==================== design 1
Fig. 1: design 1, cells by drive strength
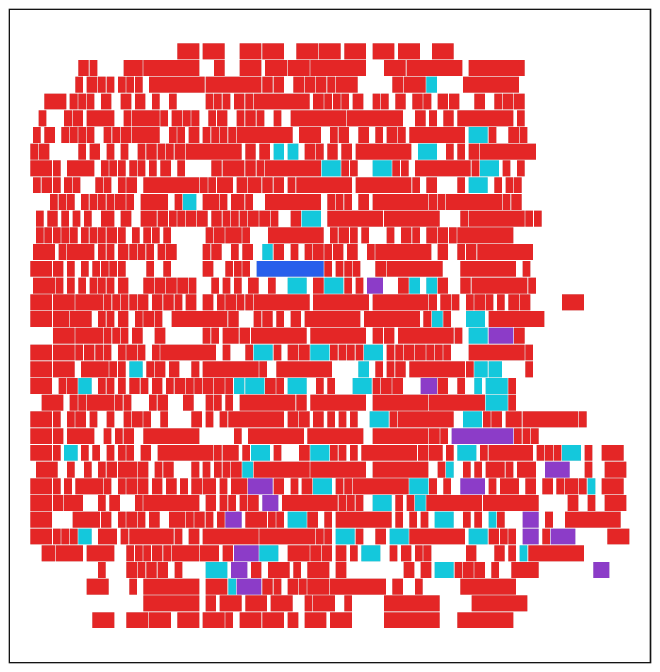

**src/rtl/pc_unit_pkg.sv**
```systemverilog
// Shared encodings for the program-counter stage.
// Strobes from the sequence controller are active-low.
package pc_unit_pkg;

  localparam logic [1:0] PCSRC_BRANCH = 2'b00;
  localparam logic [1:0] PCSRC_RETURN = 2'b01;
  localparam logic [1:0] PCSRC_REG    = 2'b10;
  localparam logic [1:0] PCSRC_VECTOR = 2'b11;

  localparam logic BRA_ABS = 1'b0;
  localparam logic BRA_REL = 1'b1;

  localparam logic ASSERTED   = 1'b0;
  localparam logic DEASSERTED = 1'b1;

  typedef struct packed {
    logic rst;
    logic ld;
    logic inc;
    logic push;
    logic pop;
  } pc_req_t;

endpackage

```
**src/rtl/pc_unit_return_stack.sv**
```systemverilog
// Hardware return-address stack with push/pop/swap
// and a sticky overflow/underflow error flag.
module return_stack
  import pc_unit_pkg::*;
#(
  parameter int unsigned DataWidth  = 16,
  parameter int unsigned StackDepth = 4
) (
  input  logic                 Clk,
  input  logic                 Reset,
  input  logic                 push,
  input  logic                 pop,
  input  logic [DataWidth-1:0] push_data,
  input  logic                 clr,
  output logic [DataWidth-1:0] top,
  output logic                 full,
  output logic                 empty,
  output logic                 err
);

  localparam int unsigned AW =
    (StackDepth > 1) ? $clog2(StackDepth) : 1;
  localparam int unsigned CW = AW + 1;

  logic [DataWidth-1:0] mem [StackDepth];
  logic [CW-1:0]        depth;
  logic [CW-1:0]        depth_next;
  logic                 err_next;
  logic                 wr_en;
  logic [AW-1:0]        wr_idx;
  logic [AW-1:0]        top_idx;
  logic [AW-1:0]        push_idx;

  logic do_clr;
  logic do_swap;
  logic do_pop;
  logic do_push;

  assign push_idx = depth[AW-1:0];
  assign top_idx  = depth[AW-1:0] - AW'(1);

  assign empty = (depth == '0);
  assign full  = (depth == CW'(StackDepth));
  assign top   = empty ? '0 : mem[top_idx];

  assign do_clr  = clr;
  assign do_swap = !clr && push && pop;
  assign do_pop  = !clr && pop && !push;
  assign do_push = !clr && push && !pop;

  always_comb begin
    depth_next = depth;
    err_next   = err;
    wr_en      = 1'b0;
    wr_idx     = push_idx;
    unique case (1'b1)
      do_clr: begin
        depth_next = '0;
        err_next   = 1'b0;
      end
      do_swap: begin
        // Swap on empty: underflow, then the push lands in slot 0.
        wr_en = 1'b1;
        if (empty) begin
          err_next   = 1'b1;
          wr_idx     = push_idx;
          depth_next = CW'(1);
        end else begin
          wr_idx = top_idx;
        end
      end
      do_pop: begin
        if (empty) begin
          err_next = 1'b1;
        end else begin
          depth_next = depth - CW'(1);
        end
      end
      do_push: begin
        if (full) begin
          err_next = 1'b1;
        end else begin
          wr_en      = 1'b1;
          wr_idx     = push_idx;
          depth_next = depth + CW'(1);
        end
      end
      default: begin
      end
    endcase
  end

  always_ff @(posedge Clk or negedge Reset) begin
    if (!Reset) begin
      depth <= '0;
      err   <= 1'b0;
    end else begin
      depth <= depth_next;
      err   <= err_next;
    end
  end

  always_ff @(posedge Clk or negedge Reset) begin
    if (!Reset) begin
      for (int i = 0; i < int'(StackDepth); i++) begin
        mem[i] <= '0;
      end
    end else if (wr_en) begin
      mem[wr_idx] <= push_data;
    end
  end

endmodule

```
**src/rtl/pc_unit.sv**
```systemverilog
// Program-counter stage: PC register, branch target
// adder, source mux and return-address stack.
module pc_unit
  import pc_unit_pkg::*;
#(
  parameter int unsigned DataWidth   = 16,
  parameter int unsigned OffsetWidth = 10,
  parameter int unsigned StackDepth  = 4,
  parameter int unsigned ResetVector = 0
) (
  input  logic                 Clk,
  input  logic                 Reset,
  input  logic                 PC_Rst,
  input  logic                 PC_Inc,
  input  logic                 PC_Ld,
  input  logic [1:0]           PC_Src,
  input  logic                 BRA_Src,
  input  logic                 STK_Ld,
  input  logic [DataWidth-1:0] IR,
  input  logic [DataWidth-1:0] Reg_Src1,
  output logic [DataWidth-1:0] PC,
  output logic [DataWidth-1:0] STK_Top,
  output logic                 STK_Full,
  output logic                 STK_Empty,
  output logic                 STK_Err
);

  localparam logic [DataWidth-1:0] RV =
    DataWidth'(ResetVector);
  localparam int unsigned XW = DataWidth - OffsetWidth;

  pc_req_t              req;
  logic [OffsetWidth-1:0] offset;
  logic [DataWidth-1:0] offset_sext;
  logic [DataWidth-1:0] offset_zext;
  logic [DataWidth-1:0] branch_tgt;
  logic [DataWidth-1:0] return_tgt;
  logic [DataWidth-1:0] load_tgt;
  logic [DataWidth-1:0] pc_next;
  logic                 unused_ir;

  assign req.rst  = (PC_Rst == ASSERTED);
  assign req.ld   = !req.rst && (PC_Ld == ASSERTED);
  assign req.inc  = !req.rst && !req.ld
                 && (PC_Inc == ASSERTED);
  assign req.pop  = req.ld && (PC_Src == PCSRC_RETURN);
  assign req.push = !req.rst && (STK_Ld == ASSERTED);

  assign offset      = IR[OffsetWidth-1:0];
  assign unused_ir   = ^IR[DataWidth-1:OffsetWidth];
  assign offset_sext = {{XW{offset[OffsetWidth-1]}}, offset};
  assign offset_zext = {{XW{1'b0}}, offset};

  // PC already points past the branch, so no extra adjust.
  assign branch_tgt = (BRA_Src == BRA_REL)
                    ? PC + offset_sext
                    : offset_zext;

  assign return_tgt = STK_Empty ? RV : STK_Top;

  always_comb begin
    load_tgt = RV;
    unique case (PC_Src)
      PCSRC_BRANCH: load_tgt = branch_tgt;
      PCSRC_RETURN: load_tgt = return_tgt;
      PCSRC_REG:    load_tgt = Reg_Src1;
      PCSRC_VECTOR: load_tgt = RV;
      default:      load_tgt = RV;
    endcase
  end

  always_comb begin
    pc_next = PC;
    unique case (1'b1)
      req.rst: pc_next = RV;
      req.ld:  pc_next = load_tgt;
      req.inc: pc_next = PC + DataWidth'(1);
      default: pc_next = PC;
    endcase
  end

  always_ff @(posedge Clk or negedge Reset) begin
    if (!Reset) begin
      PC <= RV;
    end else begin
      PC <= pc_next;
    end
  end

  return_stack #(
    .DataWidth (DataWidth),
    .StackDepth(StackDepth)
  ) u_stack (
    .Clk      (Clk),
    .Reset    (Reset),
    .push     (req.push),
    .pop      (req.pop),
    .push_data(PC),
    .clr      (req.rst),
    .top      (STK_Top),
    .full     (STK_Full),
    .empty    (STK_Empty),
    .err      (STK_Err)
  );

endmodule

```
**config.mk**
```make
export PLATFORM = sky130hd
export DESIGN_NAME = pc_unit
export DESIGN_NICKNAME = d
export VERILOG_FILES = /design/src/rtl/pc_unit_pkg.sv /design/src/rtl/pc_unit_return_stack.sv /design/src/rtl/pc_unit.sv
export SDC_FILE = /design/constraint.sdc
export NUM_CORES = 1
export LEC_CHECK = 0
export ABC_AREA = 1
export CORE_AREA = 3 3 101 103
export CTS_BUF_LIST = sky130_fd_sc_hd__clkbuf_2
export DETAILED_ROUTE_END_ITERATION = 10
export DIE_AREA = 0 0 104 106
export HOLD_SLACK_MARGIN = 0.05
export PLACE_DENSITY = 0.94
export SLEW_MARGIN = 0
export SYNTH_ARGS = -nofsm -noshare
export SYNTH_HDL_FRONTEND = slang
export SYNTH_SLANG_ARGS = --single-unit
```
**constraint.sdc**
```tcl
create_clock -name Clk -period 4.42 [get_ports Clk]
set_clock_uncertainty 0.2 [all_clocks]
set_input_delay 0.663 -clock Clk [delete_from_list [all_inputs] [get_ports Clk]]
set_output_delay 0.663 -clock Clk [all_outputs]
set_load 0.01 [all_outputs]
```
==================== design 2
File: config.mk
export PLATFORM = sky130hd
export DESIGN_NAME = cpu_trace_serializer
export DESIGN_NICKNAME = d
export VERILOG_FILES = /design/src/rtl/cpu_trace_pkg.sv /design/src/rtl/hex_ascii.sv /design/src/rtl/cpu_trace_serializer.sv
export SDC_FILE = /design/constraint.sdc
export NUM_CORES = 1
export LEC_CHECK = 0
export ABC_AREA = 1
export CORE_ASPECT_RATIO = 0.9
export CORE_MARGIN = 4
export CORE_UTILIZATION = 32
export DETAILED_ROUTE_END_ITERATION = 10
export DONT_BUFFER_PORTS = 1
export PLACE_DENSITY = 0.47
export SYNTH_ARGS = -nofsm -noshare
export SYNTH_HDL_FRONTEND = slang
export SYNTH_SLANG_ARGS = --single-unit
File: constraint.sdc
create_clock -name clk -period 8.49 [get_ports clk]
set_clock_uncertainty 0.2 [all_clocks]
set_input_delay 1.2735 -clock clk [delete_from_list [all_inputs] [get_ports clk]]
set_output_delay 1.2735 -clock clk [all_outputs]
set_load 0.05 [all_outputs]
File: src/rtl/cpu_trace_pkg.sv
// cpu_trace_pkg: shared ASCII constants, record kind encoding and serializer state enum (SERIALIZER_SPACE_EN adds SP states)
package cpu_trace_pkg;
  localparam logic KIND_REG = 1'b0;
  localparam logic KIND_MEM = 1'b1;
  localparam logic [7:0] CH_NUL   = 8'h00;
  localparam logic [7:0] CH_CARET = 8'h5e;
  localparam logic [7:0] CH_AT    = 8'h40;
  localparam logic [7:0] CH_COLON = 8'h3a;
  localparam logic [7:0] CH_DOLR  = 8'h24;
  localparam logic [7:0] CH_STAR  = 8'h2a;
  localparam logic [7:0] CH_LT    = 8'h3c;
  localparam logic [7:0] CH_EQ    = 8'h3d;
  localparam logic [7:0] CH_HASH  = 8'h23;
  localparam logic [7:0] CH_SP    = 8'h20;
  localparam logic [7:0] CH_X     = 8'h58;
  typedef enum logic [3:0] {
    S_IDLE, S_CARET, S_TIME, S_AT, S_PC, S_COLON, S_TAG, S_OPER, S_LT, S_EQ, S_DATA, S_HASH
`ifdef SERIALIZER_SPACE_EN
    , S_SP1, S_SP2, S_SP3
`endif
  } state_t;
endpackage

File: src/rtl/hex_ascii.sv
// hex_ascii: maps a nibble to '0'-'9' / 'a'-'f'; ports i_nib (4b in), o_char (8b ASCII out)
module hex_ascii (
  input  logic [3:0] i_nib,
  output logic [7:0] o_char
);
  assign o_char = (i_nib < 4'd10) ? 8'h30 + {4'b0, i_nib} : 8'h57 + {4'b0, i_nib};
endmodule

File: src/rtl/cpu_trace_serializer.sv
// cpu_trace_serializer: turns a register/memory write record into one ASCII trace line, a char per cycle; ports clk, reset, in_* record handshake, char_out/char_valid stream; SERIALIZER_SPACE_EN adds spaces around TAG/OPER and DATA
module cpu_trace_serializer
  import cpu_trace_pkg::*;
(
  input  logic        clk,
  input  logic        reset,
  input  logic        in_valid,
  output logic        in_ready,
  input  logic        in_kind,
  input  logic [15:0] in_time,
  input  logic [31:0] in_pc,
  input  logic [4:0]  in_grf,
  input  logic [31:0] in_addr,
  input  logic [31:0] in_data,
  output logic [7:0]  char_out,
  output logic        char_valid
);
  state_t      r_state, w_next;
  logic [2:0]  r_cnt, w_sh;
  logic        r_kind, w_accept, w_dec2;
  logic [15:0] r_time;
  logic [31:0] r_pc, r_addr, r_data;
  logic [4:0]  r_grf;
  logic [1:0]  w_tstart, w_tidx, w_tens;
  logic [3:0]  w_ones, w_tnib, w_nib;
  logic [7:0]  w_hex;
  assign in_ready = (r_state == S_IDLE) || (r_state == S_HASH);
  assign w_accept = in_valid && in_ready;
  // first significant BCD digit; an all-zero time still shows its last digit
  assign w_tstart = |r_time[15:12] ? 2'd0 : |r_time[11:8] ? 2'd1 : |r_time[7:4] ? 2'd2 : 2'd3;
  assign w_tidx   = w_tstart + r_cnt[1:0];
  assign w_tnib   = r_time[{2'd3 - w_tidx, 2'b00} +: 4];
  assign w_tens   = r_grf >= 5'd30 ? 2'd3 : r_grf >= 5'd20 ? 2'd2 : r_grf >= 5'd10 ? 2'd1 : 2'd0;
  assign w_ones   = 4'(r_grf - 5'd10 * {3'b0, w_tens});
  assign w_dec2   = |w_tens;
  assign w_sh     = 3'd7 - r_cnt;
  always_comb
    w_nib = r_state == S_TIME ? w_tnib :
            r_state == S_PC   ? r_pc[{w_sh, 2'b00} +: 4] :
            r_state == S_DATA ? r_data[{w_sh, 2'b00} +: 4] :
            r_kind == KIND_MEM ? r_addr[{w_sh, 2'b00} +: 4] :
            (w_dec2 && r_cnt == 3'd0) ? {2'b00, w_tens} : w_ones;
  hex_ascii u_hex (.i_nib(w_nib), .o_char(w_hex));
  always_comb begin
    w_next = r_state;
    case (r_state)
      S_IDLE:  w_next = w_accept ? S_CARET : S_IDLE;
      S_CARET: w_next = S_TIME;
      S_TIME:  w_next = (w_tidx == 2'd3) ? S_AT : S_TIME;
      S_AT:    w_next = S_PC;
      S_PC:    w_next = (r_cnt == 3'd7) ? S_COLON : S_PC;
`ifdef SERIALIZER_SPACE_EN
      S_COLON: w_next = S_SP1;
      S_SP1:   w_next = S_TAG;
      S_OPER:  w_next = (r_kind == KIND_MEM ? r_cnt == 3'd7 : (!w_dec2 || r_cnt == 3'd1)) ? S_SP2 : S_OPER;
      S_SP2:   w_next = S_LT;
      S_EQ:    w_next = S_SP3;
      S_SP3:   w_next = S_DATA;
`else
      S_COLON: w_next = S_TAG;
      S_OPER:  w_next = (r_kind == KIND_MEM ? r_cnt == 3'd7 : (!w_dec2 || r_cnt == 3'd1)) ? S_LT : S_OPER;
      S_EQ:    w_next = S_DATA;
`endif
      S_TAG:   w_next = S_OPER;
      S_LT:    w_next = S_EQ;
      S_DATA:  w_next = (r_cnt == 3'd7) ? S_HASH : S_DATA;
      S_HASH:  w_next = w_accept ? S_CARET : S_IDLE;
      default: w_next = S_IDLE;
    endcase
  end
  always_comb begin
    char_valid = r_state != S_IDLE;
    char_out   = CH_NUL;
    case (r_state)
      S_CARET: char_out = CH_CARET;
      S_TIME:  char_out = (w_tnib > 4'd9) ? CH_X : w_hex;
      S_AT:    char_out = CH_AT;
      S_COLON: char_out = CH_COLON;
      S_TAG:   char_out = (r_kind == KIND_MEM) ? CH_STAR : CH_DOLR;
      S_PC, S_OPER, S_DATA: char_out = w_hex;
      S_LT:    char_out = CH_LT;
      S_EQ:    char_out = CH_EQ;
      S_HASH:  char_out = CH_HASH;
`ifdef SERIALIZER_SPACE_EN
      S_SP1, S_SP2, S_SP3: char_out = CH_SP;
`endif
      default: char_out = CH_NUL;
    endcase
  end
  always_ff @(posedge clk)
    if (reset) begin
      r_state <= S_IDLE;
      r_cnt   <= 3'd0;
      r_kind  <= 1'b0;
      r_time  <= 16'd0;
      r_pc    <= 32'd0;
      r_grf   <= 5'd0;
      r_addr  <= 32'd0;
      r_data  <= 32'd0;
    end else begin
      r_state <= w_next;
      r_cnt   <= (w_next == r_state && r_state != S_IDLE) ? r_cnt + 3'd1 : 3'd0;
      if (w_accept) begin
        r_kind <= in_kind;
        r_time <= in_time;
        r_pc   <= in_pc;
        r_grf  <= in_grf;
        r_addr <= in_addr;
        r_data <= in_data;
      end
    end
endmodule

==================== design 3
File: config.mk
export PLATFORM = sky130hd
export DESIGN_NAME = gpu_instruction_executor
export DESIGN_NICKNAME = d
export VERILOG_FILES = /design/src/rtl/gpu_pkg.sv /design/src/rtl/gpu_cursor.sv /design/src/rtl/gpu_instruction_executor.sv
export SDC_FILE = /design/constraint.sdc
export NUM_CORES = 1
export LEC_CHECK = 0
export CAP_MARGIN = 10
export CORE_ASPECT_RATIO = 1.2
export CORE_MARGIN = 1
export CORE_UTILIZATION = 30
export CTS_CLUSTER_SIZE = 25
export DETAILED_ROUTE_END_ITERATION = 12
export GPL_ROUTABILITY_DRIVEN = 0
export GPL_TIMING_DRIVEN = 0
export PLACE_DENSITY = 0.52
export SLEW_MARGIN = 20
export SYNTH_ARGS = -nofsm -noshare
export SYNTH_HDL_FRONTEND = slang
export SYNTH_SLANG_ARGS = --single-unit
File: constraint.sdc
create_clock -name i_clk -period 4.65 [get_ports i_clk]
set_input_delay 0.465 -clock i_clk [delete_from_list [all_inputs] [get_ports i_clk]]
set_output_delay 0.465 -clock i_clk [all_outputs]
set_load 0.03 [all_outputs]
File: src/rtl/gpu_pkg.sv
// Shared definitions for the GPU instruction executor: opcodes, instruction
// layout, FSM state encoding and default framebuffer geometry.
package gpu_pkg;

    localparam int unsigned H_RES_DEF   = 160;
    localparam int unsigned V_RES_DEF   = 120;
    localparam int unsigned ADDR_W_DEF  = 15;
    localparam int unsigned COLOR_W_DEF = 8;
    localparam int unsigned CRD_W       = 8;

    localparam logic [7:0] OP_NOP        = 8'h00;
    localparam logic [7:0] OP_SET_CURSOR = 8'h01;
    localparam logic [7:0] OP_SET_COLOR  = 8'h02;
    localparam logic [7:0] OP_PUT_PIXEL  = 8'h03;
    localparam logic [7:0] OP_FILL_RUN   = 8'h04;
    localparam logic [7:0] OP_CLEAR      = 8'h05;

    localparam logic [2:0] ST_IDLE   = 3'd0;
    localparam logic [2:0] ST_DECODE = 3'd1;
    localparam logic [2:0] ST_WRITE  = 3'd2;
    localparam logic [2:0] ST_FILL   = 3'd3;
    localparam logic [2:0] ST_CLEAR  = 3'd4;
    localparam logic [2:0] ST_DONE   = 3'd5;

    // Instruction word: opcode in the low byte, arguments above it.
    typedef struct packed {
        logic [7:0] arg2;
        logic [7:0] arg1;
        logic [7:0] arg0;
        logic [7:0] opcode;
    } instr_t;

endpackage

File: src/rtl/gpu_cursor.sv
// Drawing cursor: x/y with clamp on load, raster-order wrap on advance, and a
// linear framebuffer address kept in step with x/y.
module gpu_cursor
    import gpu_pkg::*;
#(
    parameter int unsigned H_RES  = H_RES_DEF,
    parameter int unsigned V_RES  = V_RES_DEF,
    parameter int unsigned ADDR_W = ADDR_W_DEF
) (
    input  logic              i_clk,
    input  logic              i_reset,
    input  logic              i_load,
    input  logic [CRD_W-1:0]  i_x,
    input  logic [CRD_W-1:0]  i_y,
    input  logic              i_advance,
    output logic [ADDR_W-1:0] o_addr
);

    localparam logic [CRD_W-1:0] X_MAX = CRD_W'(H_RES - 1);
    localparam logic [CRD_W-1:0] Y_MAX = CRD_W'(V_RES - 1);

    logic [CRD_W-1:0]  r_x;
    logic [CRD_W-1:0]  r_y;
    logic [CRD_W-1:0]  w_x_cl;
    logic [CRD_W-1:0]  w_y_cl;
    logic [ADDR_W-1:0] w_load_addr;

    always_comb begin
        w_x_cl      = (i_x > X_MAX) ? X_MAX : i_x;
        w_y_cl      = (i_y > Y_MAX) ? Y_MAX : i_y;
        w_load_addr = ADDR_W'(w_y_cl) * ADDR_W'(H_RES) + ADDR_W'(w_x_cl);
    end

    // Linear address is multiplied once at load and then incremented alongside x/y.
    always_ff @(posedge i_clk or posedge i_reset) begin
        if (i_reset) begin
            r_x    <= '0;
            r_y    <= '0;
            o_addr <= '0;
        end else if (i_load) begin
            r_x    <= w_x_cl;
            r_y    <= w_y_cl;
            o_addr <= w_load_addr;
        end else if (i_advance) begin
            if (r_x == X_MAX) begin
                r_x <= '0;
                if (r_y == Y_MAX) begin
                    r_y    <= '0;
                    o_addr <= '0;
                end else begin
                    r_y    <= r_y + CRD_W'(1);
                    o_addr <= o_addr + ADDR_W'(1);
                end
            end else begin
                r_x    <= r_x + CRD_W'(1);
                o_addr <= o_addr + ADDR_W'(1);
            end
        end
    end

endmodule

File: src/rtl/gpu_instruction_executor.sv
// Decodes assembled 32-bit instructions and drives framebuffer pixel writes
// (cursor/colour state, single pixel, horizontal run, full clear).
module gpu_instruction_executor
    import gpu_pkg::*;
#(
    parameter int unsigned H_RES   = H_RES_DEF,
    parameter int unsigned V_RES   = V_RES_DEF,
    parameter int unsigned ADDR_W  = ADDR_W_DEF,
    parameter int unsigned COLOR_W = COLOR_W_DEF
) (
    input  logic               i_clk,
    input  logic               i_reset,
    input  logic [31:0]        i_instruction,
    input  logic               i_ready,
    output logic               o_busy,
    output logic               o_done,
    output logic               o_error,
    output logic               o_fb_we,
    output logic [ADDR_W-1:0]  o_fb_addr,
    output logic [COLOR_W-1:0] o_fb_data
);

    localparam logic [ADDR_W-1:0] LAST_ADDR = ADDR_W'(H_RES * V_RES - 1);

    logic [2:0]         r_state;
    logic               r_ready_q;
    instr_t             r_instr;
    logic [COLOR_W-1:0] r_color;
    logic [7:0]         r_remaining;
    logic [ADDR_W-1:0]  r_clr_addr;

    logic [2:0]         w_next_state;
    logic               w_accept;
    logic               w_issue;
    logic [ADDR_W-1:0]  w_issue_addr;
    logic               w_advance;
    logic               w_load;
    logic               w_color_we;
    logic               w_err;
    logic               w_rem_load;
    logic               w_rem_dec;
    logic               w_clr_start;
    logic               w_clr_inc;
    logic [ADDR_W-1:0]  w_cur_addr;
    logic               w_unused_arg2;

    assign w_accept      = (r_state == ST_IDLE) && i_ready && !r_ready_q && !o_busy;
    assign w_unused_arg2 = ^r_instr.arg2;

    gpu_cursor #(
        .H_RES  (H_RES),
        .V_RES  (V_RES),
        .ADDR_W (ADDR_W)
    ) u_cursor (
        .i_clk     (i_clk),
        .i_reset   (i_reset),
        .i_load    (w_load),
        .i_x       (r_instr.arg0),
        .i_y       (r_instr.arg1),
        .i_advance (w_advance),
        .o_addr    (w_cur_addr)
    );

    always_ff @(posedge i_clk or posedge i_reset) begin
        if (i_reset) r_state <= ST_IDLE;
        else         r_state <= w_next_state;
    end

    // A write is issued one cycle ahead of its visible o_fb_we cycle.
    always_comb begin
        w_next_state = r_state;
        w_issue      = 1'b0;
        w_issue_addr = w_cur_addr;
        w_advance    = 1'b0;
        w_load       = 1'b0;
        w_color_we   = 1'b0;
        w_err        = 1'b0;
        w_rem_load   = 1'b0;
        w_rem_dec    = 1'b0;
        w_clr_start  = 1'b0;
        w_clr_inc    = 1'b0;
        case (r_state)
            ST_IDLE: if (w_accept) w_next_state = ST_DECODE;
            ST_DECODE: begin
                w_next_state = ST_DONE;
                case (r_instr.opcode)
                    OP_NOP: ;
                    OP_SET_CURSOR: w_load = 1'b1;
                    OP_SET_COLOR:  w_color_we = 1'b1;
                    OP_PUT_PIXEL: begin
                        w_next_state = ST_WRITE;
                        w_issue      = 1'b1;
                        w_advance    = 1'b1;
                    end
                    OP_FILL_RUN: begin
                        if (r_instr.arg0 != 8'd0) begin
                            w_next_state = ST_FILL;
                            w_issue      = 1'b1;
                            w_advance    = 1'b1;
                            w_rem_load   = 1'b1;
                        end
                    end
                    OP_CLEAR: begin
                        w_next_state = ST_CLEAR;
                        w_issue      = 1'b1;
                        w_issue_addr = '0;
                        w_clr_start  = 1'b1;
                    end
                    default: w_err = 1'b1;
                endcase
            end
            ST_WRITE: w_next_state = ST_DONE;
            ST_FILL: begin
                if (r_remaining == 8'd0) begin
                    w_next_state = ST_DONE;
                end else begin
                    w_issue   = 1'b1;
                    w_advance = 1'b1;
                    w_rem_dec = 1'b1;
                end
            end
            ST_CLEAR: begin
                if (r_clr_addr == LAST_ADDR) begin
                    w_next_state = ST_DONE;
                end else begin
                    w_issue      = 1'b1;
                    w_issue_addr = r_clr_addr + ADDR_W'(1);
                    w_clr_inc    = 1'b1;
                end
            end
            ST_DONE: w_next_state = ST_IDLE;
            default: w_next_state = ST_IDLE;
        endcase
    end

    always_ff @(posedge i_clk or posedge i_reset) begin
        if (i_reset) begin
            r_ready_q   <= 1'b0;
            r_instr     <= '0;
            r_color     <= '0;
            r_remaining <= '0;
            r_clr_addr  <= '0;
        end else begin
            r_ready_q <= i_ready;
            if (w_accept)   r_instr <= instr_t'(i_instruction);
            if (w_color_we) r_color <= r_instr.arg0[COLOR_W-1:0];
            if (w_rem_load)     r_remaining <= r_instr.arg0 - 8'd1;
            else if (w_rem_dec) r_remaining <= r_remaining - 8'd1;
            if (w_clr_start)    r_clr_addr <= '0;
            else if (w_clr_inc) r_clr_addr <= r_clr_addr + ADDR_W'(1);
        end
    end

    always_ff @(posedge i_clk or posedge i_reset) begin
        if (i_reset) begin
            o_busy    <= 1'b0;
            o_done    <= 1'b0;
            o_error   <= 1'b0;
            o_fb_we   <= 1'b0;
            o_fb_addr <= '0;
            o_fb_data <= '0;
        end else begin
            o_busy    <= (w_next_state != ST_IDLE);
            o_done    <= (w_next_state == ST_DONE);
            o_error   <= w_err;
            o_fb_we   <= w_issue;
            o_fb_addr <= w_issue ? w_issue_addr : '0;
            o_fb_data <= w_issue ? r_color : '0;
        end
    end

endmodule
==================== design 4
===== src/rtl/alu_share_arbiter.sv =====
// ---------------------------------------------------------------------------
// cpu_types_pkg / alu_share_arbiter
//
// Shares one combinational ALU between NREQ requesters using round-robin
// arbitration. A granted request has its opcode and operands registered onto
// the ALU inputs. The ALU output is captured one cycle later. The captured
// result and flags are then held on the response channel until the owning
// requester accepts them.
//
// Ports
//   CLK, RST                  clock, synchronous active-high reset
//   req_valid/req_ready       per-requester request handshake (ready one-hot)
//   req_op, req_a, req_b      per-requester opcode and operands
//   rsp_valid/rsp_ready       per-requester response handshake (valid one-hot)
//   rsp_result, rsp_overflow, rsp_zero, rsp_negative
//                             captured ALU result and flags (shared)
//   alu_op, alu_a, alu_b      registered drive of the shared ALU inputs
//   alu_result, alu_overflow, alu_zero, alu_negative
//                             shared ALU outputs
//   busy                      high whenever an operation is in flight
// ---------------------------------------------------------------------------

package cpu_types_pkg;
  typedef enum logic [3:0] {
    ALU_SLL  = 4'd0,
    ALU_SRL  = 4'd1,
    ALU_SRA  = 4'd2,
    ALU_ADD  = 4'd3,
    ALU_SUB  = 4'd4,
    ALU_AND  = 4'd5,
    ALU_OR   = 4'd6,
    ALU_XOR  = 4'd7,
    ALU_SLT  = 4'd8,
    ALU_SLTU = 4'd9
  } aluop_t;
endpackage

module alu_share_arbiter
  import cpu_types_pkg::*;
#(
  parameter  int NREQ = 2,
  localparam int IDXW = $clog2(NREQ)
) (
  input  logic            CLK,
  input  logic            RST,
  input  logic [NREQ-1:0] req_valid,
  output logic [NREQ-1:0] req_ready,
  input  aluop_t          req_op [NREQ],
  input  logic [31:0]     req_a  [NREQ],
  input  logic [31:0]     req_b  [NREQ],
  output logic [NREQ-1:0] rsp_valid,
  input  logic [NREQ-1:0] rsp_ready,
  output logic [31:0]     rsp_result,
  output logic            rsp_overflow,
  output logic            rsp_zero,
  output logic            rsp_negative,
  output aluop_t          alu_op,
  output logic [31:0]     alu_a,
  output logic [31:0]     alu_b,
  input  logic [31:0]     alu_result,
  input  logic            alu_overflow,
  input  logic            alu_zero,
  input  logic            alu_negative,
  output logic            busy
);

  typedef enum logic [1:0] {
    ST_IDLE = 2'd0,
    ST_EXEC = 2'd1,
    ST_RESP = 2'd2
  } state_t;

  state_t            state_r;
  state_t            state_s;
  logic [IDXW-1:0]   last_grant_r;
  logic [IDXW-1:0]   owner_r;
  logic [IDXW-1:0]   winner_s;
  logic              found_s;
  logic [IDXW:0]     cand_sum_s;
  logic              accept_s;

  // Round-robin search: candidates are last_grant+1, last_grant+2, ... wrapping
  // modulo NREQ; the first valid candidate wins. The extra bit of cand_sum_s
  // holds the un-wrapped sum before the modulo correction.
  always_comb begin
    found_s    = 1'b0;
    winner_s   = '0;
    cand_sum_s = '0;
    for (int k = 1; k <= NREQ; k++) begin
      cand_sum_s = {1'b0, last_grant_r} + (IDXW+1)'(k);
      if (cand_sum_s >= (IDXW+1)'(NREQ)) begin
        cand_sum_s = cand_sum_s - (IDXW+1)'(NREQ);
      end else begin
        cand_sum_s = cand_sum_s;
      end
      if (!found_s && req_valid[cand_sum_s[IDXW-1:0]]) begin
        found_s  = 1'b1;
        winner_s = cand_sum_s[IDXW-1:0];
      end else begin
        found_s  = found_s;
        winner_s = winner_s;
      end
    end
  end

  // A request is taken exactly when a valid bit meets its ready bit.
  assign accept_s = |(req_valid & req_ready);

  // State register.
  always_ff @(posedge CLK) begin
    if (RST) begin
      state_r <= ST_IDLE;
    end else begin
      state_r <= state_s;
    end
  end

  // Next-state logic; only the owner's rsp_ready can release RESP.
  always_comb begin
    state_s = state_r;
    case (state_r)
      ST_IDLE: begin
        if (accept_s) begin
          state_s = ST_EXEC;
        end else begin
          state_s = ST_IDLE;
        end
      end
      ST_EXEC: state_s = ST_RESP;
      ST_RESP: begin
        if (rsp_ready[owner_r]) begin
          state_s = ST_IDLE;
        end else begin
          state_s = ST_RESP;
        end
      end
      default: state_s = ST_IDLE;
    endcase
  end

  // Output decode from registered state; req_ready never looks at rsp_ready.
  always_comb begin
    req_ready = '0;
    rsp_valid = '0;
    busy      = 1'b0;
    case (state_r)
      ST_IDLE: begin
        if (found_s) begin
          req_ready[winner_s] = 1'b1;
        end else begin
          req_ready = '0;
        end
      end
      ST_EXEC: busy = 1'b1;
      ST_RESP: begin
        busy               = 1'b1;
        rsp_valid[owner_r] = 1'b1;
      end
      default: busy = 1'b0;
    endcase
  end

  // Operand, ownership and response registers. The ALU drive is only
  // reloaded on an accepted request so it keeps its value between ops.
  always_ff @(posedge CLK) begin
    if (RST) begin
      last_grant_r <= IDXW'(NREQ - 1);
      owner_r      <= '0;
      alu_op       <= ALU_SLL;
      alu_a        <= 32'h0000_0000;
      alu_b        <= 32'h0000_0000;
      rsp_result   <= 32'h0000_0000;
      rsp_overflow <= 1'b0;
      rsp_zero     <= 1'b0;
      rsp_negative <= 1'b0;
    end else begin
      if (accept_s) begin
        alu_op       <= req_op[winner_s];
        alu_a        <= req_a[winner_s];
        alu_b        <= req_b[winner_s];
        owner_r      <= winner_s;
        last_grant_r <= winner_s;
      end
      if (state_r == ST_EXEC) begin
        rsp_result   <= alu_result;
        rsp_overflow <= alu_overflow;
        rsp_zero     <= alu_zero;
        rsp_negative <= alu_negative;
      end
    end
  end

endmodule


===== config.mk =====
export PLATFORM = sky130hd
export DESIGN_NAME = alu_share_arbiter
export DESIGN_NICKNAME = d
export VERILOG_FILES = /design/src/rtl/alu_share_arbiter.sv
export SDC_FILE = /design/constraint.sdc
export NUM_CORES = 1
export LEC_CHECK = 0
export CAP_MARGIN = 30
export CORE_MARGIN = 5
export CORE_UTILIZATION = 39
export DETAILED_ROUTE_END_ITERATION = 12
export PLACE_DENSITY_LB_ADDON = 0.25
export SYNTH_ARGS = -nofsm -noshare
export SYNTH_HDL_FRONTEND = slang
export SYNTH_SLANG_ARGS = --single-unit

===== constraint.sdc =====
create_clock -name CLK -period 2.75 [get_ports CLK]
set_clock_uncertainty 0.15 [all_clocks]
set_input_delay 0.55 -clock CLK [delete_from_list [all_inputs] [get_ports CLK]]
set_output_delay 0.55 -clock CLK [all_outputs]
set_load 0.01 [all_outputs]

Fig. 2: design 4, signal wires on met1
Supply wires on this layer in gray. Cells faint in the background.
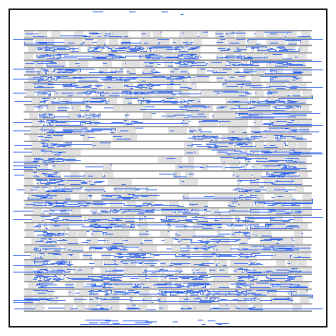
- main direction: horizontal
- longest straight run: 34.5 um
- wire length on this layer: 5740 um

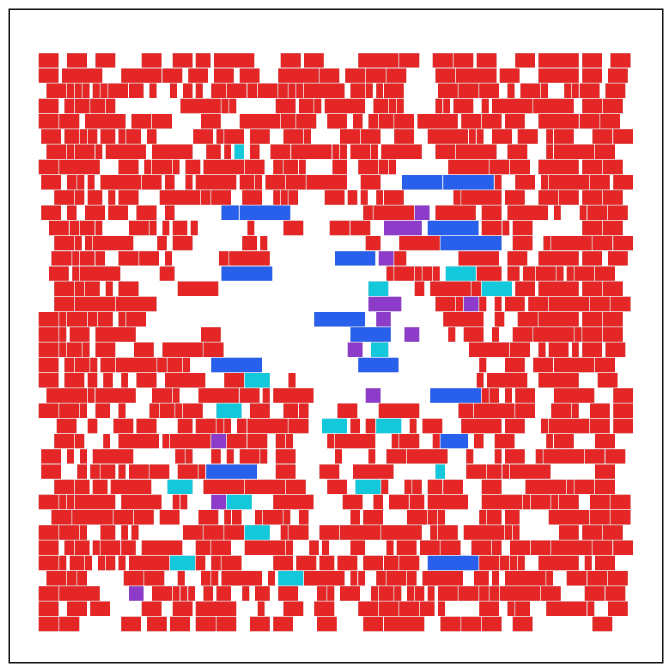
Fig. 3. Cells by drive strength (design 4).
- x1 and smaller: red (cells 740; most used clkdlybuf4s50_1)
- x6 and larger: blue (cells 16; most used clkbuf_16)
- x3 and x4: purple (cells 12; most used buf_4)
- x2: cyan (cells 16; most used a211oi_2)

==> changes_impl.md, design 4 <==
### Implementation results

* Outcome: complete, no violations
* Signal buf overhead at just under 40%
* I/O Buffers at between 200 and 300
* Share of layout cells above drive strength 1 at under 10%
* TritonCTS clock tree: done
* Most frequent logic cells in the routed design: 283 x clkdlybuf4s50_1, 107 x dfxtp_1, 105 x nor2_1, 71 x nand2_1, 70 x a21oi_1
* Reg-to-reg endpoint: alu_a[28]
* Dpl cell area at 0.00737 mm2
* Initial antenna violation count at 0
* Largest class: buffers
* Adder Area Share at less than 1%
* Area leader share at 48.5%
* Final Hold Violation Tally at 0
* Most numerous logic cell after layout: clkdlybuf4s50_1
* Yosys cell count at around 520
* Asr flop ratio synth at 0%
* Worst Path Max Fanout at 3
[design 4: report_power, final]
group,switching [mW],total (mW),internal (mW)
Clock,0.575,1.31,0.731
Combinational,0.568,1.28,0.716
Sequential,0.0889,1.81,1.72
Total,1.23,4.40,3.16
[design 4: per-layer routing]
metal | up-vias | wire length (um) | global-route usage (%) | part of all wire [%]
met4 | 0 | 559 | 10.3 | 3.5
met1 | 2205 | 5740 | 24.8 | 36
met2 | 238 | 7540 | 38.4 | 48
li1 | 2293 | - | - | -
met5 | - | 0 | 0 | 0
met3 | 36 | 1930 | 8.55 | 12
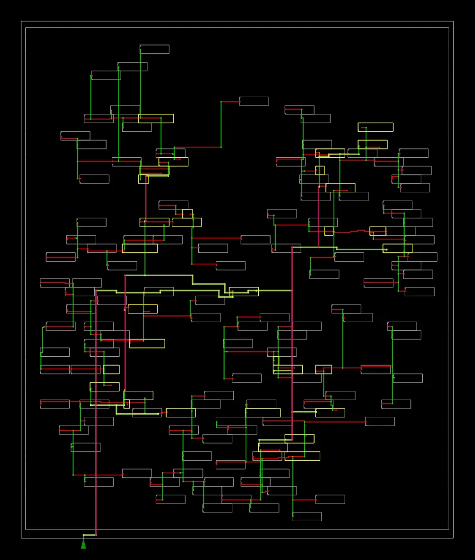
Fig. 4. Clock nets (design 3).
Num CTS Buffers: 17
number of clock-tree buffers in the layout: 20
Setup Skew: 8.01 ps

==> changes_impl.md, design 3 <==
### Implementation results

* CTS Buffer Depth at 2
* Minimum clock period at ~3600 ps
* Outcome: complete, no violations
* P_clk at roughly 1.5 mW
* TritonCTS clock tree: done
* Met1 GRT Util at a little over a fifth
* Init Core Util at around 30%
* Clock-pin transition on the worst setup and hold timing paths at around 60 ps
* Setup TNS at 0 ps
* Slew margin rel. at 45.7%
* Crit. Startpoint: r_state[1]
* Initial antenna violation count at 0
* Dominant Register Cell: dfrtp_1
* Top power group: combinational logic
* Die area at between 0.02 and 0.025 mm2
* Met3 Usage GRT at between 2 and 3%
* Yosys stat area at approximately 0.0064 mm2
* Post-CTS Setup Inserts at 0
* CP endpoint: r_remaining[6]
* Most frequent logic cells in the routed design: 117 x dfrtp_1, 61 x o21ai_0, 59 x nor2_1, 58 x nand2_1, 53 x clkdlybuf4s50_1
* Reg-to-reg endpoint: r_remaining[6]
* Log Warnings at 34
## design 3: cell families (layout without fill, tap and decap cells)
group / after synthesis / in the layout / synth area share [%]
buffers and inverters: 46 / 132 / 2.80
other: 1 / 1 / 0.0582
muxes: 37 / 37 / 6.41
and+or+nand+nor: 263 / 263 / 21.1
xor gates and xnor gates: 34 / 34 / 4.62
AOI/OAI and AO/OA: 153 / 153 / 15.0
adders and majority gates: 22 / 22 / 4.51
DFF: 117 / 117 / 45.5
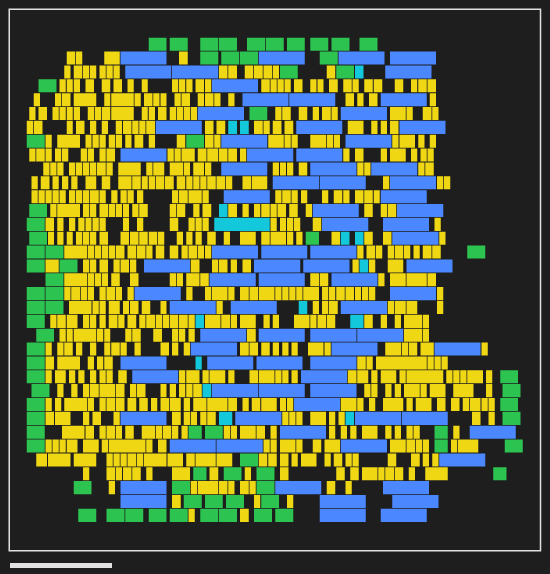
Fig. 5. Placed cells, one color a class (design 1).
Scale bar: 20 um.
- remaining logic cells: yellow (cells 695; share of their area 54%)
- sequential cells: blue (cells 84; share of their area 33%)
- remaining buffers and delay cells: green (cells 74; share of their area 11%)
- clock drivers and dummy loads: cyan (cells 15; share of their area 1.6%)

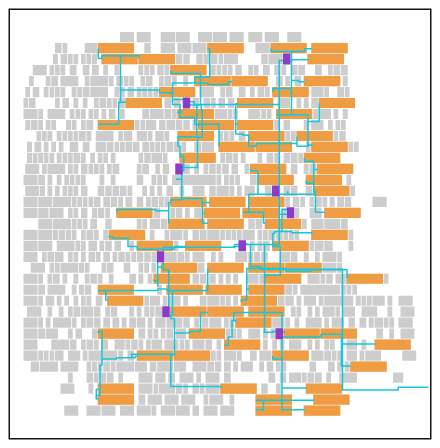
Fig. 6. Clock network drawn from the DEF (design 1).
- clock wires: cyan (length 974 um)
- clock-net drivers: purple (count 9)
- flip-flops: orange (count 84)
- routed clock nets: 10

About Fig. 1:
- x6 and larger: blue (cells 1; most used bufinv_16)
- x3 and x4: purple (cells 16; most used buf_4)
- x1 and smaller: red (cells 790; most used nand2_1)
- x2: cyan (cells 61; most used o21ai_2)

==> changes_impl.md, design 1 <==
### Implementation results

* Die H at between 100 and 150 um
* Mux area share at 0%
* Area leader share at between 30% and 40%
* Worst Path Max Fanout at 17
* Reg-to-reg endpoint: u_stack.mem[56]
* R2R setup slack at approximately 1400 ps
* Fmax at 254 MHz
* Clk latency late pin at roughly 550 ps
* Syn Area/Cell at around 7 um2
* Crit path DAT at between 3000 and 4000 ps
* Synthesized net count at 871
* Minimum clock period at a little under 4000 ps
* Busiest grt layer: met2
* Pwr/cell area at between 300 and 400 mW/mm2
* Router iterations before antenna repair at 5
* Hold Slack at approximately 60 ps
* Outcome: complete, no violations
* H-tree depth at 3
* Simple-Gate Fraction of Synth Area at 29.6%
design 1: area by class of cell:
| type | instances | area share (%) |
|---|---|---|
| Inverter | 86 | 4.96 |
| Clock buffer | 10 | 0.769 |
| Timing Repair Buffer | 74 | 11.1 |
| Clock inverter | 5 | 0.826 |
| Tap cell | 129 | 2.48 |
| Sequential cell | 84 | 32.3 |
| Multi-Input combinational cell | 609 | 47.5 |
design 1: where the power goes:
part | internal, mW | switching (mW) | total, mW
Combinational | 0.426 | 0.648 | 1.07
Clock | 0.126 | 0.264 | 0.390
Sequential | 0.959 | 0.128 | 1.09
Total | 1.51 | 1.04 | 2.55
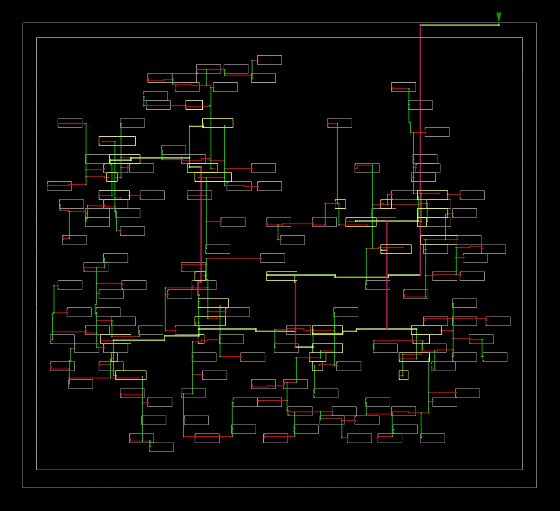
Fig. 7. Clock nets (design 2).
P_clk: 0.766 mW
flip-flops: 125

==> changes_impl.md, design 2 <==
### Implementation results

* Outcome: complete, no violations
* Met1 GRT Util at roughly a quarter
* Highest metal used: met4
* Yosys top cell by area: dfxtp_1
* Root buf cell: clkbuf_16
* Critical path depth in cells at 20
* Hold Buf Count CTS at 0
* Hold Crit Depth at 2
* TritonCTS clock tree: done
* Dominant Register Cell: dfxtp_1
* Final Max Tran Viols at 0
* Asr flop ratio synth at 0%
* All-Layer GR Usage at 16.2%
* Number of remaining DRC errors at 0
* Area leader share at 40.1%
* Die H at 140 um
* Die Wd at 155 um
* Routed WL at roughly 18000 um
* Post-CTS Resized at 0
* Crit path DAT at ~3700 ps
* Syn. warnings at 0
* Vias in the first global route at just over 5000
* Register Area at approximately 0.0025 mm2
* Lkg Pwr at around 2.8 nW
* Metal-1 WL at approximately 9400 um
-- design 2: logic make-up after synthesis --
family,count (synthesis),synth area share [%]
other,1,0.0601
XOR/XNOR,1,0.140
multiplexers,1,0.160
adder cells (fa/ha/maj),8,1.73
AND/OR/NAND/NOR,444,29.1
buffers and inverters,138,10.2
flip-flops,125,40.1
AND-OR/OR-AND,224,18.5
-- design 2: state kept, by name (all words and copies together), names as in the netlist --
register,count
r_pc,32
r_time,16
r_grf,5
r_data,32
r_cnt,3
r_state,4
r_kind,1
r_addr,32

==================== design 5
Fig. 8: design 5, clock nets
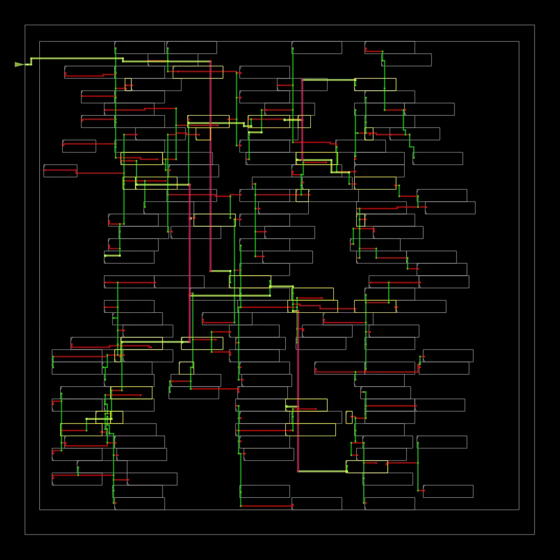

`src/rtl/regfile_pkg.sv`:
```
// Shared types and default sizing for the regfile block.
package regfile_pkg;

  // Sweep controller states: CLEAR zeroes storage one entry per cycle,
  // IDLE accepts normal traffic.
  typedef enum logic {
    CLEAR = 1'b0,
    IDLE  = 1'b1
  } state_e;

  localparam int WIDTH_DEF = 16;
  localparam int DEPTH_DEF = 8;

endpackage

```
`src/rtl/regfile_sweep.sv`:
```
// Post-reset clear sweep for regfile: walks ptr over every entry, issuing
// one zero-write per cycle, then settles in IDLE and raises ready.
module regfile_sweep
  import regfile_pkg::*;
#(
  parameter int DEPTH = DEPTH_DEF,
  parameter int AW    = $clog2(DEPTH)
) (
  input  logic          clk,
  input  logic          rst,
  output logic          clr_en_o,
  output logic [AW-1:0] clr_addr_o,
  output logic          ready_o
);

  localparam logic [AW-1:0] LAST = AW'(DEPTH - 1);

  state_e          state_q;
  logic [AW-1:0]   ptr_q;

  // Sweep FSM and pointer; reset restarts the sweep from entry 0.
  always_ff @(posedge clk) begin
    // NOTE: sequential state uses non-blocking assignments so every register
    // samples the pre-edge values, independent of statement order.
    if (rst) begin
      state_q <= CLEAR;
      ptr_q   <= '0;
    end else begin
      case (state_q)
        CLEAR: begin
          if (ptr_q == LAST) state_q <= IDLE;
          else               ptr_q   <= ptr_q + AW'(1);
        end
        IDLE:    state_q <= IDLE;
        default: state_q <= CLEAR;
      endcase
    end
  end

  // The zero-write happens on CLEAR edges not overridden by reset.
  assign clr_en_o   = (state_q == CLEAR) && !rst;
  assign clr_addr_o = ptr_q;
  assign ready_o    = (state_q == IDLE);

endmodule

```
`src/rtl/regfile.sv`:
```
// regfile: DEPTH x WIDTH register file, one write port, two combinational
// read ports. Storage is cleared by a sweep after reset so it may map to RAM.
// Optional build macro REGFILE_BYPASS_EN forwards same-cycle write data to
// a read port whose address matches the write address.
module regfile
  import regfile_pkg::*;
#(
  parameter  int WIDTH = WIDTH_DEF,
  parameter  int DEPTH = DEPTH_DEF,
  localparam int AW    = $clog2(DEPTH)
) (
  input  logic             clk,
  input  logic             rst,
  input  logic             en,
  input  logic [AW-1:0]    wAddr,
  input  logic [WIDTH-1:0] bus,
  input  logic [AW-1:0]    aAddr,
  input  logic [AW-1:0]    bAddr,
  output logic [WIDTH-1:0] dA,
  output logic [WIDTH-1:0] dB,
  output logic             ready
);

  // One extra bit so the range check also works when DEPTH is a power of two.
  localparam logic [AW:0] DEPTH_W = (AW + 1)'(DEPTH);

  logic [WIDTH-1:0] mem_q [DEPTH];

  logic          clr_en;
  logic [AW-1:0] clr_addr;

  logic             w_ok, a_ok, b_ok;
  logic             user_wr;
  logic             wr_en_d;
  logic [AW-1:0]    wr_addr_d;
  logic [WIDTH-1:0] wr_data_d;
  logic [AW-1:0]    a_idx, b_idx;
  logic [WIDTH-1:0] a_mem, b_mem;

  regfile_sweep #(
    .DEPTH (DEPTH),
    .AW    (AW)
  ) u_sweep (
    .clk        (clk),
    .rst        (rst),
    .clr_en_o   (clr_en),
    .clr_addr_o (clr_addr),
    .ready_o    (ready)
  );

  assign w_ok = ({1'b0, wAddr} < DEPTH_W);
  assign a_ok = ({1'b0, aAddr} < DEPTH_W);
  assign b_ok = ({1'b0, bAddr} < DEPTH_W);

  // A user write request is only honoured once the sweep has finished.
  assign user_wr = ready && en && w_ok;

  // Write mux: sweep zero-writes in CLEAR, user writes in IDLE, none in reset.
  always_comb begin
    // NOTE: every combinational output gets a default first so no path
    // leaves it unassigned, which would otherwise infer a latch.
    wr_en_d   = 1'b0;
    wr_addr_d = wAddr;
    wr_data_d = bus;
    if (clr_en) begin
      wr_en_d   = 1'b1;
      wr_addr_d = clr_addr;
      wr_data_d = '0;
    end else if (user_wr && !rst) begin
      wr_en_d   = 1'b1;
    end
  end

  // Storage array; contents are defined by the clear sweep, not by reset.
  always_ff @(posedge clk) begin
    // NOTE: the array has no reset branch so it can map onto RAM macros;
    // the sweep provides the zero initial contents instead.
    if (wr_en_d) mem_q[wr_addr_d] <= wr_data_d;
  end

  // Out-of-range read addresses are steered to entry 0 and masked below,
  // so the array is never indexed past its end.
  assign a_idx = a_ok ? aAddr : '0;
  assign b_idx = b_ok ? bAddr : '0;
  assign a_mem = (ready && a_ok) ? mem_q[a_idx] : '0;
  assign b_mem = (ready && b_ok) ? mem_q[b_idx] : '0;

`ifdef REGFILE_BYPASS_EN
  // Read ports with same-cycle forwarding of the pending write data.
  always_comb begin
    dA = a_mem;
    dB = b_mem;
    if (user_wr && (aAddr == wAddr)) dA = bus;
    if (user_wr && (bAddr == wAddr)) dB = bus;
  end
`else
  // Read ports return pre-write contents on a same-cycle address match.
  always_comb begin
    dA = a_mem;
    dB = b_mem;
  end
`endif

endmodule

```
`config.mk`:
```
export PLATFORM = sky130hd
export DESIGN_NAME = regfile
export DESIGN_NICKNAME = d
export VERILOG_FILES = /design/src/rtl/regfile_pkg.sv /design/src/rtl/regfile_sweep.sv /design/src/rtl/regfile.sv
export SDC_FILE = /design/constraint.sdc
export NUM_CORES = 1
export LEC_CHECK = 0
export CAP_MARGIN = 20
export CORE_MARGIN = 3
export CORE_UTILIZATION = 57
export DETAILED_ROUTE_END_ITERATION = 8
export GPL_ROUTABILITY_DRIVEN = 0
export PLACE_DENSITY = 0.78
export SLEW_MARGIN = 20
export SYNTH_ARGS = -nofsm -noshare
export SYNTH_HDL_FRONTEND = slang
export SYNTH_SLANG_ARGS = --single-unit
export TNS_END_PERCENT = 100
```
`constraint.sdc`:
```
create_clock -name clk -period 2.8 [get_ports clk]
set_input_delay 0.56 -clock clk [delete_from_list [all_inputs] [get_ports clk]]
set_output_delay 0.56 -clock clk [all_outputs]
set_load 0.02 [all_outputs]
```
==================== design 6
### src/rtl/rptr_empty.sv
// Read-side pointer and status logic of the dual-clock FIFO (RCLK domain).
// Maintains binary/Gray read pointers and registered empty, almost-empty, level and underflow flags.
module rptr_empty #(
  parameter int unsigned ADDR_SIZE     = 4,
  parameter int unsigned AEMPTY_THRESH = 2
) (
  input  logic                 RCLK,
  input  logic                 RRST,
  input  logic                 RINC,
  input  logic [ADDR_SIZE:0]   RQ2_WPTR,
  output logic [ADDR_SIZE-1:0] RADDR,
  output logic [ADDR_SIZE:0]   RPTR,
  output logic                 REMPTY,
  output logic                 RAEMPTY,
  output logic [ADDR_SIZE:0]   RLEVEL,
  output logic                 RUNDERFLOW
);

  localparam logic [ADDR_SIZE:0] AE_TH = (ADDR_SIZE+1)'(AEMPTY_THRESH);

  logic [ADDR_SIZE:0] rbin;
  logic [ADDR_SIZE:0] rbin_nx;
  logic [ADDR_SIZE:0] rgray_nx;
  logic [ADDR_SIZE:0] wbin;
  logic [ADDR_SIZE:0] lvl_nx;
  logic               accept;

  assign RADDR = rbin[ADDR_SIZE-1:0];

  always_comb begin
    accept   = RINC & ~REMPTY;
    rbin_nx  = rbin + (ADDR_SIZE+1)'(accept);
    rgray_nx = (rbin_nx >> 1) ^ rbin_nx;
  end

  // Gray-to-binary: each binary bit is the XOR of all Gray bits at or above it.
  always_comb begin
    wbin            = '0;
    wbin[ADDR_SIZE] = RQ2_WPTR[ADDR_SIZE];
    for (int unsigned i = 0; i < ADDR_SIZE; i++) begin
      wbin[ADDR_SIZE-1-i] = wbin[ADDR_SIZE-i] ^ RQ2_WPTR[ADDR_SIZE-1-i];
    end
  end

  assign lvl_nx = wbin - rbin_nx;

  always_ff @(posedge RCLK or posedge RRST) begin
    if (RRST) begin
      rbin       <= '0;
      RPTR       <= '0;
      REMPTY     <= 1'b1;
      RAEMPTY    <= 1'b1;
      RLEVEL     <= '0;
      RUNDERFLOW <= 1'b0;
    end else begin
      rbin       <= rbin_nx;
      RPTR       <= rgray_nx;
      REMPTY     <= (rgray_nx == RQ2_WPTR);
      RAEMPTY    <= (lvl_nx <= AE_TH);
      RLEVEL     <= lvl_nx;
      RUNDERFLOW <= RUNDERFLOW | (RINC & REMPTY);
    end
  end

endmodule

### config.mk
export PLATFORM = sky130hd
export DESIGN_NAME = rptr_empty
export DESIGN_NICKNAME = d
export VERILOG_FILES = /design/src/rtl/rptr_empty.sv
export SDC_FILE = /design/constraint.sdc
export NUM_CORES = 1
export LEC_CHECK = 0
export CORE_AREA = 8 8 65 67
export CTS_BUF_LIST = sky130_fd_sc_hd__clkbuf_8
export DETAILED_ROUTE_END_ITERATION = 8
export DIE_AREA = 0 0 73 75
export SLEW_MARGIN = 0
export SYNTH_ARGS = -nofsm -noshare
export SYNTH_HDL_FRONTEND = slang
export SYNTH_SLANG_ARGS = --single-unit
### constraint.sdc
create_clock -name RCLK -period 7.87 [get_ports RCLK]
set_clock_uncertainty 0.2 [all_clocks]
set_input_delay 0.787 -clock RCLK [delete_from_list [all_inputs] [get_ports RCLK]]
set_output_delay 0.787 -clock RCLK [all_outputs]
set_load 0.005 [all_outputs]
==================== design 7
**config.mk**
```make
export PLATFORM = sky130hd
export DESIGN_NAME = gray_capture_ctrl
export DESIGN_NICKNAME = d
export VERILOG_FILES = /design/src/rtl/gray_capture_ctrl.sv
export SDC_FILE = /design/constraint.sdc
export NUM_CORES = 1
export LEC_CHECK = 0
export CORE_MARGIN = 2
export CORE_UTILIZATION = 30
export DETAILED_ROUTE_END_ITERATION = 8
export GPL_ROUTABILITY_DRIVEN = 0
export GPL_TIMING_DRIVEN = 1
export PLACE_DENSITY_LB_ADDON = 0.25
export SLEW_MARGIN = 10
export SYNTH_ARGS = -nofsm -noshare
export SYNTH_HDL_FRONTEND = slang
export SYNTH_SLANG_ARGS = --single-unit
```
**constraint.sdc**
```tcl
create_clock -name clk -period 2.42 [get_ports clk]
set_input_delay 0.242 -clock clk [delete_from_list [all_inputs] [get_ports clk]]
set_output_delay 0.242 -clock clk [all_outputs]
set_load 0.02 [all_outputs]
```
**src/rtl/gray_capture_ctrl.sv**
```systemverilog
// gray_capture_ctrl: synchronizes, debounces and decodes a 4-bit Gray input,
// hands each accepted code to a consumer over a valid/ready handshake.
// Ports: clk, rst (sync, active-high), en, gray_in[3:0], out_ready, err_clr
//        -> bin_out[3:0], out_valid, dir, step_err (sticky), overrun (sticky).
// Macro GRAY_CAPTURE_STEP_CHECK_EN builds the multi-bit step checker;
// without it step_err is tied low.
module gray_capture_ctrl #(
    parameter int SYNC_STAGES     = 2,
    parameter int DEBOUNCE_CYCLES = 4
) (
    input  logic       clk,
    input  logic       rst,
    input  logic       en,
    input  logic [3:0] gray_in,
    input  logic       out_ready,
    input  logic       err_clr,
    output logic [3:0] bin_out,
    output logic       out_valid,
    output logic       dir,
    output logic       step_err,
    output logic       overrun
);

    typedef enum logic [1:0] {
        IDLE,
        SETTLE,
        CONVERT,
        HOLD
    } state_e;

    localparam logic [7:0] CNT_LAST = 8'(DEBOUNCE_CYCLES - 1);

    state_e     state_q, state_d;
    logic [3:0] sync_q [SYNC_STAGES];
    logic [3:0] sync_gray;
    logic [3:0] last_q, last_d;
    logic [3:0] cand_q, cand_d;
    logic [3:0] bin_q, bin_d;
    logic [7:0] cnt_q, cnt_d;
    logic       valid_q, valid_d;
    logic       dir_q, dir_d;
    logic       ovr_q, ovr_d;
    logic       ovr_set;
    logic       diff;

    function automatic logic [3:0] g2b(input logic [3:0] g);
        logic [3:0] b;
        b[3] = g[3];
        b[2] = b[3] ^ g[2];
        b[1] = b[2] ^ g[1];
        b[0] = b[1] ^ g[0];
        return b;
    endfunction

    always_ff @(posedge clk) begin
        if (rst) begin
            for (int i = 0; i < SYNC_STAGES; i++) sync_q[i] <= '0;
        end else begin
            sync_q[0] <= gray_in;
            for (int i = 1; i < SYNC_STAGES; i++) sync_q[i] <= sync_q[i-1];
        end
    end

    assign sync_gray = sync_q[SYNC_STAGES-1];
    assign diff      = (sync_gray != last_q);

    // State register
    always_ff @(posedge clk) begin
        if (rst) state_q <= IDLE;
        else     state_q <= state_d;
    end

    // Next-state logic
    always_comb begin
        state_d = state_q;
        unique case (state_q)
            IDLE: begin
                if (en && diff) state_d = SETTLE;
            end
            SETTLE: begin
                if (!en || !diff)
                    state_d = IDLE;
                else if (sync_gray == cand_q && cnt_q == CNT_LAST)
                    state_d = CONVERT;
            end
            CONVERT: state_d = HOLD;
            HOLD: begin
                if (valid_q && out_ready) state_d = IDLE;
            end
            default: state_d = IDLE;
        endcase
    end

    // Datapath / output next values
    always_comb begin
        last_d  = last_q;
        cand_d  = cand_q;
        bin_d   = bin_q;
        cnt_d   = cnt_q;
        valid_d = valid_q;
        dir_d   = dir_q;
        ovr_set = 1'b0;
        unique case (state_q)
            IDLE: begin
                if (en && diff) begin
                    cand_d = sync_gray;
                    cnt_d  = 8'd1;
                end
            end
            SETTLE: begin
                if (en && diff) begin
                    if (sync_gray != cand_q) begin
                        // Input moved again: restart debounce on new code
                        cand_d = sync_gray;
                        cnt_d  = 8'd1;
                    end else if (cnt_q != CNT_LAST) begin
                        cnt_d = cnt_q + 8'd1;
                    end
                end
            end
            CONVERT: begin
                bin_d   = g2b(cand_q);
                valid_d = 1'b1;
                last_d  = cand_q;
                dir_d   = (g2b(cand_q) > g2b(last_q));
            end
            HOLD: begin
                if (valid_q && out_ready) valid_d = 1'b0;
                // last_q already holds the pending code here
                ovr_set = diff;
            end
            default: ;
        endcase
        // A new error event in the same cycle beats err_clr
        if (ovr_set)      ovr_d = 1'b1;
        else if (err_clr) ovr_d = 1'b0;
        else              ovr_d = ovr_q;
    end

    always_ff @(posedge clk) begin
        if (rst) begin
            last_q  <= '0;
            cand_q  <= '0;
            bin_q   <= '0;
            cnt_q   <= '0;
            valid_q <= 1'b0;
            dir_q   <= 1'b0;
            ovr_q   <= 1'b0;
        end else begin
            last_q  <= last_d;
            cand_q  <= cand_d;
            bin_q   <= bin_d;
            cnt_q   <= cnt_d;
            valid_q <= valid_d;
            dir_q   <= dir_d;
            ovr_q   <= ovr_d;
        end
    end

`ifdef GRAY_CAPTURE_STEP_CHECK_EN
    logic serr_q, serr_d;
    logic serr_set;

    assign serr_set = (state_q == CONVERT) &&
                      ($countones(cand_q ^ last_q) > 1);

    always_comb begin
        if (serr_set)     serr_d = 1'b1;
        else if (err_clr) serr_d = 1'b0;
        else              serr_d = serr_q;
    end

    always_ff @(posedge clk) begin
        if (rst) serr_q <= 1'b0;
        else     serr_q <= serr_d;
    end

    assign step_err = serr_q;
`else
    assign step_err = 1'b0;
`endif

    assign bin_out   = bin_q;
    assign out_valid = valid_q;
    assign dir       = dir_q;
    assign overrun   = ovr_q;

endmodule

```
==================== design 8
--- src/rtl/lcd_frame_refresher_pkg.sv ---
// lcd_pkg: shared constants and FSM state encoding for the LCD frame refresher.
// Latency: n/a (declarations only).
// Backpressure: n/a.
package lcd_pkg;

  localparam logic [7:0] LCD_CMD_LINE0  = 8'h80;
  localparam logic [7:0] LCD_CMD_LINE1  = 8'hC0;
  localparam logic [7:0] LCD_CHAR_SPACE = 8'h20;
  localparam int         LCD_LINE_LEN   = 16;

  typedef enum logic [2:0] {
    ST_WAIT_INIT = 3'd0,
    ST_IDLE      = 3'd1,
    ST_CMD       = 3'd2,
    ST_CHAR      = 3'd3,
    ST_GAP       = 3'd4
  } lcd_state_t;

  // Cursor-positioning command for the start of a line.
  function automatic logic [7:0] line_cmd(input logic line);
    return line ? LCD_CMD_LINE1 : LCD_CMD_LINE0;
  endfunction

endpackage

--- src/rtl/lcd_frame_refresher_if.sv ---
// Byte handshake between the frame refresher and the text LCD controller.
// Latency: n/a (wires only).
// Backpressure: lcd_ready gates every lcd_valid pulse.
// Signals: lcd_init_done, lcd_ready (controller -> refresher);
//          lcd_valid, lcd_is_cmd, lcd_data (refresher -> controller).
interface lcd_frame_refresher_if;
  logic       lcd_init_done;
  logic       lcd_ready;
  logic       lcd_valid;
  logic       lcd_is_cmd;
  logic [7:0] lcd_data;

  modport master (
    input  lcd_init_done,
    input  lcd_ready,
    output lcd_valid,
    output lcd_is_cmd,
    output lcd_data
  );

  modport slave (
    output lcd_init_done,
    output lcd_ready,
    input  lcd_valid,
    input  lcd_is_cmd,
    input  lcd_data
  );
endinterface

--- src/rtl/lcd_frame_buf.sv ---
// 2x16 shadow character buffer with per-line dirty tracking.
// Latency: write/clear visible on rd_char and dirty one cycle after the request.
// Backpressure: none; writes and clears are always accepted.
// Ports: clk, reset; wr_en/wr_addr/wr_char byte write; clr_req fill with spaces;
//        set_all marks both lines dirty; dirty_clr clears dirty bits (set wins);
//        rd_line/rd_col -> rd_char combinational read; dirty per-line flags.
module lcd_frame_buf
  import lcd_pkg::*;
(
  input  logic       clk,
  input  logic       reset,
  input  logic       wr_en,
  input  logic [4:0] wr_addr,
  input  logic [7:0] wr_char,
  input  logic       clr_req,
  input  logic       set_all,
  input  logic [1:0] dirty_clr,
  input  logic       rd_line,
  input  logic [3:0] rd_col,
  output logic [7:0] rd_char,
  output logic [1:0] dirty
);

  logic [31:0][7:0] mem;
  logic [1:0]       dirty_set;

  always_ff @(posedge clk or posedge reset) begin
    if (reset) begin
      mem <= {32{LCD_CHAR_SPACE}};
    end else if (clr_req) begin
      mem <= {32{LCD_CHAR_SPACE}};
    end else if (wr_en) begin
      mem[wr_addr] <= wr_char;
    end
  end

  assign rd_char = mem[{rd_line, rd_col}];

  always_comb begin
    dirty_set = 2'b00;
    if (clr_req || set_all) begin
      dirty_set = 2'b11;
    end else if (wr_en) begin
      dirty_set[wr_addr[4]] = 1'b1;
    end
  end

  // Set is OR-ed after the clear so an update landing on the line being
  // picked for replay is never dropped.
  always_ff @(posedge clk or posedge reset) begin
    if (reset) begin
      dirty <= 2'b11;
    end else begin
      dirty <= (dirty & ~dirty_clr) | dirty_set;
    end
  end

endmodule

--- src/rtl/lcd_frame_refresher.sv ---
// Replays dirty lines of a 2x16 shadow buffer to a text LCD controller.
// Latency: one pulse per 2 cycles minimum; 17 pulses (cursor cmd + 16 chars) per line.
// Backpressure: each pulse waits for lcd_ready; one dead cycle follows every pulse.
// Ports: clk, reset (async, active high); wr_en/wr_addr/wr_char byte write
//        ([4] line, [3:0] column); clr_req fills with spaces; lcd (master
//        modport) controller handshake; refresh_busy, frame_done status.
// Optional macro LCD_REFRESH_PERIODIC_EN: forces a full replay every
// REFRESH_CYCLES cycles while the controller is initialised.
module lcd_frame_refresher
  import lcd_pkg::*;
#(
  parameter int LINE_LEN       = 16,
  parameter int REFRESH_CYCLES = 5_000_000
) (
  input  logic                         clk,
  input  logic                         reset,
  input  logic                         wr_en,
  input  logic [4:0]                   wr_addr,
  input  logic [7:0]                   wr_char,
  input  logic                         clr_req,
  lcd_frame_refresher_if.master        lcd,
  output logic                         refresh_busy,
  output logic                         frame_done
);

  if (LINE_LEN != LCD_LINE_LEN) begin : g_line_len_check
    $error("lcd_frame_refresher: address split requires LINE_LEN == 16");
  end
  if (REFRESH_CYCLES < 1) begin : g_refresh_check
    $error("lcd_frame_refresher: REFRESH_CYCLES must be at least 1");
  end

  lcd_state_t state, state_n, ret, ret_n;
  logic       line, line_n;
  logic [3:0] col, col_n;
  logic       busy_n, done_n, valid_n, is_cmd_n;
  logic [7:0] data_n;
  logic [1:0] dirty, dirty_clr;
  logic [7:0] rd_char;
  logic       refresh_tick;

`ifdef LCD_REFRESH_PERIODIC_EN
  localparam logic [31:0] REFRESH_LAST = 32'(REFRESH_CYCLES - 1);
  logic [31:0] refresh_cnt;

  always_ff @(posedge clk or posedge reset) begin
    if (reset) begin
      refresh_cnt <= '0;
    end else if (lcd.lcd_init_done) begin
      refresh_cnt <= (refresh_cnt == REFRESH_LAST) ? '0 : refresh_cnt + 32'd1;
    end
  end

  assign refresh_tick = lcd.lcd_init_done && (refresh_cnt == REFRESH_LAST);
`else
  assign refresh_tick = 1'b0;
`endif

  // Holding both lines dirty while the controller is uninitialised means
  // the whole panel is repainted once it comes back.
  lcd_frame_buf u_buf (
    .clk       (clk),
    .reset     (reset),
    .wr_en     (wr_en),
    .wr_addr   (wr_addr),
    .wr_char   (wr_char),
    .clr_req   (clr_req),
    .set_all   (!lcd.lcd_init_done || refresh_tick),
    .dirty_clr (dirty_clr),
    .rd_line   (line),
    .rd_col    (col),
    .rd_char   (rd_char),
    .dirty     (dirty)
  );

  always_ff @(posedge clk or posedge reset) begin
    if (reset) begin
      state          <= ST_WAIT_INIT;
      ret            <= ST_IDLE;
      line           <= 1'b0;
      col            <= 4'd0;
      refresh_busy   <= 1'b0;
      frame_done     <= 1'b0;
      lcd.lcd_valid  <= 1'b0;
      lcd.lcd_is_cmd <= 1'b0;
      lcd.lcd_data   <= 8'h00;
    end else begin
      state          <= state_n;
      ret            <= ret_n;
      line           <= line_n;
      col            <= col_n;
      refresh_busy   <= busy_n;
      frame_done     <= done_n;
      lcd.lcd_valid  <= valid_n;
      lcd.lcd_is_cmd <= is_cmd_n;
      lcd.lcd_data   <= data_n;
    end
  end

  always_comb begin
    state_n   = state;
    ret_n     = ret;
    line_n    = line;
    col_n     = col;
    busy_n    = refresh_busy;
    done_n    = 1'b0;
    valid_n   = 1'b0;
    is_cmd_n  = lcd.lcd_is_cmd;
    data_n    = lcd.lcd_data;
    dirty_clr = 2'b00;

    if (!lcd.lcd_init_done) begin
      state_n = ST_WAIT_INIT;
      busy_n  = 1'b0;
    end else begin
      case (state)
        ST_WAIT_INIT: state_n = ST_IDLE;
        ST_IDLE: begin
          if (dirty != 2'b00) begin
            line_n    = !dirty[0];
            dirty_clr = dirty[0] ? 2'b01 : 2'b10;
            busy_n    = 1'b1;
            state_n   = ST_CMD;
          end
        end
        ST_CMD: begin
          if (lcd.lcd_ready) begin
            valid_n  = 1'b1;
            is_cmd_n = 1'b1;
            data_n   = line_cmd(line);
            ret_n    = ST_CHAR;
            col_n    = 4'd0;
            state_n  = ST_GAP;
          end
        end
        ST_CHAR: begin
          if (lcd.lcd_ready) begin
            // Read at issue time so late writes to unsent columns still land.
            valid_n  = 1'b1;
            is_cmd_n = 1'b0;
            data_n   = rd_char;
            if (col == 4'(LINE_LEN - 1)) begin
              ret_n = ST_IDLE;
            end else begin
              col_n = col + 4'd1;
            end
            state_n = ST_GAP;
          end
        end
        ST_GAP: begin
          // Dead cycle lets the controller drop ready before we look again.
          state_n = ret;
          if (ret == ST_IDLE) begin
            busy_n = 1'b0;
            done_n = (dirty == 2'b00);
          end
        end
        default: state_n = ST_WAIT_INIT;
      endcase
    end
  end

endmodule

--- src/flat_wrapper.sv ---
// flat-port wrapper written by rule: the top's interface ports become plain ports
module lcd_frame_refresher_flat import lcd_pkg::*;
#(
  parameter int LINE_LEN       = 16,
  parameter int REFRESH_CYCLES = 5_000_000
)
  (clk, reset, wr_en, wr_addr, wr_char, clr_req, refresh_busy, frame_done, lcd_lcd_init_done, lcd_lcd_ready, lcd_lcd_valid, lcd_lcd_is_cmd, lcd_lcd_data);
  lcd_frame_refresher_if lcd_i ();
  input  logic clk;
  input  logic reset;
  input  logic wr_en;
  input  logic [4:0] wr_addr;
  input  logic [7:0] wr_char;
  input  logic clr_req;
  output logic refresh_busy;
  output logic frame_done;
  input wire logic [$bits(lcd_i.lcd_init_done)-1:0] lcd_lcd_init_done;
  input wire logic [$bits(lcd_i.lcd_ready)-1:0] lcd_lcd_ready;
  output wire logic [$bits(lcd_i.lcd_valid)-1:0] lcd_lcd_valid;
  output wire logic [$bits(lcd_i.lcd_is_cmd)-1:0] lcd_lcd_is_cmd;
  output wire logic [$bits(lcd_i.lcd_data)-1:0] lcd_lcd_data;
  assign lcd_i.lcd_init_done = lcd_lcd_init_done;
  assign lcd_i.lcd_ready = lcd_lcd_ready;
  assign lcd_lcd_valid = lcd_i.lcd_valid;
  assign lcd_lcd_is_cmd = lcd_i.lcd_is_cmd;
  assign lcd_lcd_data = lcd_i.lcd_data;
  lcd_frame_refresher #(.LINE_LEN(LINE_LEN), .REFRESH_CYCLES(REFRESH_CYCLES)) u_core (.clk(clk), .reset(reset), .wr_en(wr_en), .wr_addr(wr_addr), .wr_char(wr_char), .clr_req(clr_req), .lcd(lcd_i), .refresh_busy(refresh_busy), .frame_done(frame_done));
endmodule
--- config.mk ---
export PLATFORM = sky130hd
export DESIGN_NAME = lcd_frame_refresher_flat
export DESIGN_NICKNAME = d
export VERILOG_FILES = /design/src/rtl/lcd_frame_refresher_pkg.sv /design/src/rtl/lcd_frame_refresher_if.sv /design/src/rtl/lcd_frame_buf.sv /design/src/rtl/lcd_frame_refresher.sv /design/src/flat_wrapper.sv
export SDC_FILE = /design/constraint.sdc
export NUM_CORES = 1
export LEC_CHECK = 0
export CORE_MARGIN = 10
export CORE_UTILIZATION = 60
export CTS_CLUSTER_DIAMETER = 200
export CTS_CLUSTER_SIZE = 12
export DETAILED_ROUTE_END_ITERATION = 7
export PLACE_DENSITY_LB_ADDON = 0.1
export REMOVE_ABC_BUFFERS = 1
export SLEW_MARGIN = 20
export SYNTH_ARGS = -nofsm -noshare
export SYNTH_HDL_FRONTEND = slang
export SYNTH_HIERARCHICAL = 1
export SYNTH_SLANG_ARGS = --single-unit
--- constraint.sdc ---
create_clock -name clk -period 10.67 [get_ports clk]
set_input_delay 1.6005 -clock clk [delete_from_list [all_inputs] [get_ports clk]]
set_output_delay 1.6005 -clock clk [all_outputs]
set_load 0.01 [all_outputs]
Fig. 9: design 7, placed cells, one color a class
Scale bar: 20 um.
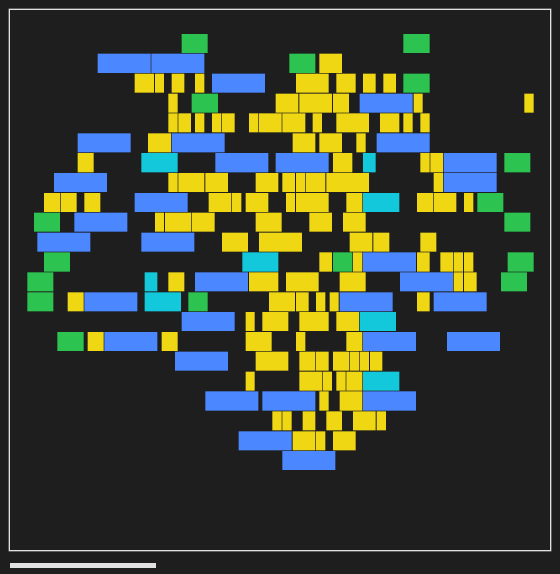
- clock drivers and dummy loads: cyan (cells 8; share of their area 5.5%)
- sequential cells: blue (cells 32; share of their area 38%)
- remaining logic cells: yellow (cells 118; share of their area 46%)
- remaining buffers and delay cells: green (cells 17; share of their area 9.8%)

==> changes_impl.md, design 7 <==
### Implementation results

* Outcome: complete, no violations
* Post-CTS Resized at 0
* Non-clock inverters at 3
* Period utilisation layout at around nine tenths
* Setup Skew at ~5.2 ps
* I/O Buffers at 15
* Hold Buf Count CTS at 0
* Setup Crit Path Kind: reg2reg
* Comb power frac at ~8.0%
* Critical-path cell list: xnor2_1 -> xnor2_1 -> xnor2_1 -> ha_1 -> nor2b_1 -> o21a_1 -> o21a_1 -> o21ai_0 -> a21oi_1
* Clock power share at 39.7%
* Startpoint Class: flip-flop
* P_clk at 0.415 mW
* Seq/total area at between 30% and 40%
* Hold_sp: sync_q[0][1]
* Largest net degree at the start of global routing at 17
* CP max stage cell: dfxtp_1
* Final worst setup slack at about 260 ps
* Critical path required time at ~2600 ps
* Fmax at 463 MHz
* Layout Utilization at between 30 and 40%
* Seq. pwr at around 0.55 mW
* Total grt overflow at 0
* Nets@finish at ~190
* Global-route wire length before repair at 4770 um
* Setup TNS at 0 ps
* Register Area at roughly 640 um2
* Worst-margin pin slew at roughly 700 ps
* Clk latency late pin at between 200 and 300 ps
* Non-CTS buffers at 17
* Most frequent cell after synthesis: dfxtp_1
* Simple-Gate Fraction of Synth Area at a little over a fifth
* Max stage delay on crit path at 380 ps
* Final Non-Filler Cells at 242
* Syn Inst Count at around 160
* Vias in the first global route at roughly 1100
* Most frequent logic cells in the routed design: 32 x dfxtp_1, 20 x nand2_1, 15 x nor2_1, 15 x clkdlybuf4s50_1, 13 x xnor2_1
[design 7: layer usage]
layer  track usage (%)  wire length [um]
met3              4.34               158
met2              17.2              1290
met1              14.7              1340
met5                 0                 0
met4              6.67                22
[design 7: kinds of logic after synthesis]
logic type,after synthesis
buffers and inverters,10
and+or+nand+nor,63
xor gates and xnor gates,18
muxes,6
DFF,32
other,1
adders and majority gates,5
AOI/OAI and AO/OA,22
[design 7: state kept, by name, indices dropped and copies added, names as in the netlist, named ones only]
signal and count:
overrun 1, dir 1, cand_q 4, sync_q 8, state_q 1, out_valid 1, last_q 4, bin_out 3
cnt_q 8
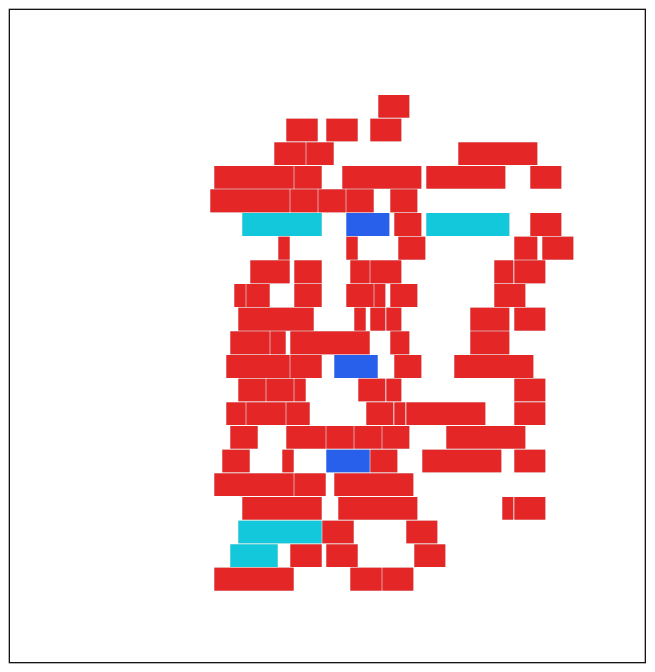
Fig. 10. Cells by drive strength (design 6).
- x6 and larger: blue (cells 3; most used clkbuf_8)
- x2: cyan (cells 4; most used dfstp_2)
- x1 and smaller: red (cells 91; most used clkdlybuf4s50_1)

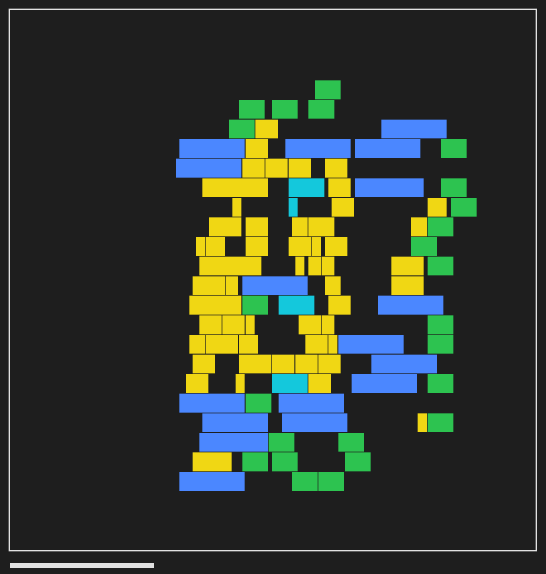
Fig. 11. Placed cells, one color a class (design 6).
Scale bar: 20 um.
- remaining buffers and delay cells: green (cells 24; share of their area 20%)
- sequential cells: blue (cells 17; share of their area 36%)
- remaining logic cells: yellow (cells 53; share of their area 40%)
- clock drivers and dummy loads: cyan (cells 4; share of their area 3.8%)

==> changes_impl.md, design 6 <==
### Implementation results

* Outcome: complete, no violations
* Tap Cells at about 46
* Wire length on met3 at ~94 um
* Lkg Pwr at between 0.5 and 0.6 nW
* Yosys top cell by area: dfrtp_1
* Area leader share at about two fifths
* Post-synth seq share at 47.0%
* Simple-Gate Fraction of Synth Area at roughly 5.6%
* Aoi share at a little under 7%
* Init Core Util at between 20% and 30%
* Crit. Startpoint: RQ2_WPTR[4]
* Clock sink total at 17
* Pwr/cell area at between 400 and 500 mW/mm2
* Vias in the first global route at between 600 and 700
* CTS Buffer Depth at 2
* Die area at roughly 0.0055 mm2
* Post-CTS Setup Inserts at 0
* Post-CTS Resized at 0
* Slew margin rel. at between 50% and 60%
* Largest net degree at the start of global routing at 18
* Setup TNS at 0 ps
* Metal-1 WL at a little under 700 um
* Num CTS Buffers at 3
* RSZ-0062 raised after global routing: no
* Final worst setup slack at roughly 4200 ps
* Hold Path Class: reg2reg
* Register Area at 428 um2
* Worst IR Drop VDD at between 0.1 and 0.15 mV
==> design 6: critical path, delay by kind of cell <==
| kind | cells | cell delay [ps] |
|---|---|---|
| xor gates and xnor gates | 4 | 1110 |
| buffers and inverters | 2 | 600 |
| adders and majority gates | 2 | 570 |
| AOI/OAI and AO/OA | 2 | 520 |
==> design 6: registers in the layout (all words and copies together) (netlist names) <==
name / cells
RAEMPTY: 1
RUNDERFLOW: 1
RLEVEL: 5
REMPTY: 1
rbin: 4
RPTR: 5
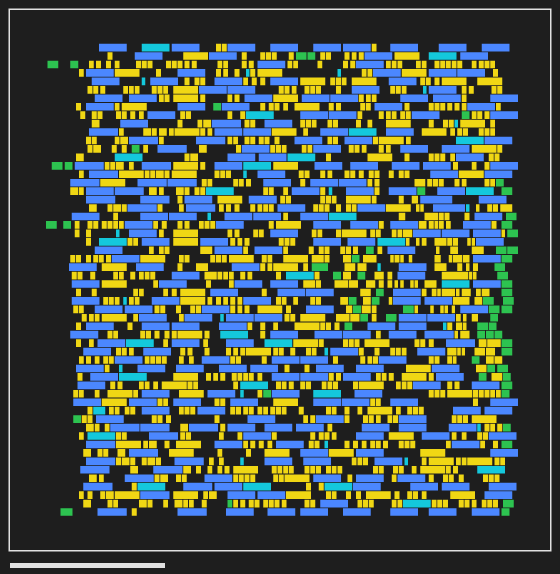
Fig. 12. Placed cells, one color a class (design 8).
Scale bar: 50 um.
- clock drivers and dummy loads: cyan (cells 49; share of their area 5.2%)
- sequential cells: blue (cells 279; share of their area 47%)
- remaining buffers and delay cells: green (cells 64; share of their area 3.8%)
- remaining logic cells: yellow (cells 960; share of their area 44%)

==> changes_impl.md, design 8 <==
### Implementation results

* Pwr/cell area at 149 mW/mm2
* Die area at about 0.030 mm2
* Reg-to-reg endpoint: u_core/lcd.lcd_data[6]
* Layout overhead on the synthesized area at 7.21%
* DRT antenna net count at 0
* Unique masters post-synth at 38
* Register Area at 0.00703 mm2
* Comb power frac at 11.8%
* Post-synth top cells: 268 x nand3_1, 260 x o21ai_0, 245 x dfrtp_1
* Total grt overflow at 0
* Crit. Startpoint: reset
* ANT cells at 0
* Lkg Pwr at between 5 and 6 nW
* Via/cell ratio at about 6.9
* Number of clock-tree buffers in the layout at 48
* Hold Crit Depth at 2
* Final worst setup slack at ~6700 ps
* Die Wd at between 150 and 200 um
* CTS Buffer Depth at 3
* Main area contributors: dfrtp_1 43%, mux4_2 13%, nand3_1 9.4%
* Flip-flops at 279
* Setup TNS at 0 ps
* Yosys cell count at approximately 1400
* Yosys stat area at between 0.01 and 0.015 mm2
* Vias in the first global route at between 10000 and 15000
* Met3 Usage GRT at between 3 and 4%
* Worst-margin pin slew at around 1200 ps
* Comb power at between 0.2 and 0.3 mW
* Share of layout cells above drive strength 1 at between 10% and 20%
* Yosys top cell by area: dfrtp_1
* Outcome: complete, no violations
* Tap Cells at ~320
* All-Layer GR Usage at between 20% and 30%
* Worst Reg-to-Reg Cells at 6
* Worst path most repeated cell: buf_4
* Highest metal used: met4
* Clock-pin transition on the worst setup and hold timing paths at 60 ps
* Aoi share at between 10% and 20%
* Area leader share at between 40% and 50%
* Top power group: registers
==> design 8: registers in the layout, summed over array words and instances, names as in the netlist <==
| register | flops |
|---|---|
| u_core/col | 4 |
| u_core/frame_done | 1 |
| u_core/lcd.lcd_is_cmd | 1 |
| u_core/u_buf/mem | 256 |
| u_core/line | 1 |
| u_core/lcd.lcd_data | 8 |
| u_core/state | 3 |
| u_core/lcd.lcd_valid | 1 |
| u_core/ret | 1 |
| u_core/refresh_busy | 1 |
| u_core/u_buf/dirty | 2 |
==> design 8: worst min-delay path, stage by stage (launching register included) <==
cell     delay (ps)
dfrtp_1         360
nand2_1          60
nand2_1          50
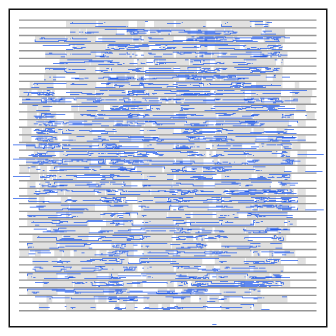
Fig. 13. Signal wires on met1 (design 5).
Supply wires on this layer in gray. Cells faint in the background.
- share of all routed wire: 38%
- nets with wire on the layer: 491
- main direction: horizontal

Notes on Fig. 8 above:
Num CTS Buffers: 17
Setup Skew: 3.96 ps
clk latency late pin: 410 ps
P_clk: 2.20 mW
flip-flops: 132

==> changes_impl.md, design 5 <==
### Implementation results

* Adder Area Share at less than 1%
* Worst Path Buf+Inv at 3
* Lkg Pwr at between 3 and 4 nW
* Area leader share at between 50% and 60%
* Crit path DAT at between 2000 and 2500 ps
* Post-DP HPWL at about 10000 um
* Post-synth top cells: 128 x edfxtp_1, 48 x mux2i_1, 19 x mux4_2, 19 x o21ai_0, 18 x inv_1
* Router iterations before antenna repair at 5
* Switching share of power at 21.8%
* Wire length on met3 at between 1000 and 1500 um
* Global Route met2 Usage at around 45%
* Total power at around 4.9 mW
* Violation count after the first detailed-routing iteration at about 400
* CTS Buffer Depth at 2
* Logic family by area: multiplexers
* Minimum clock period at approximately 2700 ps
* Hold Crit Depth at 2
* Layout Utilization at roughly three quarters
* # rows at 38
* Share of layout cells above drive strength 1 at between 20% and 30%
* Setup Crit Path Kind: in2out
* P_sw at approximately 1.1 mW
* Outcome: complete, no violations
* Placed Cells at roughly 620
* Comb power frac at under 10%
* I/O Buffers at approximately 60
* Main area contributors: edfxtp_1 60%, mux2i_1 7.4%, mux4_2 6.6%
* Clock power share at between 40% and 50%
* Die H at roughly 110 um
* Clock sink total at 132
* Synthesized net count at 428
* Post-CTS Resized at roughly 59
* Via count at slightly above 4000
* Initial antenna violation count at 0
* Highest metal used: met4
* Vias in the first global route at 4289
* Crit. Startpoint: bAddr[0]
* Nets@finish at about 530
* Worst r2r src: u_sweep.ready_o
* Post-synth seq share at around three fifths
-- design 5: state kept, by name, indices dropped and copies added (netlist names) --
signal / count
mem_q: 128
u_sweep.clr_addr_o: 3
u_sweep.ready_o: 1
-- design 5: layout make-up --
class | count | area [um2] | area share (%)
clock inverter | 13 | 160 | 1.98
tap | 140 | 175 | 2.16
timing repair buffer | 110 | 1080 | 13.3
sequential | 132 | 3920 | 48.4
multi-input combinational | 216 | 2270 | 28.0
clock buffer | 19 | 433 | 5.34
inverter | 18 | 67.6 | 0.833

==================== design 9
Fig. 14: design 9, signal wires on met1
Supply wires on this layer in gray. Cells faint in the background.
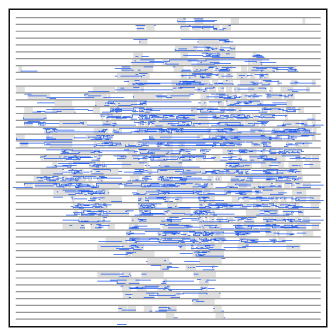

### src/rtl/dco_freq_ctrl.sv
// Closed-loop DCO frequency controller: counts synchronised DCO edges per window and trims the tap select.
// Optional lock detector is built when DCO_FREQ_CTRL_LOCK_DETECT_EN is defined; otherwise locked_o is tied low.
module dco_freq_ctrl #(
  parameter int CTRL_WIDTH   = 5,
  parameter int CNT_WIDTH    = 16,
  parameter int WINDOW       = 1000,
  parameter int SETTLE       = 16,
  parameter int TOL          = 2,
  parameter int LOCK_WINDOWS = 4
) (
  input  logic                  clk_i,
  input  logic                  reset_n_i,
  input  logic                  en_i,
  input  logic [CNT_WIDTH-1:0]  target_i,
  input  logic                  dco_clk_i,
  output logic                  osc_enable_o,
  output logic                  osc_reset_o,
  output logic [CTRL_WIDTH-1:0] freq_sel_o,
  output logic [CNT_WIDTH-1:0]  count_o,
  output logic                  locked_o
);

  localparam int TMR_MAX = (WINDOW > SETTLE) ? WINDOW : SETTLE;
  localparam int TMR_W   = $clog2(TMR_MAX);
  localparam logic [TMR_W-1:0]      SETTLE_LAST = TMR_W'(SETTLE - 1);
  localparam logic [TMR_W-1:0]      WINDOW_LAST = TMR_W'(WINDOW - 1);
  localparam logic [CTRL_WIDTH-1:0] SEL_MAX     = {CTRL_WIDTH{1'b1}};
  localparam logic [CTRL_WIDTH-1:0] SEL_MIN     = {CTRL_WIDTH{1'b0}};
  localparam logic [CNT_WIDTH-1:0]  CNT_MAX     = {CNT_WIDTH{1'b1}};
  localparam logic [CNT_WIDTH:0]    TOL_EXT     = (CNT_WIDTH + 1)'(TOL);

  typedef enum logic [1:0] {
    ST_IDLE    = 2'd0,
    ST_SETTLE  = 2'd1,
    ST_MEASURE = 2'd2,
    ST_UPDATE  = 2'd3
  } state_t;

  state_t                state_r;
  logic [1:0]            sync_r;
  logic                  prev_r;
  logic                  rst_done_r;
  logic [TMR_W-1:0]      timer_r;
  logic [CNT_WIDTH-1:0]  cnt_r;
  logic [CNT_WIDTH-1:0]  count_r;
  logic [CTRL_WIDTH-1:0] freq_sel_r;
  logic                  osc_enable_r;
  logic                  osc_reset_r;

  logic                  edge_s;
  logic [CNT_WIDTH-1:0]  cnt_next_s;
  logic                  too_slow_s;
  logic                  too_fast_s;
  logic                  can_inc_s;
  logic                  can_dec_s;

  // Two-flop synchroniser for the asynchronous DCO plus a history flop for edge detection
  always_ff @(posedge clk_i or negedge reset_n_i) begin
    if (!reset_n_i) begin
      sync_r <= 2'b00;
      prev_r <= 1'b0;
    end else begin
      sync_r <= {sync_r[0], dco_clk_i};
      prev_r <= sync_r[1];
    end
  end

  // Saturating edge count and tolerance decision; the extra MSB keeps target +/- TOL from wrapping
  always_comb begin
    edge_s     = sync_r[1] & ~prev_r;
    cnt_next_s = cnt_r;
    if (edge_s && (cnt_r != CNT_MAX)) begin
      cnt_next_s = cnt_r + CNT_WIDTH'(1);
    end else begin
      cnt_next_s = cnt_r;
    end
    too_slow_s = (({1'b0, cnt_r} + TOL_EXT) < {1'b0, target_i});
    too_fast_s = ({1'b0, cnt_r} > ({1'b0, target_i} + TOL_EXT));
    can_inc_s  = too_slow_s && (freq_sel_r != SEL_MAX);
    can_dec_s  = too_fast_s && (freq_sel_r != SEL_MIN);
  end

  // Control FSM; rst_done_r holds the loop in IDLE for the first clock after reset release
  always_ff @(posedge clk_i or negedge reset_n_i) begin
    if (!reset_n_i) begin
      state_r      <= ST_IDLE;
      rst_done_r   <= 1'b0;
      timer_r      <= {TMR_W{1'b0}};
      cnt_r        <= {CNT_WIDTH{1'b0}};
      count_r      <= {CNT_WIDTH{1'b0}};
      freq_sel_r   <= SEL_MIN;
      osc_enable_r <= 1'b0;
      osc_reset_r  <= 1'b1;
    end else begin
      rst_done_r <= 1'b1;
      if (!en_i) begin
        state_r      <= ST_IDLE;
        osc_enable_r <= 1'b0;
        osc_reset_r  <= 1'b1;
      end else begin
        case (state_r)
          ST_IDLE: begin
            if (rst_done_r) begin
              state_r      <= ST_SETTLE;
              timer_r      <= {TMR_W{1'b0}};
              osc_enable_r <= 1'b1;
              osc_reset_r  <= 1'b0;
            end
          end
          ST_SETTLE: begin
            if (timer_r == SETTLE_LAST) begin
              state_r <= ST_MEASURE;
              timer_r <= {TMR_W{1'b0}};
              cnt_r   <= {CNT_WIDTH{1'b0}};
            end else begin
              timer_r <= timer_r + TMR_W'(1);
            end
          end
          ST_MEASURE: begin
            cnt_r <= cnt_next_s;
            if (timer_r == WINDOW_LAST) begin
              state_r <= ST_UPDATE;
            end else begin
              timer_r <= timer_r + TMR_W'(1);
            end
          end
          ST_UPDATE: begin
            count_r <= cnt_r;
            timer_r <= {TMR_W{1'b0}};
            // A saturated select counts as "held" and goes straight back to measuring
            if (can_inc_s) begin
              freq_sel_r <= freq_sel_r + CTRL_WIDTH'(1);
              state_r    <= ST_SETTLE;
            end else if (can_dec_s) begin
              freq_sel_r <= freq_sel_r - CTRL_WIDTH'(1);
              state_r    <= ST_SETTLE;
            end else begin
              state_r <= ST_MEASURE;
              cnt_r   <= {CNT_WIDTH{1'b0}};
            end
          end
          default: begin
            state_r      <= ST_IDLE;
            osc_enable_r <= 1'b0;
            osc_reset_r  <= 1'b1;
          end
        endcase
      end
    end
  end

  assign osc_enable_o = osc_enable_r;
  assign osc_reset_o  = osc_reset_r;
  assign freq_sel_o   = freq_sel_r;
  assign count_o      = count_r;

`ifdef DCO_FREQ_CTRL_LOCK_DETECT_EN
  localparam int LOCK_W = $clog2(LOCK_WINDOWS + 1);
  localparam logic [LOCK_W-1:0] LOCK_FULL = LOCK_W'(LOCK_WINDOWS);

  logic [LOCK_W-1:0] lock_cnt_r;
  logic              update_s;
  logic              in_tol_s;

  // An update is only real while the loop is still enabled
  always_comb begin
    update_s = (state_r == ST_UPDATE) && en_i;
    in_tol_s = !too_slow_s && !too_fast_s;
  end

  // Consecutive in-tolerance update counter, saturating at LOCK_WINDOWS
  always_ff @(posedge clk_i or negedge reset_n_i) begin
    if (!reset_n_i) begin
      lock_cnt_r <= {LOCK_W{1'b0}};
    end else if (!en_i) begin
      lock_cnt_r <= {LOCK_W{1'b0}};
    end else if (update_s) begin
      if (!in_tol_s) begin
        lock_cnt_r <= {LOCK_W{1'b0}};
      end else if (lock_cnt_r != LOCK_FULL) begin
        lock_cnt_r <= lock_cnt_r + LOCK_W'(1);
      end
    end
  end

  // The out-of-tolerance mask drops lock during the offending update cycle itself
  assign locked_o = (lock_cnt_r == LOCK_FULL) && !(update_s && !in_tol_s);
`else
  assign locked_o = 1'b0;
`endif

endmodule

### config.mk
export PLATFORM = sky130hd
export DESIGN_NAME = dco_freq_ctrl
export DESIGN_NICKNAME = d
export VERILOG_FILES = /design/src/rtl/dco_freq_ctrl.sv
export SDC_FILE = /design/constraint.sdc
export NUM_CORES = 1
export LEC_CHECK = 0
export CAP_MARGIN = 20
export CORE_MARGIN = 2
export CORE_UTILIZATION = 28
export CTS_CLUSTER_SIZE = 12
export DETAILED_ROUTE_END_ITERATION = 12
export PLACE_DENSITY = 0.55
export SLEW_MARGIN = 10
export SYNTH_ARGS = -nofsm -noshare
export SYNTH_HDL_FRONTEND = slang
export SYNTH_SLANG_ARGS = --single-unit
export TNS_END_PERCENT = 10
### constraint.sdc
create_clock -name clk_i -period 4.2 [get_ports clk_i]
set_input_delay 1.26 -clock clk_i [delete_from_list [all_inputs] [get_ports clk_i]]
set_output_delay 1.26 -clock clk_i [all_outputs]
set_load 0.01 [all_outputs]
==================== design 10
$ cat src/rtl/ir_nec_tx_pkg.sv
// Shared definitions for the NEC infrared transmitter.
//   - nec_state_e : transmitter FSM states
//   - *_U         : NEC segment lengths in protocol time units
//   - NEC_BITS    : payload bits per frame (addr, ~addr, data, ~data)
package ir_nec_pkg;

    typedef enum logic [2:0] {
        StIdle,
        StLeadMark,
        StLeadSpace,
        StBitMark,
        StBitSpace,
        StStopMark,
        StGap
    } nec_state_e;

    localparam int unsigned LEAD_MARK_U  = 16;
    localparam int unsigned LEAD_SPACE_U = 8;
    localparam int unsigned BIT_MARK_U   = 1;
    localparam int unsigned ZERO_SPACE_U = 1;
    localparam int unsigned ONE_SPACE_U  = 3;
    localparam int unsigned STOP_U       = 1;
    localparam int unsigned FRAME_U      = 121;
    localparam int unsigned NEC_BITS     = 32;

endpackage

$ cat src/rtl/ir_nec_tx_if.sv
// Request/status bundle of the NEC transmitter.
//   start    : frame request (master -> slave)
//   dataIn   : payload byte  (master -> slave)
//   IRDA_TXD : modulated IR LED drive (slave -> master)
//   busy     : frame in progress, gap included (slave -> master)
//   done     : one-cycle completion pulse (slave -> master)
interface ir_nec_tx_if;

    logic       start;
    logic [7:0] dataIn;
    logic       IRDA_TXD;
    logic       busy;
    logic       done;

    modport master (
        output start,
        output dataIn,
        input  IRDA_TXD,
        input  busy,
        input  done
    );

    modport slave (
        input  start,
        input  dataIn,
        output IRDA_TXD,
        output busy,
        output done
    );

endinterface

$ cat src/rtl/ir_nec_tx_carrier_gen.sv
// Carrier divider for IR marks.
//   CLOCK_50  : system clock
//   reset     : asynchronous active-high reset
//   en        : carrier runs while high; output held low otherwise
//   phase_clr : restart the carrier at its high phase (mark entry)
//   carrier   : registered square wave, CARRIER_HALF clocks high then low
module ir_carrier_gen #(
    parameter int unsigned CARRIER_HALF = 658
) (
    input  logic CLOCK_50,
    input  logic reset,
    input  logic en,
    input  logic phase_clr,
    output logic carrier
);

    localparam int unsigned HW = (CARRIER_HALF > 1) ? $clog2(CARRIER_HALF) : 1;

    logic [HW-1:0] half_cnt_q, half_cnt_d;
    logic          carrier_q, carrier_d;

    always_comb begin
        half_cnt_d = half_cnt_q;
        carrier_d  = carrier_q;
        if (phase_clr) begin
            half_cnt_d = '0;
            carrier_d  = 1'b1;
        end else if (!en) begin
            half_cnt_d = '0;
            carrier_d  = 1'b0;
        end else if (half_cnt_q == HW'(CARRIER_HALF - 1)) begin
            half_cnt_d = '0;
            carrier_d  = ~carrier_q;
        end else begin
            half_cnt_d = half_cnt_q + 1'b1;
        end
    end

    always_ff @(posedge CLOCK_50 or posedge reset) begin
        if (reset) begin
            half_cnt_q <= '0;
            carrier_q  <= 1'b0;
        end else begin
            half_cnt_q <= half_cnt_d;
            carrier_q  <= carrier_d;
        end
    end

    assign carrier = carrier_q;

endmodule

$ cat src/rtl/ir_nec_tx.sv
// NEC infrared frame transmitter.
// On an accepted start it latches one byte and sends leader, ADDR, ~ADDR, data, ~data
// (LSB first), a stop burst and an inter-frame gap; marks carry the modulated carrier.
//   CLOCK_50 : system clock
//   reset    : asynchronous active-high reset
//   bus      : ir_nec_tx_if slave (start, dataIn in; IRDA_TXD, busy, done out)
module ir_nec_tx
    import ir_nec_pkg::*;
#(
    parameter int unsigned UNIT_CYCLES  = 28125,
    parameter int unsigned CARRIER_HALF = 658,
    parameter int unsigned GAP_UNITS    = 71,
    parameter logic [7:0]  ADDR         = 8'h00
) (
    input  logic        CLOCK_50,
    input  logic        reset,
    ir_nec_tx_if.slave  bus
);

    localparam int unsigned UCW = (UNIT_CYCLES > 1) ? $clog2(UNIT_CYCLES) : 1;
    localparam int unsigned GW  = $clog2(GAP_UNITS + 1);
    localparam int unsigned UW  = (GW > 5) ? GW : 5;

    nec_state_e     state_q, state_d;
    logic [UCW-1:0] unit_cnt_q, unit_cnt_d;
    logic [UW-1:0]  units_q, units_d;
    logic [4:0]     bit_idx_q, bit_idx_d;
    logic [31:0]    shift_q, shift_d;
    logic           busy_q, busy_d;
    logic           done_q, done_d;

    logic [UW-1:0]  dur;
    logic           unit_end;
    logic           state_end;
    logic           mark_d;
    logic           phase_clr;
    logic           carrier;

    // Length of the current state in units; a bit space depends on the bit being sent.
    always_comb begin
        dur = UW'(1);
        case (state_q)
            StLeadMark:  dur = UW'(LEAD_MARK_U);
            StLeadSpace: dur = UW'(LEAD_SPACE_U);
            StBitMark:   dur = UW'(BIT_MARK_U);
            StBitSpace:  dur = shift_q[0] ? UW'(ONE_SPACE_U) : UW'(ZERO_SPACE_U);
            StStopMark:  dur = UW'(STOP_U);
            StGap:       dur = UW'(GAP_UNITS);
            default:     dur = UW'(1);
        endcase
    end

    assign unit_end  = (unit_cnt_q == UCW'(UNIT_CYCLES - 1));
    assign state_end = unit_end && (units_q == dur - UW'(1));

    always_comb begin
        state_d    = state_q;
        unit_cnt_d = unit_cnt_q;
        units_d    = units_q;
        bit_idx_d  = bit_idx_q;
        shift_d    = shift_q;
        done_d     = 1'b0;

        if (state_q != StIdle) begin
            if (unit_end) begin
                unit_cnt_d = '0;
                units_d    = units_q + 1'b1;
            end else begin
                unit_cnt_d = unit_cnt_q + 1'b1;
            end
        end

        unique case (state_q)
            StIdle: begin
                if (bus.start) begin
                    state_d = StLeadMark;
                end
            end
            StLeadMark:  if (state_end) state_d = StLeadSpace;
            StLeadSpace: if (state_end) state_d = StBitMark;
            StBitMark:   if (state_end) state_d = StBitSpace;
            StBitSpace: begin
                if (state_end) begin
                    shift_d   = shift_q >> 1;
                    bit_idx_d = bit_idx_q + 1'b1;
                    state_d   = (bit_idx_q == 5'(NEC_BITS - 1)) ? StStopMark : StBitMark;
                end
            end
            StStopMark:  if (state_end) state_d = StGap;
            StGap: begin
                if (state_end) begin
                    done_d  = 1'b1;
                    // A held start chains straight into the next frame.
                    state_d = bus.start ? StLeadMark : StIdle;
                end
            end
            default: state_d = StIdle;
        endcase

        if (state_d != state_q) begin
            unit_cnt_d = '0;
            units_d    = '0;
        end

        // Frame acceptance: from IDLE or the last gap cycle.
        if (state_d == StLeadMark && state_q != StLeadMark) begin
            shift_d   = {~bus.dataIn, bus.dataIn, ~ADDR, ADDR};
            bit_idx_d = '0;
        end
    end

    assign busy_d    = (state_d != StIdle);
    assign mark_d    = (state_d == StLeadMark) || (state_d == StBitMark) ||
                       (state_d == StStopMark);
    assign phase_clr = mark_d && (state_d != state_q);

    always_ff @(posedge CLOCK_50 or posedge reset) begin
        if (reset) begin
            state_q    <= StIdle;
            unit_cnt_q <= '0;
            units_q    <= '0;
            bit_idx_q  <= '0;
            shift_q    <= '0;
            busy_q     <= 1'b0;
            done_q     <= 1'b0;
        end else begin
            state_q    <= state_d;
            unit_cnt_q <= unit_cnt_d;
            units_q    <= units_d;
            bit_idx_q  <= bit_idx_d;
            shift_q    <= shift_d;
            busy_q     <= busy_d;
            done_q     <= done_d;
        end
    end

    ir_carrier_gen #(
        .CARRIER_HALF(CARRIER_HALF)
    ) u_carrier (
        .CLOCK_50  (CLOCK_50),
        .reset     (reset),
        .en        (mark_d),
        .phase_clr (phase_clr),
        .carrier   (carrier)
    );

    assign bus.IRDA_TXD = carrier;
    assign bus.busy     = busy_q;
    assign bus.done     = done_q;

endmodule

$ cat src/flat_wrapper.sv
// flat-port wrapper written by rule: the top's interface ports become plain ports
module ir_nec_tx_flat import ir_nec_pkg::*;
#(
    parameter int unsigned UNIT_CYCLES  = 28125,
    parameter int unsigned CARRIER_HALF = 658,
    parameter int unsigned GAP_UNITS    = 71,
    parameter logic [7:0]  ADDR         = 8'h00
)
  (CLOCK_50, reset, bus_start, bus_dataIn, bus_IRDA_TXD, bus_busy, bus_done);
  ir_nec_tx_if bus_i ();
  input  logic CLOCK_50;
  input  logic reset;
  input wire logic [$bits(bus_i.start)-1:0] bus_start;
  input wire logic [$bits(bus_i.dataIn)-1:0] bus_dataIn;
  output wire logic [$bits(bus_i.IRDA_TXD)-1:0] bus_IRDA_TXD;
  output wire logic [$bits(bus_i.busy)-1:0] bus_busy;
  output wire logic [$bits(bus_i.done)-1:0] bus_done;
  assign bus_i.start = bus_start;
  assign bus_i.dataIn = bus_dataIn;
  assign bus_IRDA_TXD = bus_i.IRDA_TXD;
  assign bus_busy = bus_i.busy;
  assign bus_done = bus_i.done;
  ir_nec_tx #(.UNIT_CYCLES(UNIT_CYCLES), .CARRIER_HALF(CARRIER_HALF), .GAP_UNITS(GAP_UNITS), .ADDR(ADDR)) u_core (.CLOCK_50(CLOCK_50), .reset(reset), .bus(bus_i));
endmodule
$ cat config.mk
export PLATFORM = sky130hd
export DESIGN_NAME = ir_nec_tx_flat
export DESIGN_NICKNAME = d
export VERILOG_FILES = /design/src/rtl/ir_nec_tx_pkg.sv /design/src/rtl/ir_nec_tx_if.sv /design/src/rtl/ir_nec_tx_carrier_gen.sv /design/src/rtl/ir_nec_tx.sv /design/src/flat_wrapper.sv
export SDC_FILE = /design/constraint.sdc
export NUM_CORES = 1
export LEC_CHECK = 0
export CORE_MARGIN = 4
export CORE_UTILIZATION = 50
export DETAILED_ROUTE_END_ITERATION = 6
export PLACE_DENSITY = 0.67
export SYNTH_ARGS = -nofsm -noshare
export SYNTH_HDL_FRONTEND = slang
export SYNTH_SLANG_ARGS = --single-unit
$ cat constraint.sdc
create_clock -name CLOCK_50 -period 9.35 [get_ports CLOCK_50]
set_clock_uncertainty 0.1 [all_clocks]
set_input_delay 1.87 -clock CLOCK_50 [delete_from_list [all_inputs] [get_ports CLOCK_50]]
set_output_delay 1.87 -clock CLOCK_50 [all_outputs]
set_load 0.05 [all_outputs]
==================== design 11
$ cat src/rtl/rf_wb_arbiter.sv
// rf_wb_arbiter: round-robin arbiter merging ALU and load-unit writebacks onto one
// registered register-file write port, with a saturating conflict counter.
module rf_wb_arbiter #(
    parameter int DW = 32,
    parameter int AW = 5
) (
    input  logic          clk,
    input  logic          rst,
    input  logic          v0,
    input  logic [AW-1:0] a0,
    input  logic [DW-1:0] d0,
    output logic          rdy0,
    input  logic          v1,
    input  logic [AW-1:0] a1,
    input  logic [DW-1:0] d1,
    output logic          rdy1,
    input  logic          hold,
    output logic          wr_en,
    output logic [AW-1:0] wr_addr,
    output logic [DW-1:0] wr_data,
    output logic [15:0]   conflict_cnt
);
    typedef enum logic {P0, P1} state_t;
    state_t state_q, state_d;
    logic          wr_en_q, wr_en_d;
    logic [AW-1:0] wr_addr_q, wr_addr_d;
    logic [DW-1:0] wr_data_q, wr_data_d;
    logic [15:0]   conflict_q, conflict_d;
    always_ff @(posedge clk or posedge rst) begin
        if (rst) state_q <= P0;
        else     state_q <= state_d;
    end
    always_comb begin
        state_d = rdy0 ? P1 : rdy1 ? P0 : state_q;
    end
    // Grants depend only on valids, hold and priority, never on address/data.
    always_comb begin
        rdy0 = ~rst & ~hold & v0 & (~v1 | (state_q == P0));
        rdy1 = ~rst & ~hold & v1 & (~v0 | (state_q == P1));
    end
    // Writes to register 0 are accepted but suppressed at the output stage.
    always_comb begin
        wr_en_d    = (rdy0 & (a0 != '0)) | (rdy1 & (a1 != '0));
        wr_addr_d  = rdy0 ? a0 : rdy1 ? a1 : wr_addr_q;
        wr_data_d  = rdy0 ? d0 : rdy1 ? d1 : wr_data_q;
        conflict_d = (v0 & v1 & ~hold & (conflict_q != 16'hFFFF)) ? conflict_q + 16'd1 : conflict_q;
    end
    always_ff @(posedge clk or posedge rst) begin
        if (rst) begin
            wr_en_q    <= 1'b0;
            wr_addr_q  <= '0;
            wr_data_q  <= '0;
            conflict_q <= '0;
        end else begin
            wr_en_q    <= wr_en_d;
            wr_addr_q  <= wr_addr_d;
            wr_data_q  <= wr_data_d;
            conflict_q <= conflict_d;
        end
    end
    assign wr_en        = wr_en_q;
    assign wr_addr      = wr_addr_q;
    assign wr_data      = wr_data_q;
    assign conflict_cnt = conflict_q;
endmodule
$ cat config.mk
export PLATFORM = sky130hd
export DESIGN_NAME = rf_wb_arbiter
export DESIGN_NICKNAME = d
export VERILOG_FILES = /design/src/rtl/rf_wb_arbiter.sv
export SDC_FILE = /design/constraint.sdc
export NUM_CORES = 1
export LEC_CHECK = 0
export CORE_UTILIZATION = 40
export CTS_CLUSTER_SIZE = 10
export DETAILED_ROUTE_END_ITERATION = 16
export PLACE_DENSITY = 0.81
export SLEW_MARGIN = 0
export SYNTH_ARGS = -nofsm -noshare
export SYNTH_HDL_FRONTEND = slang
export SYNTH_SLANG_ARGS = --single-unit
$ cat constraint.sdc
create_clock -name clk -period 2.1 [get_ports clk]
set_input_delay 0.42 -clock clk [delete_from_list [all_inputs] [get_ports clk]]
set_output_delay 0.42 -clock clk [all_outputs]
set_load 0.02 [all_outputs]
==================== design 12
===== config.mk =====
export PLATFORM = sky130hd
export DESIGN_NAME = ula_operand_stage
export DESIGN_NICKNAME = d
export VERILOG_FILES = /design/src/rtl/ula_operand_stage.sv
export SDC_FILE = /design/constraint.sdc
export NUM_CORES = 1
export LEC_CHECK = 0
export ABC_CLOCK_PERIOD_IN_PS = 5300
export CORE_MARGIN = 1.5
export CORE_UTILIZATION = 30
export DETAILED_ROUTE_END_ITERATION = 8
export HOLD_SLACK_MARGIN = 0.1
export SLEW_MARGIN = 20
export SYNTH_ARGS = -nofsm -noshare
export SYNTH_HDL_FRONTEND = slang
export SYNTH_SLANG_ARGS = --single-unit

===== constraint.sdc =====
create_clock -name clk -period 5.3 [get_ports clk]
set_input_delay 0.53 -clock clk [delete_from_list [all_inputs] [get_ports clk]]
set_output_delay 0.53 -clock clk [all_outputs]
set_load 0.05 [all_outputs]

===== src/rtl/ula_operand_stage.sv =====
// Operand-issue stage ahead of the ULA.
// Two-entry operand queue with illegal-opcode rejection and optional forwarding.
//
// Ports:
//   clk, rst            rising-edge clock, synchronous active-high reset
//   in_valid/in_ready   upstream handshake (in_ready is registered)
//   in_opcode, in_rs_idx, in_rt_idx, in_rd_idx, in_rs_data, in_rt_data
//                       decoded instruction and register-file read data
//   fwd_valid, fwd_idx, fwd_data
//                       writeback result; used only with ULA_OPSTAGE_FWD_EN
//   out_valid/out_ready ULA-side handshake for the head entry
//   A, B, opcode, out_rd_idx
//                       head entry fields, driven from registered storage
//   err_illegal         sticky illegal-opcode flag
//   illegal_cnt         saturating count of rejected instructions
//
// Build option: define ULA_OPSTAGE_FWD_EN to enable writeback forwarding.
module ula_operand_stage #(
  parameter int DATA_W = 32,
  parameter int OPC_W  = 5,
  parameter int IDX_W  = 5,
  parameter int CNT_W  = 8
) (
  input  logic              clk,
  input  logic              rst,
  input  logic              in_valid,
  output logic              in_ready,
  input  logic [OPC_W-1:0]  in_opcode,
  input  logic [IDX_W-1:0]  in_rs_idx,
  input  logic [IDX_W-1:0]  in_rt_idx,
  input  logic [IDX_W-1:0]  in_rd_idx,
  input  logic [DATA_W-1:0] in_rs_data,
  input  logic [DATA_W-1:0] in_rt_data,
  input  logic              fwd_valid,
  input  logic [IDX_W-1:0]  fwd_idx,
  input  logic [DATA_W-1:0] fwd_data,
  output logic              out_valid,
  input  logic              out_ready,
  output logic [DATA_W-1:0] A,
  output logic [DATA_W-1:0] B,
  output logic [OPC_W-1:0]  opcode,
  output logic [IDX_W-1:0]  out_rd_idx,
  output logic              err_illegal,
  output logic [CNT_W-1:0]  illegal_cnt
);

  typedef struct packed {
    logic [OPC_W-1:0]  opc;
    logic [IDX_W-1:0]  rd;
    logic [DATA_W-1:0] a;
    logic [DATA_W-1:0] b;
`ifdef ULA_OPSTAGE_FWD_EN
    logic [IDX_W-1:0]  rs;
    logic [IDX_W-1:0]  rt;
`endif
  } ent_t;

  ent_t       mem [2];
  logic       rptr;
  logic       wptr;
  logic [1:0] count;
  logic [1:0] count_next;

  logic acc;
  logic legal;
  logic push;
  logic pop;
  logic bad;
  ent_t new_ent;

  // Opcodes with the top bit set are illegal.
  assign legal = ~in_opcode[OPC_W-1];
  assign acc   = in_valid & in_ready;
  assign push  = acc & legal;
  assign bad   = acc & ~legal;
  assign pop   = out_valid & out_ready;

  assign count_next = count
                    + {1'b0, push}
                    - {1'b0, pop};

`ifdef ULA_OPSTAGE_FWD_EN
  logic fwd_hit;
  logic live [2];

  assign fwd_hit = fwd_valid &&
                   (fwd_idx != '0);

  // An entry is live when it holds data
  // and is not leaving this cycle.
  always_comb begin
    for (int i = 0; i < 2; i++) begin
      live[i] = (count == 2'd2) ||
                (count == 2'd1 &&
                 rptr == 1'(i));
      if (pop && rptr == 1'(i))
        live[i] = 1'b0;
    end
  end
`else
  logic unused_fwd;
  assign unused_fwd = ^{fwd_valid,
                        fwd_idx,
                        fwd_data};
`endif

  always_comb begin
    new_ent     = '0;
    new_ent.opc = in_opcode;
    new_ent.rd  = in_rd_idx;
    new_ent.a   = in_rs_data;
    new_ent.b   = in_rt_data;
`ifdef ULA_OPSTAGE_FWD_EN
    new_ent.rs  = in_rs_idx;
    new_ent.rt  = in_rt_idx;
    if (fwd_hit && fwd_idx == in_rs_idx)
      new_ent.a = fwd_data;
    if (fwd_hit && fwd_idx == in_rt_idx)
      new_ent.b = fwd_data;
`endif
    // Register 0 always reads as zero.
    if (in_rs_idx == '0)
      new_ent.a = '0;
    if (in_rt_idx == '0)
      new_ent.b = '0;
  end

  always_ff @(posedge clk) begin
    if (rst) begin
      mem[0]      <= '0;
      mem[1]      <= '0;
      rptr        <= 1'b0;
      wptr        <= 1'b0;
      count       <= 2'd0;
      in_ready    <= 1'b1;
      err_illegal <= 1'b0;
      illegal_cnt <= '0;
    end else begin
      for (int i = 0; i < 2; i++) begin
        if (push && wptr == 1'(i)) begin
          mem[i] <= new_ent;
        end
`ifdef ULA_OPSTAGE_FWD_EN
        else if (fwd_hit && live[i]) begin
          if (mem[i].rs == fwd_idx)
            mem[i].a <= fwd_data;
          if (mem[i].rt == fwd_idx)
            mem[i].b <= fwd_data;
        end
`endif
      end
      if (push)
        wptr <= wptr + 1'b1;
      if (pop)
        rptr <= rptr + 1'b1;
      count    <= count_next;
      in_ready <= (count_next < 2'd2);
      if (bad) begin
        err_illegal <= 1'b1;
        if (illegal_cnt != '1)
          illegal_cnt <= illegal_cnt + 1'b1;
      end
    end
  end

  assign out_valid  = (count != 2'd0);
  assign A          = mem[rptr].a;
  assign B          = mem[rptr].b;
  assign opcode     = mem[rptr].opc;
  assign out_rd_idx = mem[rptr].rd;

endmodule



==> screenshots <==
Signal wires on met1.
Supply wires on this layer in gray. Cells faint in the background.
shot_01.png
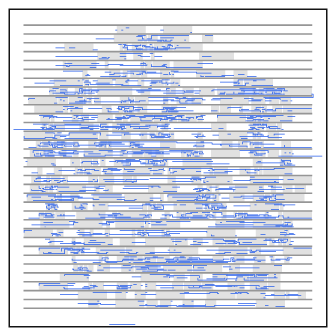
shot_02.png
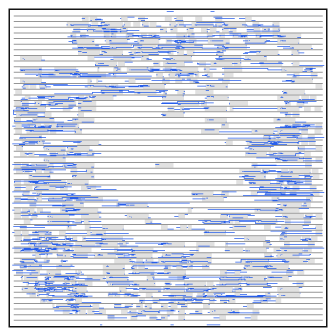
shot_03.png
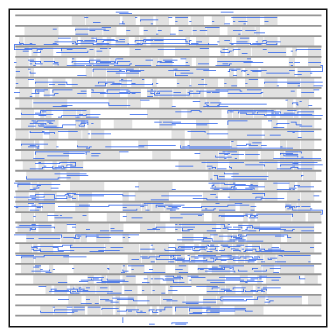
shot_03.png is design 11.
shot_02.png is design 12.
shot_01.png is design 10.

Key to shot_01.png:
- nets with wire on the layer: 377
- share of all routed wire: 50%
- main direction: horizontal
- longest straight run: 31.7 um
- wire length on this layer: 3650 um

Fig. 15: design 11, cells by drive strength
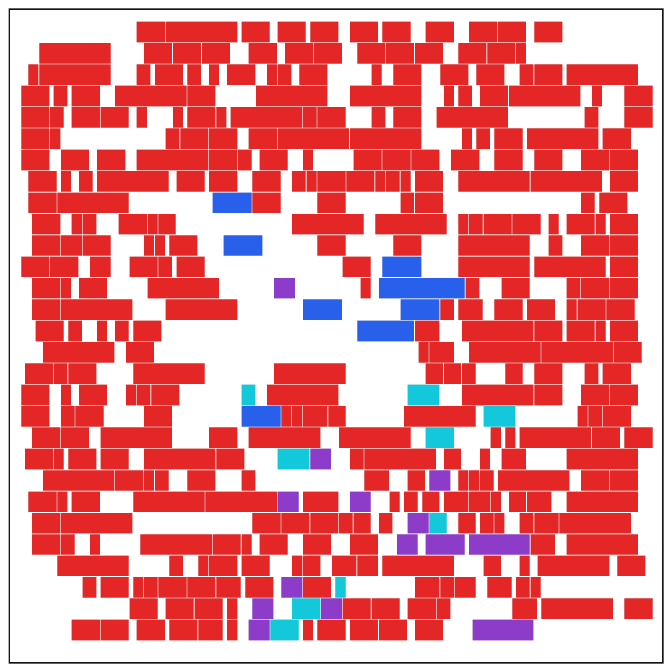
- x1 and smaller: red (cells 364; most used clkdlybuf4s50_1)
- x6 and larger: blue (cells 8; most used clkbuf_8)
- x2: cyan (cells 9; most used mux2_2)
- x3 and x4: purple (cells 14; most used buf_4)

==> changes_impl.md, design 11 <==
### Implementation results

* Outcome: complete, no violations
* Share of layout cells above drive strength 1 at 7.85%
* Log Warnings at 26
* Busiest grt layer: met2
* Max stage delay on crit path at approximately 430 ps
* Syn Inst Count at 253
* CTS Buffer Depth at 2
* Clock power share at 20.0%
* Yosys cell count at 253
* Seq/total area at around 32%
* MI comb cells at 181
* Via/cell ratio at ~5.1
* Fmax at between 500 and 600 MHz
* Die Wd at 83.0 um
* Simple-Gate Fraction of Synth Area at between 10% and 20%
* Area leader share at between 50% and 60%
* Worst IR Drop VDD at around 0.46 mV
* Critical path required time at around 1700 ps
* Router iterations before antenna repair at 4
* Post-CTS Resized at 2
* Non-clock inverters at 5
* Part of the power in registers at 41.4%
* Mux area share at 15.4%
* Seq cells post-synth at approximately 55
* Largest class: buffers
==> design 11: cells in the mapped netlist (all sizes together), types with 2 or more instances <==
cell and count:
buf 4, nand2 9, xor2 7, nor4 4, mux2 3, a31oi 2
nand4 4, mux2i 37, nor2 43, inv 5, dfrtp 55, or4 2
a21oi 39, xnor2 4, nand2b 2, nor3 5, clkbuf 8, nand3 8
==> design 11: cell families (layout without fill, tap and decap cells) <==
family,count (synthesis),count (layout)
compound gates,44,44
xor+xnor,11,11
fa+ha+maj,1,1
buf+inv,17,159
flops,55,55
mux,40,40
simple gates,85,85
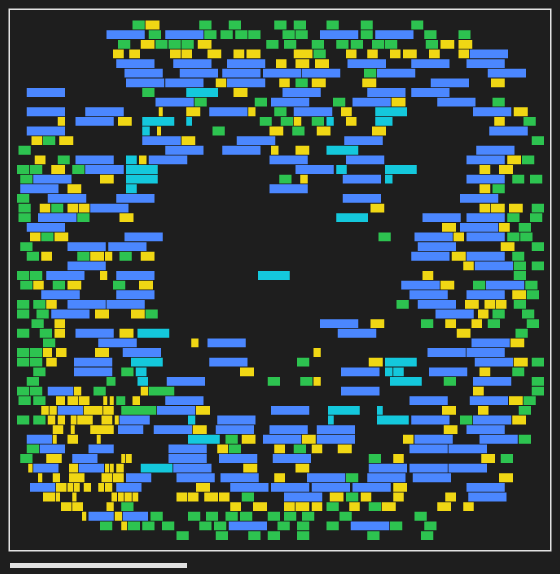
Fig. 16. Placed cells, one color a class (design 12).
Scale bar: 50 um.
- sequential cells: blue (cells 163; share of their area 53%)
- remaining buffers and delay cells: green (cells 176; share of their area 20%)
- remaining logic cells: yellow (cells 207; share of their area 21%)
- clock drivers and dummy loads: cyan (cells 32; share of their area 6.0%)

==> changes_impl.md, design 12 <==
### Implementation results

* Clk latency late pin at roughly 420 ps
* Fmax at around 320 MHz
* Outcome: complete, no violations
* Signal buf overhead at 19.2%
* Final Hold Violation Tally at 0
* Initial antenna violation count at 0
* Biggest regs: mem: 148 flops, illegal_cnt: 8 flops, count: 2 flops
* Worst Reg-to-Reg Cells at 5
* Number of enable flip-flop cells at between 100 and 150
* Critical path required time at approximately 4800 ps
* Non-CTS buffers at 176
* R2R setup slack at around 3400 ps
* Clock-pin transition on the worst setup and hold timing paths at roughly 70 ps
* Comb gate area at approximately 0.0019 mm2
* CP endpoint: out_rd_idx[4]
* Lkg Pwr at roughly 3.4 nW
* Top power group: registers
* Non-clock inverters at 0
* DRT antenna net count at 0
* Yosys stat area at approximately 0.0067 mm2
* Clock power share at 28.1%
* Crit path DAT at ~2600 ps
* Worst IR Drop VDD at approximately 0.20 mV
* I/O Buffers at approximately 170
* Combinational share of cell area at 20.0%
* Period utilisation layout at between 50% and 60%
* Slew margin rel. at between 30% and 40%
* Routed WL at 13300 um
* Max FFs per register at about 150
* Syn Inst Count at between 300 and 400
* # rows at between 50 and 60
* Post-DP HPWL at roughly 8300 um
* Seq/total area at 51.2%
* Final setup violation count at 0
* Final Max Tran Viols at 0
* Dpl cell area at roughly 0.0087 mm2
* P_clk at around 1.1 mW
* Yosys top cell by area: edfxtp_1
* Hold_sp: err_illegal
* Root buf cell: clkbuf_16
* Tap Cells at about 280
==> design 12: worst max-delay path, stage by stage (launching register included) <==
cell             delay [ps]
dfxtp_4                 660
buf_12                  300
mux2_2                  370
clkdlybuf4s50_1         740
==> design 12: routing by layer <==
| metal | share of wire (%) | wire [um] | vias to the layer above | track usage, % |
|---|---|---|---|---|
| li1 | - | - | 1783 | - |
| met1 | 42 | 5640 | 1796 | 13.9 |
| met2 | 50 | 6650 | 104 | 20.2 |
| met3 | 6.9 | 921 | 12 | 4.75 |
| met4 | 1.0 | 137 | 0 | 3.71 |
| met5 | 0 | 0 | - | 0 |
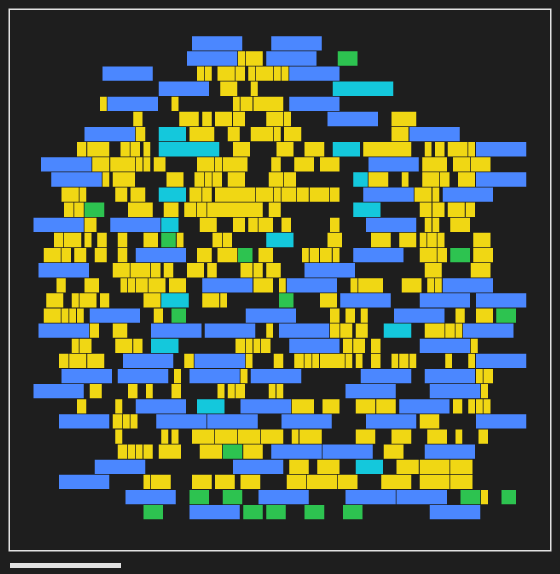
Fig. 17. Placed cells, one color a class (design 10).
Scale bar: 20 um.
- remaining logic cells: yellow (cells 290; share of their area 47%)
- sequential cells: blue (cells 75; share of their area 44%)
- remaining buffers and delay cells: green (cells 18; share of their area 3.9%)
- clock drivers and dummy loads: cyan (cells 14; share of their area 5.0%)

==> changes_impl.md, design 10 <==
### Implementation results

* CP endpoint: u_core.unit_cnt_q[7]
* Log Warnings at 28
* Aoi share at 8.57%
* Outcome: complete, no violations
* Dominant Register Cell: dfrtp_1
* Clock sink total at approximately 75
* Number of enable flip-flop cells at 0
* Wire per inst at around 15 um
* Via/cell ratio at roughly 5.5
* Nets@finish at just over 400
* Vias in the first global route at 2846
* Non-clock inverters at 10
* Post-CTS Resized at 0
* Register Area at ~0.0019 mm2
* Post-synth top cells: 75 x dfrtp_1, 51 x nand2_1, 22 x nor2_1
* TritonCTS clock tree: done
* # IOs at 14
* Core outline area at 0.00773 mm2
* Slew margin rel. at a little over a third
* Comb gate area at a little under 0.002 mm2
* Xor+xnor area frac at just under 8%
* Mux area share at 9.45%
* Worst IR Drop VDD at around 0.069 mV
* Yosys cell count at a little under 400
* Clock-pin transition on the worst setup and hold timing paths at 80 ps
* Most frequent logic cells in the routed design: 75 x dfrtp_1, 51 x nand2_1, 22 x nor2_1, 21 x a21oi_1, 21 x nand3_1
* Layout overhead on the synthesized area at 10.2%
* CP max stage cell: dfrtp_1
* H-tree depth at 3
* Switching share of power at around 21%
* All-Layer GR Usage at 16.9%
* Most frequent cell after synthesis: dfrtp_1
* Setup Crit Path Kind: reg2reg
* Number of clock-tree buffers in the layout at 10
* Pwr/cell area at around 140 mW/mm2
* Setup TNS at 0 ps
* Largest net degree at the start of global routing at approximately 76
* Reg with most FFs: u_core.shift_q
design 10: power groups by stage:
stage / Clock (mW) / Combinational [mW] / Sequential [mW]
CTS: 0.281 / 0.0128 / 0.324
global placement: 0 / 0.0126 / 0.331
finish: 0.273 / 0.0122 / 0.324
global route: 0.295 / 0.0140 / 0.324
detailed placement: 0 / 0.0128 / 0.331
floorplan: 0 / 0.00513 / 0.331
design 10: layer usage:
layer / part of all wire [%] / vias up / global-route usage [%]
met3: 1.5 / 12 / 3.09
met2: 47 / 21 / 27.1
met4: 1.9 / 0 / 6.70
met5: 0 / - / 0
li1: - / 1353 / -
met1: 50 / 1334 / 22.6
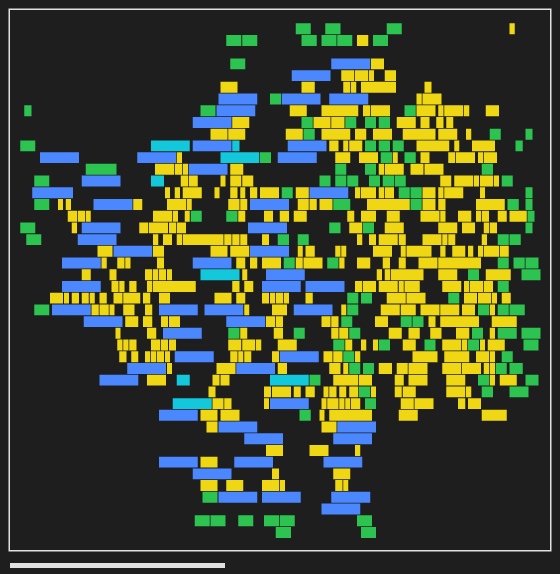
Fig. 18. Placed cells, one color a class (design 9).
Scale bar: 50 um.
- remaining buffers and delay cells: green (cells 115; share of their area 18%)
- clock drivers and dummy loads: cyan (cells 8; share of their area 2.7%)
- remaining logic cells: yellow (cells 374; share of their area 54%)
- sequential cells: blue (cells 55; share of their area 26%)

Notes on Fig. 14 above:
- nets with wire on the layer: 569
- main direction: horizontal
- longest straight run: 36.8 um
- share of all routed wire: 46%
- wire length on this layer: 5210 um

==> changes_impl.md, design 9 <==
### Implementation results

* Clk latency late pin at 300 ps
* Most frequent cell after synthesis: dfrtp_1
* Busiest grt layer: met2
* Met2 WL at ~5600 um
* Hold_sp: sync_r[0]
* Filler cell count at 1437
* Post-route cell area at ~0.0056 mm2
* Number of remaining DRC errors at 0
* Wire length on met3 at 442 um
* Yosys stat area at 0.00413 mm2
* Layout overhead on the synthesized area at 35.7%
* Die H at about 130 um
* Outcome: complete, no violations
* Hold Slack at ~360 ps
* Met3 Usage GRT at around 1.9%
* Final Max Tran Viols at 0
* Final Hold Violation Tally at 0
* Clock-pin transition on the worst setup and hold timing paths at 70 ps
* Root buf cell: clkbuf_16
* CP endpoint: state_r[1]
## design 9: through the flow
step / std cells / utilization [%] / power, mW
after floorplan: 447 / - / 1.19
after global placement: 716 / 35.5 / 1.53
after detailed placement: 716 / 35.5 / 1.55
after CTS: 733 / 37.9 / 2.05
after global routing: 736 / 38.7 / 2.19
final: 736 / 38.7 / 2.05
## design 9: registers in the layout, summed over array words and instances (netlist names)
signal,count
timer_r,10
rst_done_r,1
osc_reset_o,1
state_r,2
freq_sel_o,5
sync_r,2
prev_r,1
count_o,16
osc_enable_o,1
cnt_r,16


==> screenshots <==
Signal wires on met1.
Supply wires on this layer in gray. Cells faint in the background.
image #1
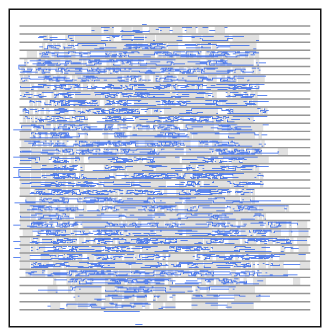
image #2
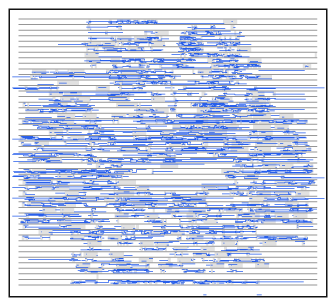
image #3
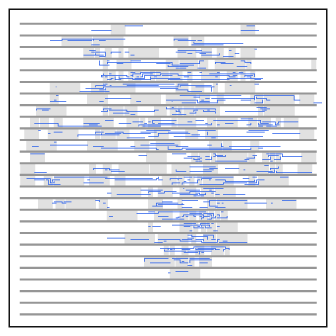
image #4
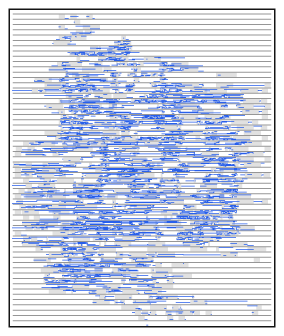
image #5
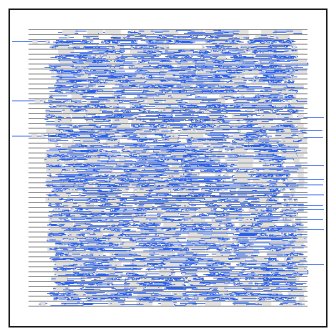
image #6
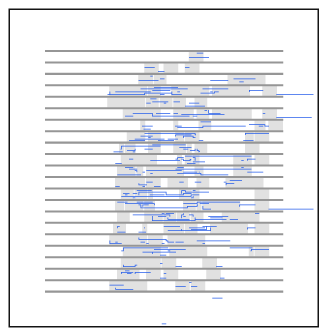
- design 7 = image #3
- design 6 = image #6
- design 1 = image #1
- design 8 = image #5
- design 3 = image #4
- design 2 = image #2


==> screenshots <==
Cells by drive strength.
panel A
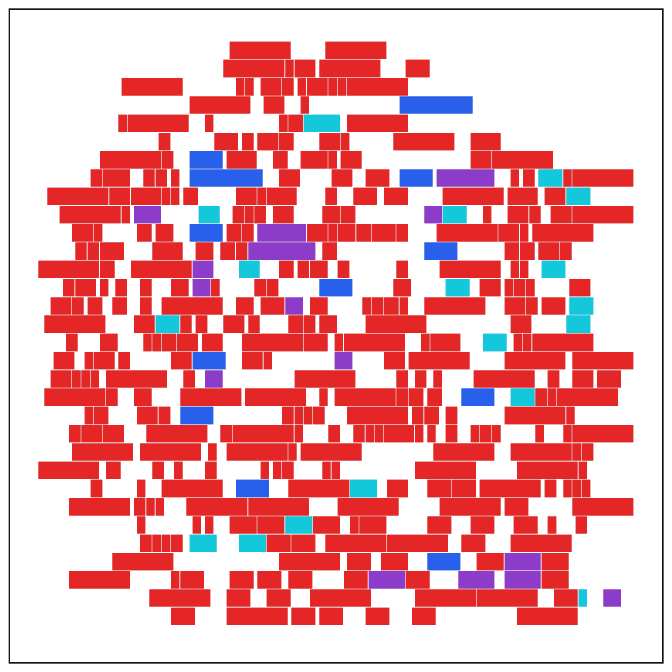
panel B
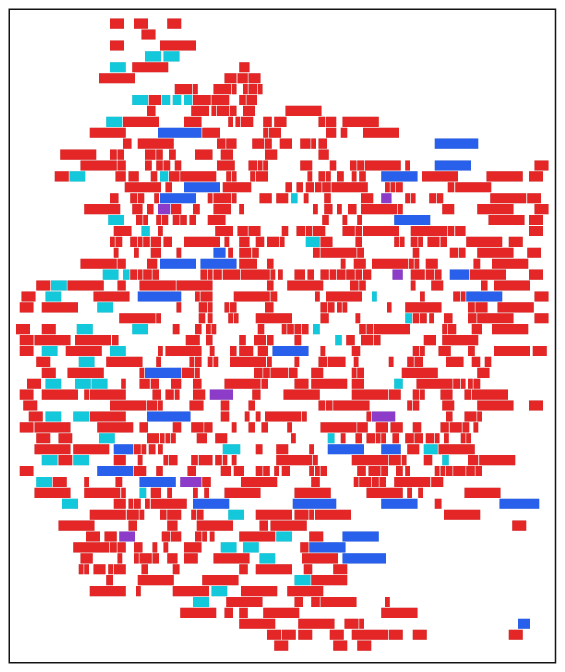
panel C
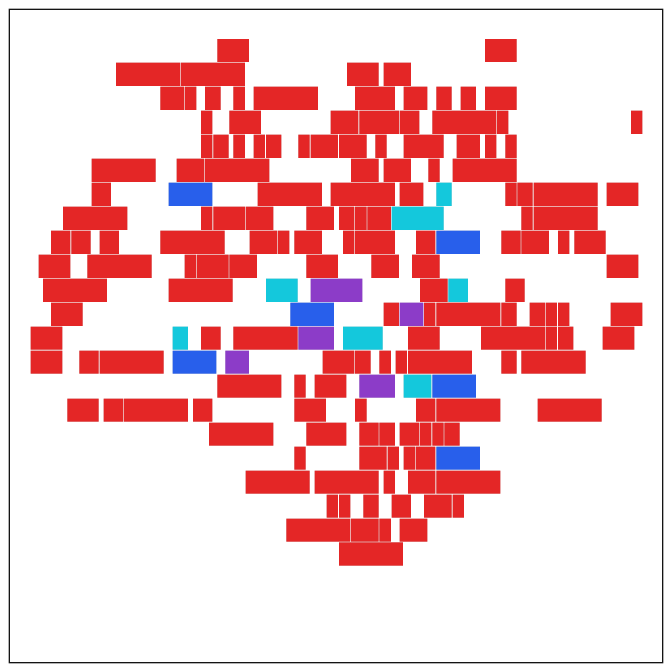
panel D
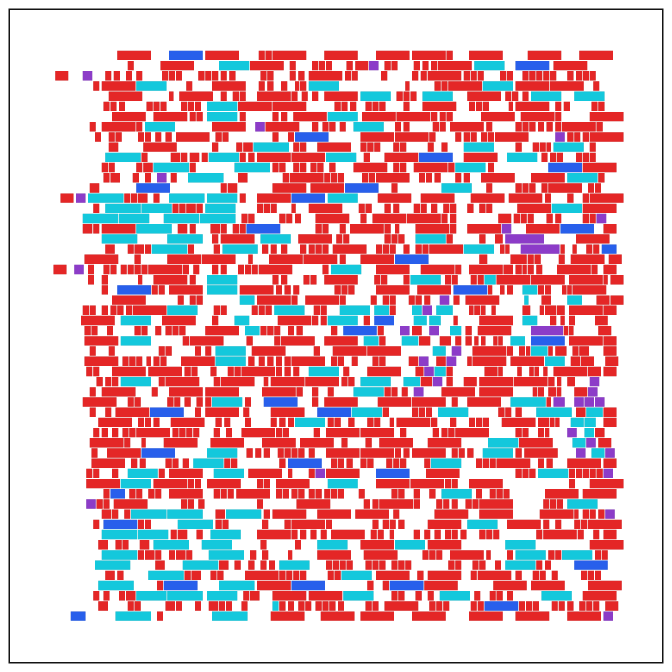
panel E
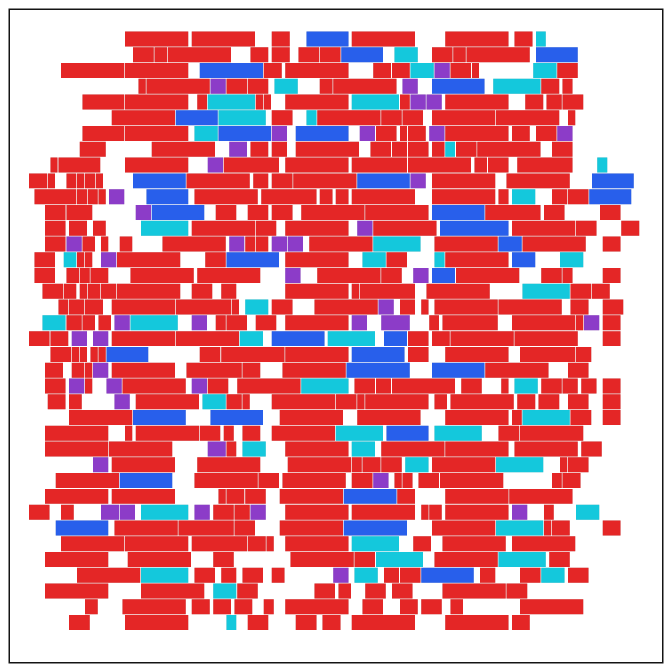
panel F
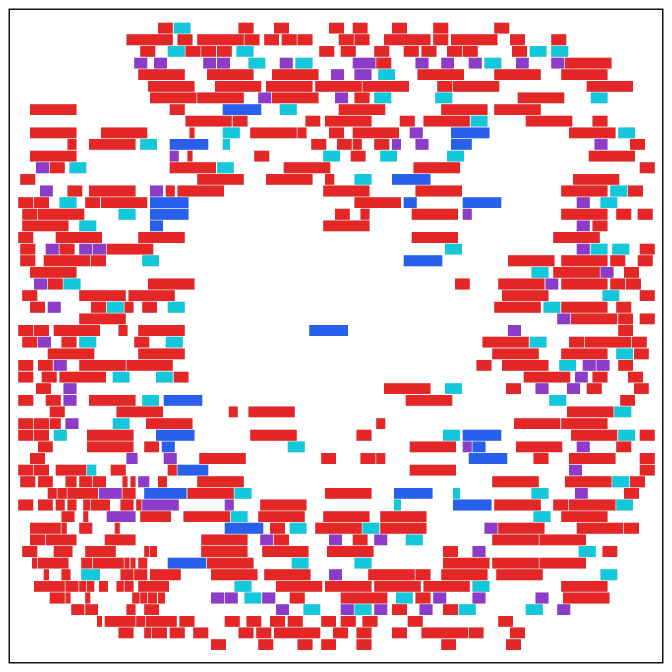
panel D: design 8
panel B: design 3
panel E: design 5
panel F: design 12
panel C: design 7
panel A: design 10
Of these, most cells: panel D
Of these, fewest cells: panel C

No activity file was given, so power comes from the tool's default toggle rates.
